######## design 1 ########
===== src/rtl/serial_pkg.sv =====
// Shared constants and types for the serial deserializer.
// Optional parity build: define SERIAL_DESER_PARITY_EN.
package serial_pkg;

    localparam int WIDTH_DEF = 8;
    localparam int CNT_W_DEF = 4;

    typedef enum logic {
        IDLE  = 1'b0,
        SHIFT = 1'b1
    } state_e;

    localparam logic DIR_MSB_FIRST = 1'b0;
    localparam logic DIR_LSB_FIRST = 1'b1;

`ifdef SERIAL_DESER_PARITY_EN
    localparam int PAR_BITS = 1;
`else
    localparam int PAR_BITS = 0;
`endif

endpackage


===== src/rtl/serial_deser_shreg.sv =====
// WIDTH-bit deserializing shift register plus bit counter; word shows the
// next-state contents so the top can capture it on the completing edge.
module deser_shreg
    import serial_pkg::*;
#(
    parameter int WIDTH = WIDTH_DEF,
    parameter int CNT_W = CNT_W_DEF
) (
    input  logic             clk,
    input  logic             rst,
    input  logic             sin,
    input  logic             sin_en,
    input  logic             start,
    input  logic             dir,
    output logic [WIDTH-1:0] word,
    output logic             done
);

    localparam logic [CNT_W-1:0] LAST     = CNT_W'(WIDTH + PAR_BITS - 1);
    localparam logic [CNT_W-1:0] DATA_END = CNT_W'(WIDTH);

    logic [WIDTH-1:0] shift_q, shift_d;
    logic [CNT_W-1:0] cnt_q, cnt_d;
    logic             dir_q, dir_d;

    // NOTE: every always_comb output gets a default first so no latch is inferred.
    always_comb begin
        shift_d = shift_q;
        cnt_d   = cnt_q;
        dir_d   = dir_q;
        done    = 1'b0;
        if (sin_en) begin
            if (start) begin
                dir_d   = dir;
                cnt_d   = CNT_W'(1);
                shift_d = (dir == DIR_LSB_FIRST) ? {sin, {(WIDTH-1){1'b0}}}
                                                 : {{(WIDTH-1){1'b0}}, sin};
            end else if (cnt_q != '0) begin
                // The trailing parity bit (if any) is counted but never shifted in.
                if (cnt_q < DATA_END) begin
                    shift_d = (dir_q == DIR_LSB_FIRST) ? {sin, shift_q[WIDTH-1:1]}
                                                       : {shift_q[WIDTH-2:0], sin};
                end
                if (cnt_q == LAST) begin
                    done  = 1'b1;
                    cnt_d = '0;
                end else begin
                    cnt_d = cnt_q + CNT_W'(1);
                end
            end
        end
    end

    // NOTE: state registers use non-blocking assignments so all flops update together.
    always_ff @(posedge clk) begin
        if (rst) begin
            shift_q <= '0;
            cnt_q   <= '0;
            dir_q   <= DIR_MSB_FIRST;
        end else begin
            shift_q <= shift_d;
            cnt_q   <= cnt_d;
            dir_q   <= dir_d;
        end
    end

    assign word = shift_d;

endmodule


===== src/rtl/serial_deser.sv =====
// Serial-to-parallel deserializer with one-entry valid/ready output buffer
// and sticky overrun. Optional parity check enabled by SERIAL_DESER_PARITY_EN.
module serial_deser
    import serial_pkg::*;
#(
    parameter int WIDTH = WIDTH_DEF,
    parameter int CNT_W = CNT_W_DEF
) (
    input  logic             clk,
    input  logic             rst,
    input  logic             sin,
    input  logic             sin_en,
    input  logic             frame,
    input  logic             dir,
    output logic [WIDTH-1:0] dout,
    output logic             dout_valid,
    input  logic             dout_ready,
    output logic             overrun,
    input  logic             ovr_clr,
    output logic             busy,
    output logic             parity_err
);

    state_e           state_q, state_d;
    logic [WIDTH-1:0] word;
    logic             done;
    logic [WIDTH-1:0] dout_q, dout_d;
    logic             dout_valid_q, dout_valid_d;
    logic             overrun_q, overrun_d;
    logic             load_word;

    deser_shreg #(.WIDTH(WIDTH), .CNT_W(CNT_W)) u_shreg (
        .clk    (clk),
        .rst    (rst),
        .sin    (sin),
        .sin_en (sin_en),
        .start  (frame),
        .dir    (dir),
        .word   (word),
        .done   (done)
    );

    always_ff @(posedge clk) begin
        if (rst) state_q <= IDLE;
        else     state_q <= state_d;
    end

    always_comb begin
        state_d = state_q;
        case (state_q)
            IDLE:    if (sin_en && frame) state_d = SHIFT;
            SHIFT:   if (done)            state_d = IDLE;
            default: state_d = IDLE;
        endcase
    end

    always_comb begin
        busy = (state_q == SHIFT);
    end

    // A full buffer being popped this cycle can take the new word losslessly.
    assign load_word = done && (!dout_valid_q || dout_ready);

    always_comb begin
        dout_d       = dout_q;
        dout_valid_d = dout_valid_q;
        if (load_word) begin
            dout_d       = word;
            dout_valid_d = 1'b1;
        end else if (dout_valid_q && dout_ready) begin
            dout_valid_d = 1'b0;
        end
        overrun_d = (done && dout_valid_q && !dout_ready) || (overrun_q && !ovr_clr);
    end

    always_ff @(posedge clk) begin
        if (rst) begin
            dout_q       <= '0;
            dout_valid_q <= 1'b0;
            overrun_q    <= 1'b0;
        end else begin
            dout_q       <= dout_d;
            dout_valid_q <= dout_valid_d;
            overrun_q    <= overrun_d;
        end
    end

    assign dout       = dout_q;
    assign dout_valid = dout_valid_q;
    assign overrun    = overrun_q;

`ifdef SERIAL_DESER_PARITY_EN
    // On the parity edge word holds the data bits and sin is the parity bit.
    logic parity_err_q;
    always_ff @(posedge clk) begin
        if (rst)            parity_err_q <= 1'b0;
        else if (load_word) parity_err_q <= (^word) ^ sin;
    end
    assign parity_err = parity_err_q;
`else
    assign parity_err = 1'b0;
`endif

endmodule


===== config.mk =====
export PLATFORM = sky130hd
export DESIGN_NAME = serial_deser
export DESIGN_NICKNAME = d
export VERILOG_FILES = /design/src/rtl/serial_pkg.sv /design/src/rtl/serial_deser_shreg.sv /design/src/rtl/serial_deser.sv
export SDC_FILE = /design/constraint.sdc
export NUM_CORES = 1
export LEC_CHECK = 0
export CORE_ASPECT_RATIO = 1.75
export CORE_MARGIN = 1.5
export CORE_UTILIZATION = 35
export CTS_CLUSTER_SIZE = 40
export DETAILED_ROUTE_END_ITERATION = 7
export HOLD_SLACK_MARGIN = 0.02
export PLACE_DENSITY = 0.58
export SLEW_MARGIN = 10
export SYNTH_ARGS = -nofsm -noshare
export SYNTH_HDL_FRONTEND = slang
export SYNTH_HIERARCHICAL = 1
export SYNTH_SLANG_ARGS = --single-unit

===== constraint.sdc =====
create_clock -name clk -period 2.07 [get_ports clk]
set_input_delay 0.207 -clock clk [delete_from_list [all_inputs] [get_ports clk]]
set_output_delay 0.207 -clock clk [all_outputs]
set_load 0.1 [all_outputs]

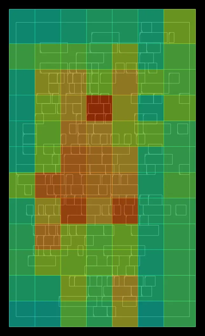
Design 1: routing congestion
M3 GR Usage: 1.58%
final core utilization: 43.1%
busiest metal layer after global routing: met2
met2 usage: 27.3%
routed length per instance: 13.9 um

==> CHANGELOG.md <==
## Implementation

- Highest-delay cell along the critical path: dfxtp_1
- CTS sink cnt: 24
- Drt first pass iters: 4
- Cell type with the largest total area: dfxtp_1
- Synth Area in Compound Gates: 11.3%
- Post-CTS Hold Buffers: 0
- Share of cells above drive strength 1: 20.8%
- Non-clk bufs: 26
- Gpl congestion: 0.834
- Basic Gates by Area: 31.1%
- Worst R2R End: dout[4]
- Max incr delay on CP: 440 ps
- H-tree depth: 1
- Worst-path cell chain: inv_1 > ha_1 > nor2b_2 > nor4_1 > nor3_1 > nand2b_1 > mux2i_1
- GR met1 Demand/Resource: 17.2%
- Largest net degree at the start of global routing: 14
- Metal1 wirelength: 1.27 mm
- CTS buffer count: 3
- Status: completed
- Data buffer area share: 13.5%
- CTS max path bufs: 2
- WP buf/inv: 1
- Critical Path Source Type: flip-flop
- Post-Syn Area: 0.00135 sq mm
- Comb_multi_in: 111
- DR top layer: met4
- Yosys xor share: 0%
- Cells after synthesis: 152
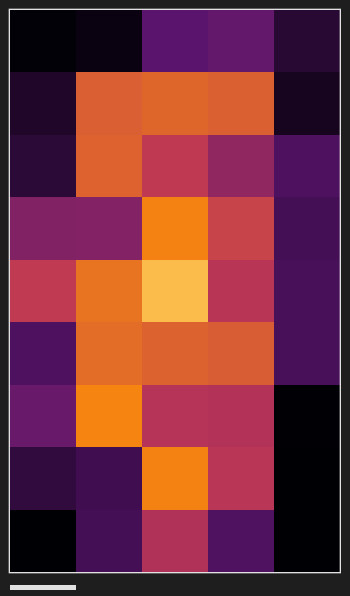
Design 1: cell area per tile
The bar under the picture is 10 um long. 5 x 9 tiles, from black (low) to pale yellow (high), 0 to 100% covered.
emptiest ninth of the die: bottom right
fullest tile: 85%
densest ninth of the die: middle
mean over tiles: 36%
tiles over 75% full: 2.2%
area of the core: 0.00366 sq mm
initial core utilization: 36.8%

==> through the flow <==
stage / std cells / hold slack (ps) / util [%] / setup WS [ps]
floorplan: 152 / 343 / - / 423
global placement: 211 / 460 / 41.9 / 204
detailed placement: 211 / 463 / 41.9 / 165
CTS: 214 / 479 / 43.1 / 172
global route: 214 / 494 / 43.1 / 171
finish: 214 / 474 / 43.1 / 363
==> worst max path at each step <==
stage,start,to,slack [ps],cells past startpoint
2_1_floorplan,dout_valid,dout[0],420,4
3_3_place_gp,frame,dout[0],200,7
3_5_place_dp,u_shreg/cnt_q[0],dout[1],170,7
4_1_cts,u_shreg/cnt_q[0],dout[1],170,7
5_1_grt,u_shreg/cnt_q[0],dout[3],170,7
6_report,u_shreg/cnt_q[0],dout[4],360,7
==> power by group <==
group	internal, uW	switching, uW	leakage (uW)	total, uW
clock network	130	141	0.0000216	271
logic	74.9	102	0.000343	177
registers	476	15.6	0.000195	492
==> registers in the layout (all words and copies together), names as in the netlist <==
register and flops:
overrun 1, dout_valid 1, dout 8, busy 1
u_shreg/shift_q 8, u_shreg/cnt_q 4, u_shreg/dir_q 1

######## design 2 ########
Design 2, M2 wires:
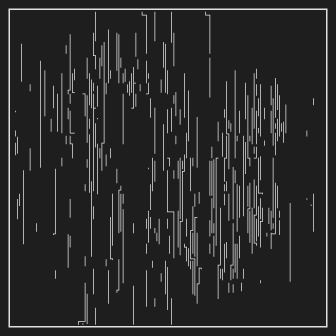
--- src/rtl/latch_sr_pkg.sv ---
// latch_sr_pkg
//   Shared definitions for the gated SR latch monitor.
//   - state_e : monitor FSM states; the numeric encoding is visible on o_state
//   - SETTLE_CYCLES_DEFAULT : default settle delay in clocks
package latch_sr_pkg;

   typedef enum logic [1:0] {
      ST_UNKNOWN = 2'd0,
      ST_SETTLE  = 2'd1,
      ST_CHECK   = 2'd2,
      ST_ILLEGAL = 2'd3
   } state_e;

   localparam int SETTLE_CYCLES_DEFAULT = 2;

endpackage

--- src/rtl/sync_2ff.sv ---
// sync_2ff
//   Two-flop synchronizer for one asynchronous bit.
//   Ports:
//     clock   in  sampling clock, rising edge
//     reset_n in  asynchronous active-low reset; both flops clear to 0
//     d       in  asynchronous input
//     q       out synchronized copy of d, two clocks of latency
module sync_2ff (
   input  logic clock,
   input  logic reset_n,
   input  logic d,
   output logic q
);

   logic meta_q;
   logic sync_q;

   always_ff @(posedge clock or negedge reset_n) begin
      if (!reset_n) begin
         meta_q <= 1'b0;
         sync_q <= 1'b0;
      end else begin
         meta_q <= d;
         sync_q <= meta_q;
      end
   end

   assign q = sync_q;

endmodule

--- src/rtl/latch_sr_monitor.sv ---
// latch_sr_monitor
//   Checker placed beside a gated SR latch. It synchronizes the latch inputs
//   and outputs, runs a reference model of the latch, and flags output
//   mismatches and the illegal S=R=1 drive while enabled.
//   Ports:
//     clock, reset_n           sampling clock, async active-low reset
//     mon_enable/set/reset     latch inputs (asynchronous)
//     mon_q, mon_q_            latch outputs (asynchronous)
//     o_expected_q, o_known    model state; o_expected_q meaningful when o_known=1
//     o_state                  FSM state (0 UNKNOWN, 1 SETTLE, 2 CHECK, 3 ILLEGAL)
//     o_mismatch, o_illegal    one-clock event pulses
//     o_error_count            saturating count of both pulse kinds
//   Optional build macro LATCH_SR_MONITOR_STICKY_EN adds o_error_sticky,
//   set by any error pulse and cleared only by reset_n.
//   Handshake: none; every output is a registered level or one-clock pulse.
module latch_sr_monitor
   import latch_sr_pkg::*;
#(
   parameter int SETTLE_CYCLES = SETTLE_CYCLES_DEFAULT,
   parameter int ERR_CNT_W     = 8
) (
   input  logic                 clock,
   input  logic                 reset_n,
   input  logic                 mon_enable,
   input  logic                 mon_set,
   input  logic                 mon_reset,
   input  logic                 mon_q,
   input  logic                 mon_q_,
   output logic                 o_expected_q,
   output logic                 o_known,
   output logic [1:0]           o_state,
   output logic                 o_mismatch,
   output logic                 o_illegal,
   output logic [ERR_CNT_W-1:0] o_error_count
`ifdef LATCH_SR_MONITOR_STICKY_EN
   ,
   output logic                 o_error_sticky
`endif
);

   localparam logic [3:0] SETTLE_LOAD = 4'(SETTLE_CYCLES);

   logic en_s, s_s, r_s, q_s, qn_s;

   sync_2ff u_sync_en (.clock(clock), .reset_n(reset_n), .d(mon_enable), .q(en_s));
   sync_2ff u_sync_s  (.clock(clock), .reset_n(reset_n), .d(mon_set),    .q(s_s));
   sync_2ff u_sync_r  (.clock(clock), .reset_n(reset_n), .d(mon_reset),  .q(r_s));
   sync_2ff u_sync_q  (.clock(clock), .reset_n(reset_n), .d(mon_q),      .q(q_s));
   sync_2ff u_sync_qn (.clock(clock), .reset_n(reset_n), .d(mon_q_),     .q(qn_s));

   state_e                 state_q, state_d;
   logic [3:0]             cnt_q, cnt_d;
   logic                   exp_q, exp_d;
   logic                   known_q, known_d;
   logic [2:0]             in_prev_q, in_prev_d;
   logic                   mm_prev_q, mm_prev_d;
   logic                   mismatch_q, mismatch_d;
   logic                   illegal_q, illegal_d;
   logic [ERR_CNT_W-1:0]   err_cnt_q, err_cnt_d;

   logic [2:0] in_now;
   logic       in_chg;
   logic       drive_in;
   logic       illegal_in;
   logic       mm;

   assign in_now     = {en_s, s_s, r_s};
   assign in_chg     = (in_now != in_prev_q);
   assign drive_in   = en_s & (s_s ^ r_s);
   assign illegal_in = en_s & s_s & r_s;
   // Q must match the model and Q' must be the complement of Q.
   assign mm         = (q_s != exp_q) | (qn_s != ~q_s);

   always_comb begin
      state_d    = state_q;
      cnt_d      = cnt_q;
      exp_d      = exp_q;
      known_d    = known_q;
      in_prev_d  = in_now;
      mm_prev_d  = 1'b0;
      mismatch_d = 1'b0;
      illegal_d  = 1'b0;

      // Reference model of the latch.
      if (en_s & s_s & ~r_s) begin
         exp_d   = 1'b1;
         known_d = 1'b1;
      end else if (en_s & ~s_s & r_s) begin
         exp_d   = 1'b0;
         known_d = 1'b1;
      end else if (illegal_in) begin
         known_d = 1'b0;
      end

      if (illegal_in) begin
         state_d   = ST_ILLEGAL;
         cnt_d     = 4'd0;
         illegal_d = (state_q != ST_ILLEGAL);
      end else begin
         case (state_q)
            ST_UNKNOWN: begin
               if (drive_in) begin
                  state_d = ST_SETTLE;
                  cnt_d   = SETTLE_LOAD;
               end
            end
            ST_SETTLE: begin
               if (in_chg) begin
                  cnt_d = SETTLE_LOAD;
               end else if (cnt_q <= 4'd1) begin
                  // Counter hits zero on the same edge the FSM enters CHECK.
                  state_d = ST_CHECK;
                  cnt_d   = 4'd0;
               end else begin
                  cnt_d = cnt_q - 4'd1;
               end
            end
            ST_CHECK: begin
               if (in_chg) begin
                  // An input change wins over a coincident mismatch edge.
                  state_d = ST_SETTLE;
                  cnt_d   = SETTLE_LOAD;
               end else begin
                  // mm_prev is 0 outside CHECK, so a mismatch already present
                  // on entry counts as a rising edge.
                  mm_prev_d  = mm;
                  mismatch_d = mm & ~mm_prev_q;
               end
            end
            ST_ILLEGAL: begin
               if (drive_in) begin
                  state_d = ST_SETTLE;
                  cnt_d   = SETTLE_LOAD;
               end else if (!en_s) begin
                  state_d = ST_UNKNOWN;
               end
            end
            default: begin
               state_d = ST_UNKNOWN;
            end
         endcase
      end

      err_cnt_d = err_cnt_q;
      if ((mismatch_d | illegal_d) && (err_cnt_q != '1)) begin
         err_cnt_d = err_cnt_q + ERR_CNT_W'(1);
      end
   end

   always_ff @(posedge clock or negedge reset_n) begin
      if (!reset_n) begin
         state_q    <= ST_UNKNOWN;
         cnt_q      <= 4'd0;
         exp_q      <= 1'b0;
         known_q    <= 1'b0;
         in_prev_q  <= 3'b000;
         mm_prev_q  <= 1'b0;
         mismatch_q <= 1'b0;
         illegal_q  <= 1'b0;
         err_cnt_q  <= '0;
      end else begin
         state_q    <= state_d;
         cnt_q      <= cnt_d;
         exp_q      <= exp_d;
         known_q    <= known_d;
         in_prev_q  <= in_prev_d;
         mm_prev_q  <= mm_prev_d;
         mismatch_q <= mismatch_d;
         illegal_q  <= illegal_d;
         err_cnt_q  <= err_cnt_d;
      end
   end

`ifdef LATCH_SR_MONITOR_STICKY_EN
   logic sticky_q, sticky_d;

   always_comb begin
      sticky_d = sticky_q | mismatch_d | illegal_d;
   end

   always_ff @(posedge clock or negedge reset_n) begin
      if (!reset_n) begin
         sticky_q <= 1'b0;
      end else begin
         sticky_q <= sticky_d;
      end
   end

   assign o_error_sticky = sticky_q;
`endif

   assign o_expected_q  = exp_q;
   assign o_known       = known_q;
   assign o_state       = state_q;
   assign o_mismatch    = mismatch_q;
   assign o_illegal     = illegal_q;
   assign o_error_count = err_cnt_q;

endmodule
--- config.mk ---
export PLATFORM = sky130hd
export DESIGN_NAME = latch_sr_monitor
export DESIGN_NICKNAME = d
export VERILOG_FILES = /design/src/rtl/latch_sr_pkg.sv /design/src/rtl/sync_2ff.sv /design/src/rtl/latch_sr_monitor.sv
export SDC_FILE = /design/constraint.sdc
export NUM_CORES = 1
export LEC_CHECK = 0
export ABC_AREA = 1
export CAP_MARGIN = 20
export CORE_UTILIZATION = 35
export DETAILED_ROUTE_END_ITERATION = 8
export PLACE_DENSITY = 0.56
export SYNTH_ARGS = -nofsm -noshare
export SYNTH_HDL_FRONTEND = slang
export SYNTH_SLANG_ARGS = --single-unit
--- constraint.sdc ---
create_clock -name clock -period 1.5 [get_ports clock]
set_input_delay 0.45 -clock clock [delete_from_list [all_inputs] [get_ports clock]]
set_output_delay 0.45 -clock clock [all_outputs]
set_load 0.02 [all_outputs]
==> CHANGELOG.md <==
## Implementation

- Status: completed
- Tool warnings: 32
- Lkg Pwr: 0.00111 uW
- First-pass GRT wire length: 5.34 mm
- CTS buffer count: 5
- Buffers on Ports: 20
- WP buf/inv: 2
- Internal: 2060 uW
- Min-Delay Endpoint: u_sync_s.q
- Max-Cap Viols: 0
- Post-CTS Hold Buffers: 0
- # DRC: 0
- Placed cells: 256
- CP most frequent cell: nand2_1
- Clock skew: 7.42 ps
- Non-clk bufs: 38
- Worst IR Drop VDD: 638 uV
- Detail Route Antenna Nets: 0
- CTS max path bufs: 2
- Die area: 0.00473 sq mm
- Post-synthesis net count: 190
- RSZ-0062 raised after global routing: true
- Final core utilization: 52.0%
- Basic Gates by Area: 29.3%
- Clock buf/inv share: 4.99%
- Vias in the first global route: 1233
- Endpoints failing setup: 0
- Total setup buffers inserted after CTS: 1
- Final Cell Area: 0.00216 sq mm
- Area reported by Yosys stat: 0.00156 sq mm
- Reg area: 803 sq um
- WHS: 352 ps
- Layout area overhead: 38.2%
About 'M2 wires' of design 2:
share of all routed wire: 49%
longest straight run: 23.1 um
drt total wl: 3.12 mm
DR vias: 1243
met2 usage: 25.0%

## Yosys cell counts
master	n	share of area, %
nand2_1	53	13
dfrtp_1	32	51
inv_1	19	4.6
nand3_1	18	5.8
nor2_1	9	2.2
ha_1	8	6.4
xor2_1	5	2.8
inv_2	3	0.72
nand2_2	3	1.2
nand4_1	3	1.2
o21ai_1	3	0.96
nand3_2	2	1.3
nor2_2	2	0.80
or2_2	2	0.80
a21o_1	1	0.48
a21oi_1	1	0.32
and2b_1	1	0.48
buf_4	1	0.48
buf_6	1	0.72
nand2_4	1	0.72
nor2_4	1	0.72
nor3_1	1	0.32
nor3_2	1	0.64
o21ai_0	1	0.32
or2_1	1	0.40
xnor2_1	1	0.56
xor2_2	1	1.0
## sequential cells by signal, indices dropped and copies added, names as in the netlist, 2 cells and up
signal         flops
cnt_q              4
in_prev_q          3
o_error_count      8
o_state            2
## power by group through the flow
stage | registers (uW) | clock network (uW) | logic [uW]
after global routing | 1130 | 885 | 1430
after CTS | 1090 | 840 | 1150
after global placement | 1110 | 0 | 1120
after floorplan | 1220 | 0 | 563
final | 1110 | 812 | 1280
after detailed placement | 1110 | 0 | 1160

######## design 3 ########
`src/rtl/jtpopeye_pkg.sv`:
```
// Shared definitions for the Popeye ROM arbiter: FSM encoding, client ids,
// default SDRAM offsets and the byte lane selector used by the main CPU port.
package jtpopeye_pkg;

    typedef enum logic [1:0] {
        ST_IDLE      = 2'd0,
        ST_WAIT_ACK  = 2'd1,
        ST_WAIT_DATA = 2'd2
    } arb_state_t;

    localparam logic CLIENT_MAIN = 1'b0;
    localparam logic CLIENT_OBJ  = 1'b1;

    localparam logic [21:0] MAIN_OFFSET_DEF = 22'h000000;
    localparam logic [21:0] OBJ_OFFSET_DEF  = 22'h002000;

    localparam int TAG_W = 13;

    function automatic logic [7:0] byte_sel(input logic [31:0] word, input logic [1:0] sel);
        logic [7:0] b;
        case (sel)
            2'd0:    b = word[7:0];
            2'd1:    b = word[15:8];
            2'd2:    b = word[23:16];
            default: b = word[31:24];
        endcase
        return b;
    endfunction

endpackage

```
`src/rtl/jtpopeye_romarb_cache.sv`:
```
// Single-entry read cache: one 32-bit word with its tag and valid bit.
// A clear wins over a fill so download/loop reset always leaves it empty.
module jtpopeye_romarb_cache
    import jtpopeye_pkg::*;
(
    input  logic             clk,
    input  logic             rst_n,
    input  logic             clr,
    input  logic             fill_en,
    input  logic [TAG_W-1:0] fill_tag,
    input  logic [31:0]      fill_data,
    input  logic [TAG_W-1:0] lookup_tag,
    output logic             hit,
    output logic [31:0]      data
);

    logic             valid_q;
    logic [TAG_W-1:0] tag_q;
    logic [31:0]      data_q;

    always_ff @(posedge clk or negedge rst_n) begin
        if (!rst_n) begin
            valid_q <= 1'b0;
            tag_q   <= '0;
            data_q  <= '0;
        end else if (clr) begin
            valid_q <= 1'b0;
        end else if (fill_en) begin
            valid_q <= 1'b1;
            tag_q   <= fill_tag;
            data_q  <= fill_data;
        end
    end

    assign hit  = valid_q && (tag_q == lookup_tag);
    assign data = data_q;

endmodule

```
`src/rtl/jtpopeye_romarb.sv`:
```
// SDRAM read arbiter for the main CPU ROM and OBJ ROM ports, with one cached
// word per client and the post-download ready delay.
module jtpopeye_romarb
    import jtpopeye_pkg::*;
#(
    parameter logic [21:0] MAIN_OFFSET = MAIN_OFFSET_DEF,
    parameter logic [21:0] OBJ_OFFSET  = OBJ_OFFSET_DEF,
    parameter int unsigned READY_DLY   = 16
)
(
    input  logic        clk,
    input  logic        rst_n,
    input  logic        downloading,
    input  logic        loop_rst,
    input  logic        main_cs,
    input  logic [14:0] main_addr,
    output logic [7:0]  main_dout,
    output logic        main_ok,
    input  logic [12:0] obj_addr,
    output logic [31:0] obj_dout,
    output logic        obj_ok,
    output logic        ready,
    output logic        sdram_req,
    input  logic        sdram_ack,
    input  logic        data_rdy,
    output logic [21:0] sdram_addr,
    input  logic [31:0] data_read,
    output logic        refresh_en
);

    arb_state_t       state_q, state_d;
    logic             client_q, client_d;
    logic             last_q, last_d;
    logic [TAG_W-1:0] tag_q, tag_d;
    logic [21:0]      addr_q, addr_d;
    logic             req_q, req_d;
    logic [15:0]      cnt_q, cnt_d;
    logic             ready_q, ready_d;

    logic             hold;
    logic             fill;
    logic             pick_obj;
    logic [TAG_W-1:0] main_tag;
    logic [TAG_W-1:0] pick_tag;
    logic             main_hit, obj_hit;
    logic             main_miss, obj_miss;
    logic [31:0]      main_word, obj_word;

    assign hold      = downloading | loop_rst;
    assign main_tag  = main_addr[14:2];
    assign main_miss = main_cs & ~main_hit;
    assign obj_miss  = ~obj_hit;

    jtpopeye_romarb_cache u_main_cache (
        .clk        (clk),
        .rst_n      (rst_n),
        .clr        (hold),
        .fill_en    (fill && client_q == CLIENT_MAIN),
        .fill_tag   (tag_q),
        .fill_data  (data_read),
        .lookup_tag (main_tag),
        .hit        (main_hit),
        .data       (main_word)
    );

    jtpopeye_romarb_cache u_obj_cache (
        .clk        (clk),
        .rst_n      (rst_n),
        .clr        (hold),
        .fill_en    (fill && client_q == CLIENT_OBJ),
        .fill_tag   (tag_q),
        .fill_data  (data_read),
        .lookup_tag (obj_addr),
        .hit        (obj_hit),
        .data       (obj_word)
    );

    always_ff @(posedge clk or negedge rst_n) begin
        if (!rst_n) begin
            state_q  <= ST_IDLE;
            client_q <= CLIENT_MAIN;
            last_q   <= CLIENT_OBJ;
            tag_q    <= '0;
            addr_q   <= '0;
            req_q    <= 1'b0;
            cnt_q    <= 16'(READY_DLY);
            ready_q  <= 1'b0;
        end else begin
            state_q  <= state_d;
            client_q <= client_d;
            last_q   <= last_d;
            tag_q    <= tag_d;
            addr_q   <= addr_d;
            req_q    <= req_d;
            cnt_q    <= cnt_d;
            ready_q  <= ready_d;
        end
    end

    // On a double miss, the client that was not served last goes first.
    assign pick_obj = obj_miss & (~main_miss | (last_q == CLIENT_MAIN));
    assign pick_tag = pick_obj ? obj_addr : main_tag;

    always_comb begin
        state_d  = state_q;
        client_d = client_q;
        last_d   = last_q;
        tag_d    = tag_q;
        addr_d   = addr_q;
        req_d    = req_q;
        cnt_d    = cnt_q;
        ready_d  = ready_q;
        fill     = 1'b0;

        if (hold) begin
            cnt_d   = 16'(READY_DLY);
            ready_d = 1'b0;
        end else begin
            if (cnt_q != 16'd0) begin
                cnt_d = cnt_q - 16'd1;
            end
            ready_d = (cnt_q == 16'd0);
        end

        if (hold) begin
            state_d = ST_IDLE;
            req_d   = 1'b0;
        end else begin
            case (state_q)
                ST_IDLE: begin
                    if (ready_q && (main_miss || obj_miss)) begin
                        client_d = pick_obj ? CLIENT_OBJ : CLIENT_MAIN;
                        tag_d    = pick_tag;
                        addr_d   = (pick_obj ? OBJ_OFFSET : MAIN_OFFSET) + {9'd0, pick_tag};
                        req_d    = 1'b1;
                        state_d  = ST_WAIT_ACK;
                    end
                end
                ST_WAIT_ACK: begin
                    if (sdram_ack) begin
                        req_d = 1'b0;
                        if (data_rdy) begin
                            fill    = 1'b1;
                            last_d  = client_q;
                            state_d = ST_IDLE;
                        end else begin
                            state_d = ST_WAIT_DATA;
                        end
                    end
                end
                ST_WAIT_DATA: begin
                    if (data_rdy) begin
                        fill    = 1'b1;
                        last_d  = client_q;
                        state_d = ST_IDLE;
                    end
                end
                default: begin
                    state_d = ST_IDLE;
                    req_d   = 1'b0;
                end
            endcase
        end
    end

    assign main_ok    = main_hit & main_cs;
    assign obj_ok     = obj_hit;
    assign main_dout  = byte_sel(main_word, main_addr[1:0]);
    assign obj_dout   = obj_word;
    assign ready      = ready_q;
    assign sdram_req  = req_q;
    assign sdram_addr = addr_q;
    assign refresh_en = (state_q == ST_IDLE) && !(main_miss || obj_miss);

endmodule
```
`config.mk`:
```
export PLATFORM = sky130hd
export DESIGN_NAME = jtpopeye_romarb
export DESIGN_NICKNAME = d
export VERILOG_FILES = /design/src/rtl/jtpopeye_pkg.sv /design/src/rtl/jtpopeye_romarb_cache.sv /design/src/rtl/jtpopeye_romarb.sv
export SDC_FILE = /design/constraint.sdc
export NUM_CORES = 1
export LEC_CHECK = 0
export CELL_PAD_IN_SITES_DETAIL_PLACEMENT = 1
export CELL_PAD_IN_SITES_GLOBAL_PLACEMENT = 2
export CORE_ASPECT_RATIO = 0.8
export CORE_UTILIZATION = 37
export DETAILED_ROUTE_END_ITERATION = 12
export PLACE_DENSITY_LB_ADDON = 0.1
export SLEW_MARGIN = 20
export SYNTH_ARGS = -nofsm -noshare
export SYNTH_HDL_FRONTEND = slang
export SYNTH_SLANG_ARGS = --single-unit
```
`constraint.sdc`:
```
create_clock -name clk -period 6.34 [get_ports clk]
set_input_delay 1.268 -clock clk [delete_from_list [all_inputs] [get_ports clk]]
set_output_delay 1.268 -clock clk [all_outputs]
set_load 0.01 [all_outputs]
```
==> CHANGELOG.md <==
## Implementation

- Setup WS pre-CTS: 1520 ps
- Sw Pwr: 480 uW
- Lkg Pwr: 0.00355 uW
- Total gr overflow: 0
- Crit-path max FO: 3
- Die area: 0.0165 sq mm
- Number of enable flip-flop cells: 0
- Drt first pass iters: 5
- WHS: 500 ps
- Yosys top cell by instances: dfrtp_1
- Row cnt: 40
- Late-Pin Clk Latency: 420 ps
- Routed vias/inst: 4.94
- Tool warnings: 28
- Synthesized area per cell: 13.7 sq um
- Synth Area in Compound Gates: 2.97%
- Commonest flop: dfrtp_1
- Post-synth ARST share: 100%
- Gpl congestion: 0.871
- RSZ-0062 raised after global routing: false
- Clock skew: 15.8 ps
- Critical Path Source Type: primary input
- PwrDens: 253 mW/mm^2
- Mux frac, synth: 26.1%
- CTS root buffer: clkbuf_16
- CTS buffer count: 17
- Crit path DRT: 5070 ps
- Post-CTS Hold Buffers: 0
- Buffers on Ports: 125
- Layout area overhead: 33.7%
- Largest net degree at the start of global routing: 67
- Endpoints failing setup: 0
- Status: completed
- DR vias: 3865
- Top cell area share: 53.0%
- CTS tree: built
- CTS max path bufs: 2
- Setup TNS: 0 ps
- First-pass GRT wire length: 24.0 mm
- Gr usage total: 19.9%
- Nets: 629
- HPWL Detailed: 10.2 mm
- Num ports: 134
- Detail Route Antenna Nets: 0
## routing by layer
layer	routed length [um]	vias up	GRT usage, %
met1	7070	1977	27.5
met4	196	0	6.88
met3	935	14	7.29
met5	0	-	0
li1	-	1782	-
met2	6530	92	28.6
## power groups by stage
stage / clock network, uW / logic, uW / registers (uW)
finish: 957 / 186 / 851
global route: 1020 / 204 / 854
CTS: 983 / 189 / 851
detailed placement: 0 / 188 / 866
global placement: 0 / 186 / 864
floorplan: 0 / 74.6 / 867
## area by class of cell
type	instances	share of cell area, %
inverter	7	0.333
clock inverter	12	1.76
tap	210	3.33
multi-input combinational	277	32.6
timing repair buffer	128	16.1
antenna	1	0.0317
clock buffer	20	5.54
sequential	127	40.3
## worst max-delay path, stage by stage
cell and delay (ps):
clkdlybuf4s50_1 430, xnor2_1 430, nand4_1 230, nor4_4 490, o211a_1 200, clkdlybuf4s50_1 530
## final timing paths
check                                         to  slack (ps)  cells after the start
min reg2reg                u_main_cache.data[20]         500                      1
max reg2reg                            tag_q[10]        3630                      6
max                                   refresh_en        1480                      6
max in group asynchronous   u_obj_cache.data[10]        4010                      2
min in group asynchronous    u_obj_cache.data[8]         950                      1
min                        u_main_cache.data[20]         500                      1
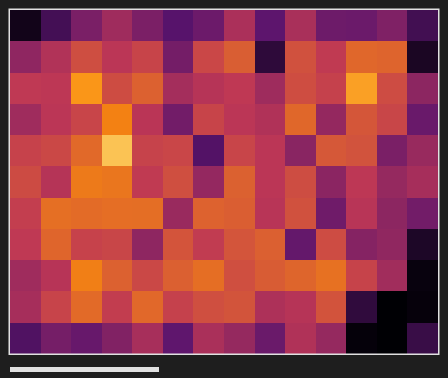
Design 3: cell area per tile
The bar under the picture is 50 um long. 14 x 11 tiles, from black (low) to pale yellow (high), 0 to 100% covered.
emptiest ninth of the die: bottom right
mean over tiles: 46%
tiles over 75% full: 1.9%
fullest tile: 87%
densest ninth of the die: left middle
initial core utilization: 38.5%
final core utilization: 51.5%
area of the core: 0.0153 sq mm

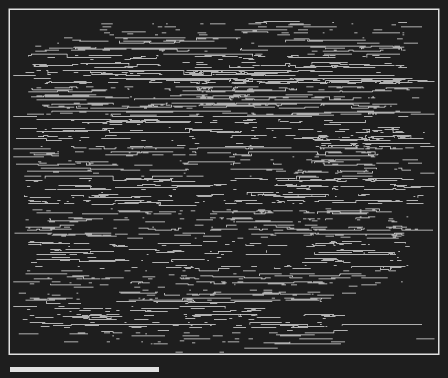
Design 3: metal 1
The bar under the picture is 50 um long.
longest straight run: 59.8 um
nets with wire on the layer: 551
GR met1 Demand/Resource: 27.5%
drt total wl: 14.7 mm


######## design 4 ########
Design 4, M2 wires:
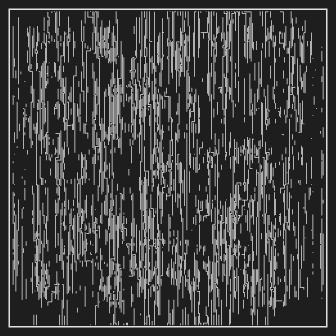
Design 4, cell area per tile:
The bar under the picture is 20 um long. 11 x 11 tiles, from black (low) to pale yellow (high), 0 to 100% covered.
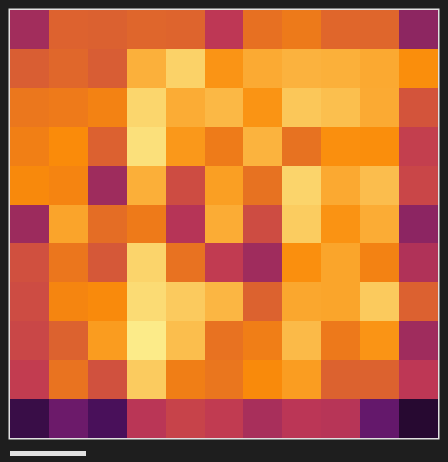
===== src/rtl/mdio_access_scheduler.sv =====
// Two-port round-robin scheduler that turns register accesses into Clause 22 / Clause 45 MDIO frames.
// Optional frame watchdog enabled by defining MDIO_SCHED_TIMEOUT_EN.
module mdio_access_scheduler #(
  parameter logic [15:0] TIMEOUT_CYCLES = 16'd4096
) (
  input  logic        clk_core,
  input  logic        sReset,
  input  logic        i_req0_valid,
  input  logic        i_req0_write,
  input  logic        i_req0_cl45,
  input  logic [4:0]  i_req0_phyaddr,
  input  logic [4:0]  i_req0_devaddr,
  input  logic [15:0] i_req0_regaddr,
  input  logic [15:0] i_req0_wdata,
  output logic        o_req0_ack,
  output logic        o_req0_done,
  output logic        o_req0_err,
  output logic [15:0] o_req0_rdata,
  input  logic        i_req1_valid,
  input  logic        i_req1_write,
  input  logic        i_req1_cl45,
  input  logic [4:0]  i_req1_phyaddr,
  input  logic [4:0]  i_req1_devaddr,
  input  logic [15:0] i_req1_regaddr,
  input  logic [15:0] i_req1_wdata,
  output logic        o_req1_ack,
  output logic        o_req1_done,
  output logic        o_req1_err,
  output logic [15:0] o_req1_rdata,
  output logic        o_mdio_en,
  output logic        o_op_write,
  output logic        o_op_read,
  output logic        o_op_addr,
  output logic        o_op_read_inc,
  output logic        o_cl45,
  output logic [4:0]  o_phyaddr,
  output logic [4:0]  o_addr,
  output logic [15:0] o_mmd,
  output logic [15:0] o_data,
  input  logic        i_mdio_done,
  input  logic [15:0] i_mdio_rdata
);

  typedef enum logic [2:0] {
    IDLE       = 3'd0,
    ISSUE_ADDR = 3'd1,
    WAIT_ADDR  = 3'd2,
    GAP        = 3'd3,
    ISSUE_OP   = 3'd4,
    WAIT_OP    = 3'd5,
    RESP       = 3'd6
  } state_t;

  state_t      state_r;
  logic        last_r;
  logic        port_r;
  logic        write_r;
  logic        cl45_r;
  logic [4:0]  phy_r;
  logic [4:0]  dev_r;
  logic [15:0] reg_r;
  logic [15:0] wdata_r;

  logic        grant_valid_s;
  logic        grant_port_s;
  logic        sel_write_s;
  logic        sel_cl45_s;
  logic [4:0]  sel_phy_s;
  logic [4:0]  sel_dev_s;
  logic [15:0] sel_reg_s;
  logic [15:0] sel_wdata_s;
  logic        tmo_hit_s;

  // Round-robin pick: on a tie the port that was not served last wins.
  always_comb begin
    grant_valid_s = 1'b0;
    grant_port_s  = 1'b0;
    if (i_req0_valid && i_req1_valid) begin
      grant_valid_s = 1'b1;
      grant_port_s  = ~last_r;
    end else if (i_req0_valid) begin
      grant_valid_s = 1'b1;
      grant_port_s  = 1'b0;
    end else if (i_req1_valid) begin
      grant_valid_s = 1'b1;
      grant_port_s  = 1'b1;
    end else begin
      grant_valid_s = 1'b0;
      grant_port_s  = 1'b0;
    end
  end

  // Request field mux for the granted port.
  always_comb begin
    sel_write_s = i_req0_write;
    sel_cl45_s  = i_req0_cl45;
    sel_phy_s   = i_req0_phyaddr;
    sel_dev_s   = i_req0_devaddr;
    sel_reg_s   = i_req0_regaddr;
    sel_wdata_s = i_req0_wdata;
    if (grant_port_s) begin
      sel_write_s = i_req1_write;
      sel_cl45_s  = i_req1_cl45;
      sel_phy_s   = i_req1_phyaddr;
      sel_dev_s   = i_req1_devaddr;
      sel_reg_s   = i_req1_regaddr;
      sel_wdata_s = i_req1_wdata;
    end else begin
      sel_write_s = i_req0_write;
      sel_cl45_s  = i_req0_cl45;
      sel_phy_s   = i_req0_phyaddr;
      sel_dev_s   = i_req0_devaddr;
      sel_reg_s   = i_req0_regaddr;
      sel_wdata_s = i_req0_wdata;
    end
  end

`ifdef MDIO_SCHED_TIMEOUT_EN
  logic [15:0] tmo_cnt_r;

  // tmo_cnt_r holds the number of cycles the current frame has had en high.
  assign tmo_hit_s = ({1'b0, tmo_cnt_r} + 17'd1) >= {1'b0, TIMEOUT_CYCLES};

  // Frame watchdog counter.
  always_ff @(posedge clk_core) begin
    if (sReset) begin
      tmo_cnt_r <= 16'd0;
    end else if ((state_r == ISSUE_ADDR) || (state_r == ISSUE_OP)) begin
      tmo_cnt_r <= 16'd1;
    end else if ((state_r == WAIT_ADDR) || (state_r == WAIT_OP)) begin
      tmo_cnt_r <= tmo_cnt_r + 16'd1;
    end else begin
      tmo_cnt_r <= 16'd0;
    end
  end
`else
  logic [15:0] unused_tmo_cfg_s;

  assign unused_tmo_cfg_s = TIMEOUT_CYCLES;
  assign tmo_hit_s        = 1'b0;
  assign o_req0_err       = 1'b0;
  assign o_req1_err       = 1'b0;
`endif

  // Access sequencer with registered requester and master outputs.
  always_ff @(posedge clk_core) begin
    if (sReset) begin
      state_r       <= IDLE;
      last_r        <= 1'b1;
      port_r        <= 1'b0;
      write_r       <= 1'b0;
      cl45_r        <= 1'b0;
      phy_r         <= 5'd0;
      dev_r         <= 5'd0;
      reg_r         <= 16'd0;
      wdata_r       <= 16'd0;
      o_req0_ack    <= 1'b0;
      o_req1_ack    <= 1'b0;
      o_req0_done   <= 1'b0;
      o_req1_done   <= 1'b0;
      o_req0_rdata  <= 16'd0;
      o_req1_rdata  <= 16'd0;
      o_mdio_en     <= 1'b0;
      o_op_write    <= 1'b0;
      o_op_read     <= 1'b0;
      o_op_addr     <= 1'b0;
      o_op_read_inc <= 1'b0;
      o_cl45        <= 1'b0;
      o_phyaddr     <= 5'd0;
      o_addr        <= 5'd0;
      o_mmd         <= 16'd0;
      o_data        <= 16'd0;
`ifdef MDIO_SCHED_TIMEOUT_EN
      o_req0_err    <= 1'b0;
      o_req1_err    <= 1'b0;
`endif
    end else begin
      o_req0_ack    <= 1'b0;
      o_req1_ack    <= 1'b0;
      o_req0_done   <= 1'b0;
      o_req1_done   <= 1'b0;
      o_op_read_inc <= 1'b0;
`ifdef MDIO_SCHED_TIMEOUT_EN
      o_req0_err    <= 1'b0;
      o_req1_err    <= 1'b0;
`endif
      case (state_r)
        // RESP already carries the done pulse, so it arbitrates like IDLE.
        IDLE, RESP: begin
          if (grant_valid_s) begin
            last_r     <= grant_port_s;
            port_r     <= grant_port_s;
            write_r    <= sel_write_s;
            cl45_r     <= sel_cl45_s;
            phy_r      <= sel_phy_s;
            dev_r      <= sel_dev_s;
            reg_r      <= sel_reg_s;
            wdata_r    <= sel_wdata_s;
            o_req0_ack <= ~grant_port_s;
            o_req1_ack <= grant_port_s;
            o_mdio_en  <= 1'b1;
            o_phyaddr  <= sel_phy_s;
            o_addr     <= sel_dev_s;
            if (sel_cl45_s) begin
              o_op_addr  <= 1'b1;
              o_op_write <= 1'b0;
              o_op_read  <= 1'b0;
              o_cl45     <= 1'b1;
              o_mmd      <= sel_reg_s;
              o_data     <= sel_reg_s;
              state_r    <= ISSUE_ADDR;
            end else begin
              o_op_addr  <= 1'b0;
              o_op_write <= sel_write_s;
              o_op_read  <= ~sel_write_s;
              o_cl45     <= 1'b0;
              o_mmd      <= 16'd0;
              o_data     <= sel_wdata_s;
              state_r    <= ISSUE_OP;
            end
          end else begin
            state_r <= IDLE;
          end
        end
        ISSUE_ADDR: begin
          state_r <= WAIT_ADDR;
        end
        WAIT_ADDR: begin
          if (i_mdio_done) begin
            o_mdio_en <= 1'b0;
            o_op_addr <= 1'b0;
            state_r   <= GAP;
          end else if (tmo_hit_s) begin
            o_mdio_en   <= 1'b0;
            o_op_addr   <= 1'b0;
            o_req0_done <= ~port_r;
            o_req1_done <= port_r;
`ifdef MDIO_SCHED_TIMEOUT_EN
            o_req0_err  <= ~port_r;
            o_req1_err  <= port_r;
`endif
            if (port_r) begin
              o_req1_rdata <= 16'hFFFF;
            end else begin
              o_req0_rdata <= 16'hFFFF;
            end
            state_r <= RESP;
          end else begin
            state_r <= WAIT_ADDR;
          end
        end
        GAP: begin
          o_mdio_en  <= 1'b1;
          o_op_addr  <= 1'b0;
          o_op_write <= write_r;
          o_op_read  <= ~write_r;
          o_cl45     <= cl45_r;
          o_phyaddr  <= phy_r;
          o_addr     <= dev_r;
          o_mmd      <= reg_r;
          o_data     <= wdata_r;
          state_r    <= ISSUE_OP;
        end
        ISSUE_OP: begin
          state_r <= WAIT_OP;
        end
        WAIT_OP: begin
          if (i_mdio_done || tmo_hit_s) begin
            o_mdio_en   <= 1'b0;
            o_op_write  <= 1'b0;
            o_op_read   <= 1'b0;
            o_req0_done <= ~port_r;
            o_req1_done <= port_r;
            if (i_mdio_done) begin
              if (!write_r && port_r) begin
                o_req1_rdata <= i_mdio_rdata;
              end else if (!write_r) begin
                o_req0_rdata <= i_mdio_rdata;
              end else begin
                o_req0_rdata <= o_req0_rdata;
              end
            end else begin
`ifdef MDIO_SCHED_TIMEOUT_EN
              o_req0_err <= ~port_r;
              o_req1_err <= port_r;
`endif
              if (port_r) begin
                o_req1_rdata <= 16'hFFFF;
              end else begin
                o_req0_rdata <= 16'hFFFF;
              end
            end
            state_r <= RESP;
          end else begin
            state_r <= WAIT_OP;
          end
        end
        default: begin
          o_mdio_en  <= 1'b0;
          o_op_write <= 1'b0;
          o_op_read  <= 1'b0;
          o_op_addr  <= 1'b0;
          state_r    <= IDLE;
        end
      endcase
    end
  end

endmodule


===== config.mk =====
export PLATFORM = sky130hd
export DESIGN_NAME = mdio_access_scheduler
export DESIGN_NICKNAME = d
export VERILOG_FILES = /design/src/rtl/mdio_access_scheduler.sv
export SDC_FILE = /design/constraint.sdc
export NUM_CORES = 1
export LEC_CHECK = 0
export CAP_MARGIN = 30
export CORE_MARGIN = 1
export CORE_UTILIZATION = 50
export CTS_CLUSTER_DIAMETER = 60
export DETAILED_ROUTE_END_ITERATION = 12
export PLACE_DENSITY_LB_ADDON = 0.05
export SLEW_MARGIN = 20
export SYNTH_ARGS = -nofsm -noshare
export SYNTH_HDL_FRONTEND = slang
export SYNTH_SLANG_ARGS = --single-unit
export TNS_END_PERCENT = 5

===== constraint.sdc =====
create_clock -name clk_core -period 4.3 [get_ports clk_core]
set_input_delay 0.86 -clock clk_core [delete_from_list [all_inputs] [get_ports clk_core]]
set_output_delay 0.86 -clock clk_core [all_outputs]
set_load 0.02 [all_outputs]

==> CHANGELOG.md <==
## Implementation

- Status: completed
- Share of cells above drive strength 1: 9.22%
- Post-synth ARST share: 0%
- Reg clk slew, reported paths: 60 ps
- Layout area overhead: 42.4%
- H-tree depth: 4
- CTS root buffer: clkbuf_16
- Top logic family: simple AND/OR/NAND/NOR gates
- Synthesized area per cell: 8.01 sq um
- Tmin final: 2630 ps
- Row cnt: 40
- Endpoints failing setup: 0
- Ys Warns: 0
- Dpl cell area: 0.00807 sq mm
- Top cells by area: dfxtp_1 43%, nand2_1 9.4%, nor2_1 7.6%
- Most frequent logic cells in the routed design: 190 x clkdlybuf4s50_1, 154 x nand2_1, 132 x dfxtp_1
- Top cell area share: 42.9%
- Commonest cells post-synth: 154 x nand2_1, 132 x dfxtp_1, 125 x nor2_1
- Area reported by Yosys stat: 0.00616 sq mm
- Buffers on Ports: 191
- R2R Setup Slk: 1680 ps
- Worst flop-to-flop path startpoint: state_r[0]
- Drt first pass iters: 6
- Layout fillers: 917
- Number of enable flip-flop cells: 0
- Cell type with the largest total area: dfxtp_1
- Seq share, synth: 42.9%
- Synth unique cells: 48
- Die Span X: 113 um
- Post-CTS Hold Buffers: 0
- Lkg Pwr: 0.00320 uW
- # DRC: 0
- RSZ-0062 raised after global routing: false
- Late-Pin Clk Latency: 410 ps
- Yosys reg bits: 132
- CTS tree: built
- Adder-cell share of the synthesized area: 0%
- Total gr overflow: 0
- Crit-path max FO: 24
- Max-Cap Viols: 0
- CTS buffer count: 17
- Setup crit end kind: flip-flop
- Ant. Diodes: 0
- Nets: 1029
- Total setup buffers inserted after CTS: 0
- CP Launch Point: i_req0_valid
- Basic Gates by Area: 26.8%
- Yosys xor share: 0.284%
- Routed vias/inst: 5.91
- Min-Delay Endpoint: o_req0_rdata[14]
- Detailed router's first-iteration violation count: 537
- Fin crit share: 61.1%
- Placed cells: 1048
- Clock skew: 6.18 ps
- PwrDens: 697 mW/mm^2
- Mux frac, synth: 2.60%
About 'M2 wires' of design 4:
wire length on this layer: 8660 um
longest straight run: 51.0 um
nets with wire on the layer: 860
share of all routed wire: 46%
main direction: vertical
DR vias: 6385
drt total wl: 18.7 mm

About 'cell area per tile' of design 4:
fullest tile: 96%
mean over tiles: 67%
tiles over 75% full: 38%
area of the core: 0.0120 sq mm
final core utilization: 73.1%
initial core utilization: 51.3%

[worst max-delay path, stage by stage]
cell and delay (ps):
clkdlybuf4s50_1 630, a21bo_2 470, buf_4 340, nand3b_1 110, a31o_2 280, a211oi_1 240
[where the power goes]
part / internal, uW / switching (uW)
Sequential: 1660 / 301
Combinational: 1050 / 1380
Clock: 1180 / 543
Total: 3900 / 2220
[final cells by class]
type                    count  area [sq um]  area share (%)
clock inverters            12           249            2.84
inverters                   2          7.51          0.0855
repair buffers            205          2050            23.3
flip-flops and latches    132          2640            30.1
clock buffers              20           457            5.20
well taps                 147           184            2.10
multi-input cells         562          3190            36.4
[state kept, by name, summed over array words and instances, names as in the netlist, 3 cells and up]
signal and flops:
o_data 16, o_mmd 16, o_req0_rdata 16, o_req1_rdata 16, reg_r 16, wdata_r 16, dev_r 5, o_addr 5
o_phyaddr 5, phy_r 5, state_r 3
[metal layers]
metal	vias to the layer above	part of all wire [%]	global-route usage [%]
li1	3023	-	-
met4	0	2.9	10.9
met5	-	0	0
met1	2991	43	38.3
met3	47	8.1	6.80
met2	324	46	48.1

######## design 5 ########
Design 5, routing congestion:
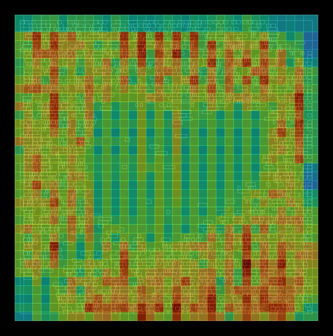
Design 5, M2 wires:
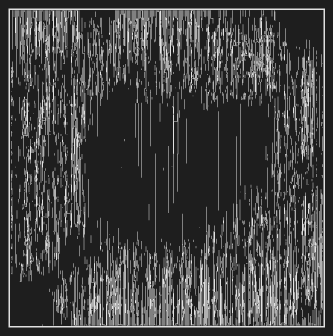
==> config.mk <==
export PLATFORM = sky130hd
export DESIGN_NAME = writeback_commit_wb
export DESIGN_NICKNAME = d
export VERILOG_FILES = /design/src/rtl/writeback_commit_wb_pkg.sv /design/src/rtl/repne_state_wb.sv /design/src/rtl/writeback_commit_wb.sv
export SDC_FILE = /design/constraint.sdc
export NUM_CORES = 1
export LEC_CHECK = 0
export ABC_AREA = 1
export CORE_AREA = 4 4 235 237
export DETAILED_ROUTE_END_ITERATION = 10
export DIE_AREA = 0 0 239 241
export PLACE_DENSITY_LB_ADDON = 0.2
export SLEW_MARGIN = 20
export SYNTH_ARGS = -nofsm -noshare
export SYNTH_HDL_FRONTEND = slang
export SYNTH_SLANG_ARGS = --single-unit
==> constraint.sdc <==
create_clock -name CLK -period 1.6 [get_ports CLK]
set_input_delay 0.24 -clock CLK [delete_from_list [all_inputs] [get_ports CLK]]
set_output_delay 0.24 -clock CLK [all_outputs]
set_load 0.01 [all_outputs]
==> src/rtl/writeback_commit_wb_pkg.sv <==
// Shared constants and types for the writeback commit stage: flag bit positions,
// datasize encodings, FSM encodings and the latched write-enable bundle.
package writeback_commit_wb_pkg;

    localparam int unsigned FlagCf = 0;
    localparam int unsigned FlagAf = 4;
    localparam int unsigned FlagZf = 6;
    localparam int unsigned FlagDf = 10;

    typedef enum logic [1:0] {
        Size8  = 2'd0,
        Size16 = 2'd1,
        Size32 = 2'd2,
        Size64 = 2'd3
    } datasize_e;

    typedef enum logic {
        StRun,
        StWaitDc
    } dc_state_e;

    typedef enum logic {
        StRepIdle,
        StRepActive
    } rep_state_e;

    typedef struct packed {
        logic gpr1;
        logic gpr2;
        logic gpr3;
        logic seg;
        logic mm;
        logic flags;
        logic dcache;
    } wb_ld_t;

    // A REPNE iteration ends when the compare matched (ZF) or the count ran out.
    function automatic logic repne_done(input logic zf, input logic [31:0] count);
        return zf | (count == 32'd0);
    endfunction

endpackage

==> src/rtl/repne_state_wb.sv <==
// REPNE iteration tracker: holds the loop-active state and the count saved on
// each committed CMPS second half, and flags the commit that ends the loop.
module repne_state_wb
    import writeback_commit_wb_pkg::*;
(
    input  logic        clk_i,
    input  logic        clr_i,
    input  logic        commit_i,
    input  logic        repne_i,
    input  logic        cmps_second_i,
    input  logic        zf_i,
    input  logic [31:0] count_i,
    output logic        terminate_o,
    output logic        active_o,
    output logic [31:0] saved_count_o
);

    rep_state_e  state_q, state_d;
    logic [31:0] saved_q, saved_d;
    logic        rep_commit;
    logic        term;

    assign rep_commit = commit_i & repne_i & cmps_second_i;
    assign term       = rep_commit & repne_done(zf_i, count_i);

    always_comb begin
        state_d = state_q;
        saved_d = saved_q;
        if (rep_commit) begin
            saved_d = count_i;
        end
        unique case (state_q)
            StRepIdle: begin
                if (rep_commit && !term) begin
                    state_d = StRepActive;
                end
            end
            StRepActive: begin
                if (term) begin
                    state_d = StRepIdle;
                end
            end
            default: state_d = StRepIdle;
        endcase
    end

    always_ff @(posedge clk_i) begin
        if (clr_i) begin
            state_q <= StRepIdle;
            saved_q <= 32'd0;
        end else begin
            state_q <= state_d;
            saved_q <= saved_d;
        end
    end

    assign terminate_o   = term;
    assign active_o      = (state_q == StRepActive);
    assign saved_count_o = saved_q;

endmodule

==> src/rtl/writeback_commit_wb.sv <==
// Writeback commit stage: latches the EX->WB bundle, runs the dcache write
// handshake and commits all architectural writes of an entry in one cycle.
module writeback_commit_wb
    import writeback_commit_wb_pkg::*;
#(
    parameter int unsigned REG_ID_W = 3
) (
    input  logic                CLK,
    input  logic                CLR,

    input  logic                WB_V_next,
    input  logic [31:0]         WB_RESULT_A_next,
    input  logic [31:0]         WB_RESULT_B_next,
    input  logic [31:0]         WB_RESULT_C_next,
    input  logic [31:0]         WB_FLAGS_next,
    input  logic [63:0]         WB_RESULT_MM_next,
    input  logic                WB_LD_GPR1_next,
    input  logic                WB_LD_GPR2_next,
    input  logic                WB_LD_GPR3_next,
    input  logic                WB_LD_SEG_next,
    input  logic                WB_LD_MM_next,
    input  logic                WB_LD_FLAGS_next,
    input  logic                WB_DCACHE_WRITE_next,
    input  logic [REG_ID_W-1:0] WB_DR1_next,
    input  logic [REG_ID_W-1:0] WB_DR2_next,
    input  logic [REG_ID_W-1:0] WB_DR3_next,
    input  logic [REG_ID_W-1:0] WB_SEG_DR_next,
    input  logic [REG_ID_W-1:0] WB_MM_DR_next,
    input  logic [31:0]         WB_MEM_ADDR_next,
    input  logic [1:0]          WB_DATASIZE_next,
    input  logic                WB_de_repne_all_next,
    input  logic                WB_IS_CMPS_SECOND_next,

    input  logic                DC_WR_ACK,

    output logic                WB_Stall,
    output logic                GPR1_WE,
    output logic [REG_ID_W-1:0] GPR1_ID,
    output logic [31:0]         GPR1_DATA,
    output logic                GPR2_WE,
    output logic [REG_ID_W-1:0] GPR2_ID,
    output logic [31:0]         GPR2_DATA,
    output logic                GPR3_WE,
    output logic [REG_ID_W-1:0] GPR3_ID,
    output logic [31:0]         GPR3_DATA,
    output logic                SEG_WE,
    output logic [REG_ID_W-1:0] SEG_ID,
    output logic [15:0]         SEG_DATA,
    output logic                MM_WE,
    output logic [REG_ID_W-1:0] MM_ID,
    output logic [63:0]         MM_DATA,
    output logic                FLAGS_WE,
    output logic [31:0]         FLAGS_DATA,
    output logic                DC_WR_REQ,
    output logic [31:0]         DC_WR_ADDR,
    output logic [31:0]         DC_WR_DATA,
    output logic [1:0]          DC_WR_SIZE,
    output logic                wb_repne_terminate_all,
    output logic [31:0]         saved_count,
    output logic                CS_REPNE_INTERNAL_COUNT_WB,
    output logic [31:0]         RETIRED_COUNT
);

    logic                v_q, v_d;
    logic [31:0]         a_q, a_d;
    logic [31:0]         b_q, b_d;
    logic [31:0]         c_q, c_d;
    logic [31:0]         flags_q, flags_d;
    logic [63:0]         mm_q, mm_d;
    wb_ld_t              ld_q, ld_d;
    logic [REG_ID_W-1:0] dr1_q, dr1_d;
    logic [REG_ID_W-1:0] dr2_q, dr2_d;
    logic [REG_ID_W-1:0] dr3_q, dr3_d;
    logic [REG_ID_W-1:0] seg_dr_q, seg_dr_d;
    logic [REG_ID_W-1:0] mm_dr_q, mm_dr_d;
    logic [31:0]         addr_q, addr_d;
    datasize_e           size_q, size_d;
    logic                repne_q, repne_d;
    logic                cmps2_q, cmps2_d;

    dc_state_e           dc_state_q, dc_state_d;
    logic [31:0]         retired_q, retired_d;

    logic                need_mem;
    logic                commit;
    logic                stall;

    assign need_mem = v_q & ld_q.dcache;
    assign stall    = need_mem & ~DC_WR_ACK;
    assign commit   = v_q & (~ld_q.dcache | DC_WR_ACK);

    // The latch only advances when the current entry is not waiting on the dcache.
    always_comb begin
        v_d      = v_q;
        a_d      = a_q;
        b_d      = b_q;
        c_d      = c_q;
        flags_d  = flags_q;
        mm_d     = mm_q;
        ld_d     = ld_q;
        dr1_d    = dr1_q;
        dr2_d    = dr2_q;
        dr3_d    = dr3_q;
        seg_dr_d = seg_dr_q;
        mm_dr_d  = mm_dr_q;
        addr_d   = addr_q;
        size_d   = size_q;
        repne_d  = repne_q;
        cmps2_d  = cmps2_q;
        if (!stall) begin
            v_d      = WB_V_next;
            a_d      = WB_RESULT_A_next;
            b_d      = WB_RESULT_B_next;
            c_d      = WB_RESULT_C_next;
            flags_d  = WB_FLAGS_next;
            mm_d     = WB_RESULT_MM_next;
            ld_d     = '{gpr1:   WB_LD_GPR1_next,
                         gpr2:   WB_LD_GPR2_next,
                         gpr3:   WB_LD_GPR3_next,
                         seg:    WB_LD_SEG_next,
                         mm:     WB_LD_MM_next,
                         flags:  WB_LD_FLAGS_next,
                         dcache: WB_DCACHE_WRITE_next};
            dr1_d    = WB_DR1_next;
            dr2_d    = WB_DR2_next;
            dr3_d    = WB_DR3_next;
            seg_dr_d = WB_SEG_DR_next;
            mm_dr_d  = WB_MM_DR_next;
            addr_d   = WB_MEM_ADDR_next;
            size_d   = datasize_e'(WB_DATASIZE_next);
            repne_d  = WB_de_repne_all_next;
            cmps2_d  = WB_IS_CMPS_SECOND_next;
        end
    end

    always_comb begin
        dc_state_d = dc_state_q;
        unique case (dc_state_q)
            StRun: begin
                if (need_mem && !DC_WR_ACK) begin
                    dc_state_d = StWaitDc;
                end
            end
            StWaitDc: begin
                if (DC_WR_ACK) begin
                    dc_state_d = StRun;
                end
            end
            default: dc_state_d = StRun;
        endcase
    end

    always_comb begin
        retired_d = retired_q;
        if (commit) begin
            retired_d = retired_q + 32'd1;
        end
    end

    always_ff @(posedge CLK) begin
        if (CLR) begin
            v_q        <= 1'b0;
            a_q        <= 32'd0;
            b_q        <= 32'd0;
            c_q        <= 32'd0;
            flags_q    <= 32'd0;
            mm_q       <= 64'd0;
            ld_q       <= '0;
            dr1_q      <= '0;
            dr2_q      <= '0;
            dr3_q      <= '0;
            seg_dr_q   <= '0;
            mm_dr_q    <= '0;
            addr_q     <= 32'd0;
            size_q     <= Size8;
            repne_q    <= 1'b0;
            cmps2_q    <= 1'b0;
            dc_state_q <= StRun;
            retired_q  <= 32'd0;
        end else begin
            v_q        <= v_d;
            a_q        <= a_d;
            b_q        <= b_d;
            c_q        <= c_d;
            flags_q    <= flags_d;
            mm_q       <= mm_d;
            ld_q       <= ld_d;
            dr1_q      <= dr1_d;
            dr2_q      <= dr2_d;
            dr3_q      <= dr3_d;
            seg_dr_q   <= seg_dr_d;
            mm_dr_q    <= mm_dr_d;
            addr_q     <= addr_d;
            size_q     <= size_d;
            repne_q    <= repne_d;
            cmps2_q    <= cmps2_d;
            dc_state_q <= dc_state_d;
            retired_q  <= retired_d;
        end
    end

    repne_state_wb u_repne_state_wb (
        .clk_i         (CLK),
        .clr_i         (CLR),
        .commit_i      (commit),
        .repne_i       (repne_q),
        .cmps_second_i (cmps2_q),
        .zf_i          (flags_q[FlagZf]),
        .count_i       (c_q),
        .terminate_o   (wb_repne_terminate_all),
        .active_o      (CS_REPNE_INTERNAL_COUNT_WB),
        .saved_count_o (saved_count)
    );

    assign WB_Stall   = stall;

    assign GPR1_WE    = commit & ld_q.gpr1;
    assign GPR1_ID    = dr1_q;
    assign GPR1_DATA  = a_q;
    assign GPR2_WE    = commit & ld_q.gpr2;
    assign GPR2_ID    = dr2_q;
    assign GPR2_DATA  = b_q;
    assign GPR3_WE    = commit & ld_q.gpr3;
    assign GPR3_ID    = dr3_q;
    assign GPR3_DATA  = c_q;
    assign SEG_WE     = commit & ld_q.seg;
    assign SEG_ID     = seg_dr_q;
    assign SEG_DATA   = a_q[15:0];
    assign MM_WE      = commit & ld_q.mm;
    assign MM_ID      = mm_dr_q;
    assign MM_DATA    = mm_q;
    assign FLAGS_WE   = commit & ld_q.flags;
    assign FLAGS_DATA = flags_q;

    assign DC_WR_REQ  = need_mem;
    assign DC_WR_ADDR = addr_q;
    assign DC_WR_DATA = a_q;
    assign DC_WR_SIZE = size_q;

    assign RETIRED_COUNT = retired_q;

endmodule

==> CHANGELOG.md <==
## Implementation

- Synth unique cells: 29
- Cell type with the largest total area: dfxtp_1
- Min-Delay Endpoint: v_q
- Late-Pin Clk Latency: 550 ps
- Logic area: 0.00583 sq mm
- Final Max-Slew Violation Tally: 0
- Crit path to: wb_repne_terminate_all
- Max_slew headroom: 74.5%
- Top cells by area: dfxtp_1 52%, nor2_1 20%, o21ai_0 10%
- CTS max path bufs: 3
- Largest net degree at the start of global routing: 67
- CTS buffer count: 39
- Largest register FFs: 64
- Worst-margin pin slew: 382 ps
- CTS tree: built
- Detailed router's first-iteration violation count: 624
- R2R Setup Slk: -60 ps
- Number of enable flip-flop cells: 0
- Crit-path max FO: 2
- Area reported by Yosys stat: 0.0122 sq mm
- Total power: 20100 uW
- Worst R2R End: GPR3_DATA[27]
- Die Span X: 239 um
- Seq share, synth: 52.0%
- Reg area: 0.00635 sq mm
- Most frequent logic cells in the routed design: 415 x nor2_1, 335 x dlygate4sd2_1, 295 x dfxtp_1
- Crit path kind: flip-flop to primary output
- Seq area share: 28.2%
- WHS: 290 ps
- Final WS setup: -328 ps
- Placed cells: 2888
- HPWL Detailed: 39.1 mm
- Reg clk slew, reported paths: 50 ps
- Yosys top cell by instances: nor2_1
- Post-synthesis net count: 1874
- Total setup buffers inserted after CTS: 5
- PwrDens: 893 mW/mm^2
- Initial antenna violation count: 4
- Gr usage total: 16.8%
- Min-delay src: WB_V_next
- Status: finished, violations left
- Num tapcells: 696
- Dpl cell area: 0.0193 sq mm
- Die area: 0.0576 sq mm
- Fin crit share: 121%
- Endpoints failing setup: 55
- Chip height: 241 um
- Layout fillers: 5443
- Setup WS pre-CTS: -538 ps
- Lkg Pwr: 0.0106 uW
- Vias in the first global route: 12300
- Commonest flop: dfxtp_1
- Top cell area share: 52.0%
- Failing checks: setup timing
- Tmin final: 1930 ps
- Data buffer area share: 35.2%
- WHS Path Cells: 3
- CTS root buffer: clkbuf_16
- Ant. Diodes: 3
- Clock buf/inv share: 5.66%
- Hold Vio Cnt, Final: 0
- Max-Cap Viols: 0
Notes on 'routing congestion' of design 5 above:
routed length per instance: 18.7 um
M3 GR Usage: 5.90%
final core utilization: 42.3%

Notes on 'M2 wires' of design 5 above:
share of all routed wire: 49%
nets with wire on the layer: 2085
wire length on this layer: 27.4 mm
met2 usage: 29.0%
drt total wl: 56.3 mm

## critical path, cell delays in order (launching register included)
cell     delay (ps)
dfxtp_2         320
nor2_2          100
nand2_1          50
nor2_1          100
buf_4           130
nand4_1         150
a21oi_2         170
buf_4           140
## metal layers
| layer | vias to the layer above | GRT usage, % | share of wire [%] | wire, um |
|---|---|---|---|---|
| li1 | 6476 | - | - | - |
| met1 | 6046 | 19.8 | 41 | 23000 |
| met3 | 84 | 5.90 | 8.0 | 4530 |
| met5 | - | 0 | 0.023 | 13 |
| met2 | 414 | 29.0 | 49 | 27400 |
| met4 | 2 | 5.12 | 2.6 | 1450 |
## cells by family after synthesis
family          count (synthesis)  share of synthesized area, %
flops                         316                          52.0
buf+inv                       202                          9.53
fa+ha+maj                       1                         0.103
compound gates                314                          13.0
xor+xnor                        1                        0.0720
simple gates                  785                          25.3
## power breakdown
group / switching [uW] / internal, uW
clock: 3500 / 5280
sequential: 314 / 8290
combinational: 1240 / 1490
total: 5060 / 15100


==> notes/layouts.md <==
Pictures saved along the way, in no particular order.

Routing congestion.
Plate I
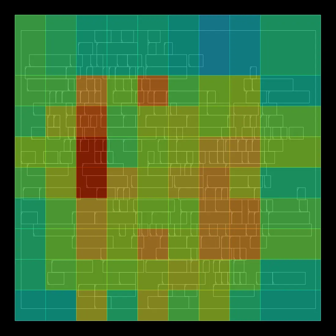
Plate II
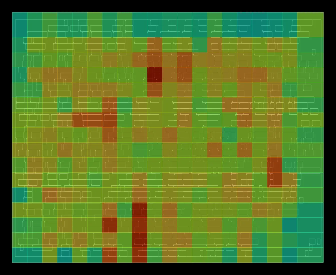
Plate III
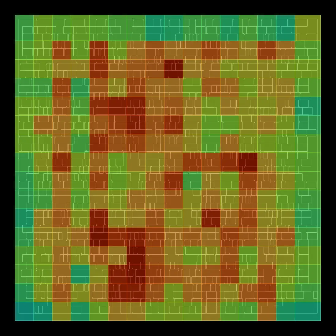
| from | picture |
|---|---|
| design 4 | Plate III |
| design 3 | Plate II |
| design 2 | Plate I |
- least wire per cell: Plate I


==> layout pictures side by side <==
Signal metal coverage by tile.
shot_01.png
The bar under the picture is 20 um long. 23 x 23 tiles, from black (low) to pale yellow (high), scaled to the fullest tile. Values are wire area over tile area, all layers added.
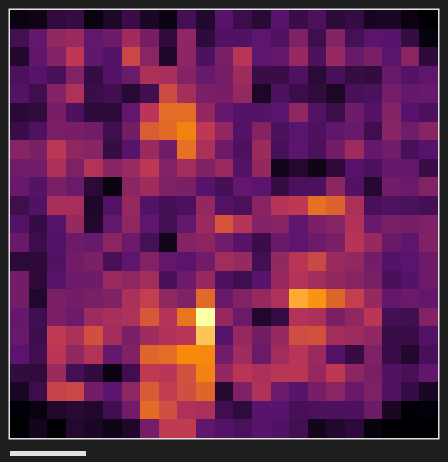
shot_02.png
The bar under the picture is 50 um long. 29 x 23 tiles, from black (low) to pale yellow (high), scaled to the fullest tile. Values are wire area over tile area, all layers added.
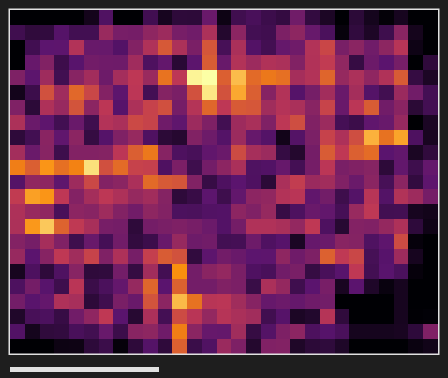
shot_03.png
The bar under the picture is 50 um long. 24 x 24 tiles, from black (low) to pale yellow (high), scaled to the fullest tile. Values are wire area over tile area, all layers added.
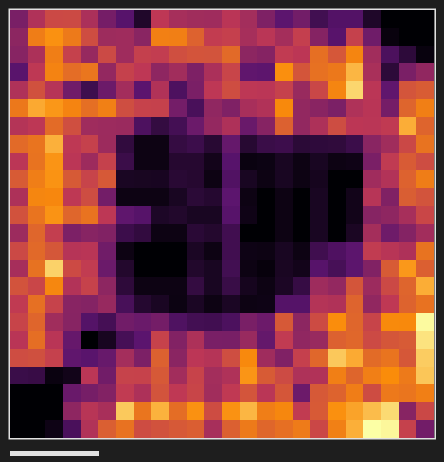
shot_04.png
The bar under the picture is 10 um long. 10 x 17 tiles, from black (low) to pale yellow (high), scaled to the fullest tile. Values are wire area over tile area, all layers added.
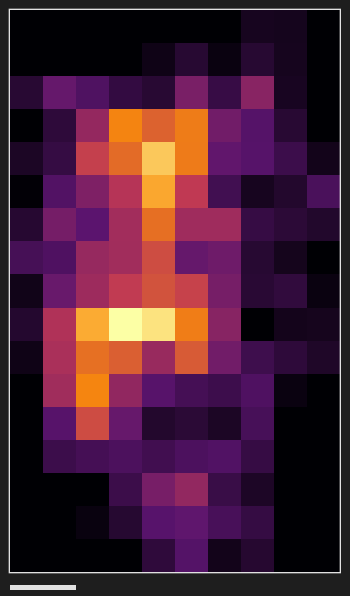
shot_05.png
The bar under the picture is 20 um long. 14 x 14 tiles, from black (low) to pale yellow (high), scaled to the fullest tile. Values are wire area over tile area, all layers added.
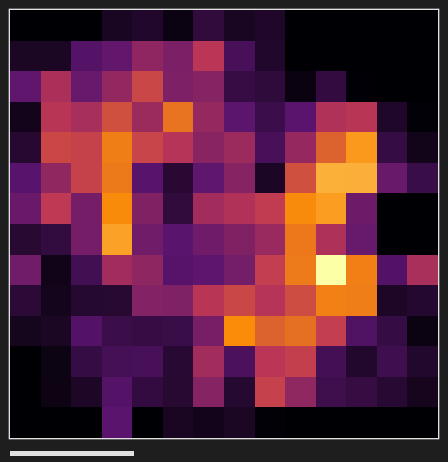
- shot_03.png = design 5
- shot_04.png = design 1
- shot_05.png = design 2
- shot_01.png = design 4
- shot_02.png = design 3
The one with the largest die is shot_03.png.

Key to shot_02.png:
tiles over half the peak: 14%
fullest tile: 0.45
mean over tiles: 0.14
emptiest ninth of the die: bottom right
nearly empty tiles: 6.6%

Power and IR drop assume default switching activity.
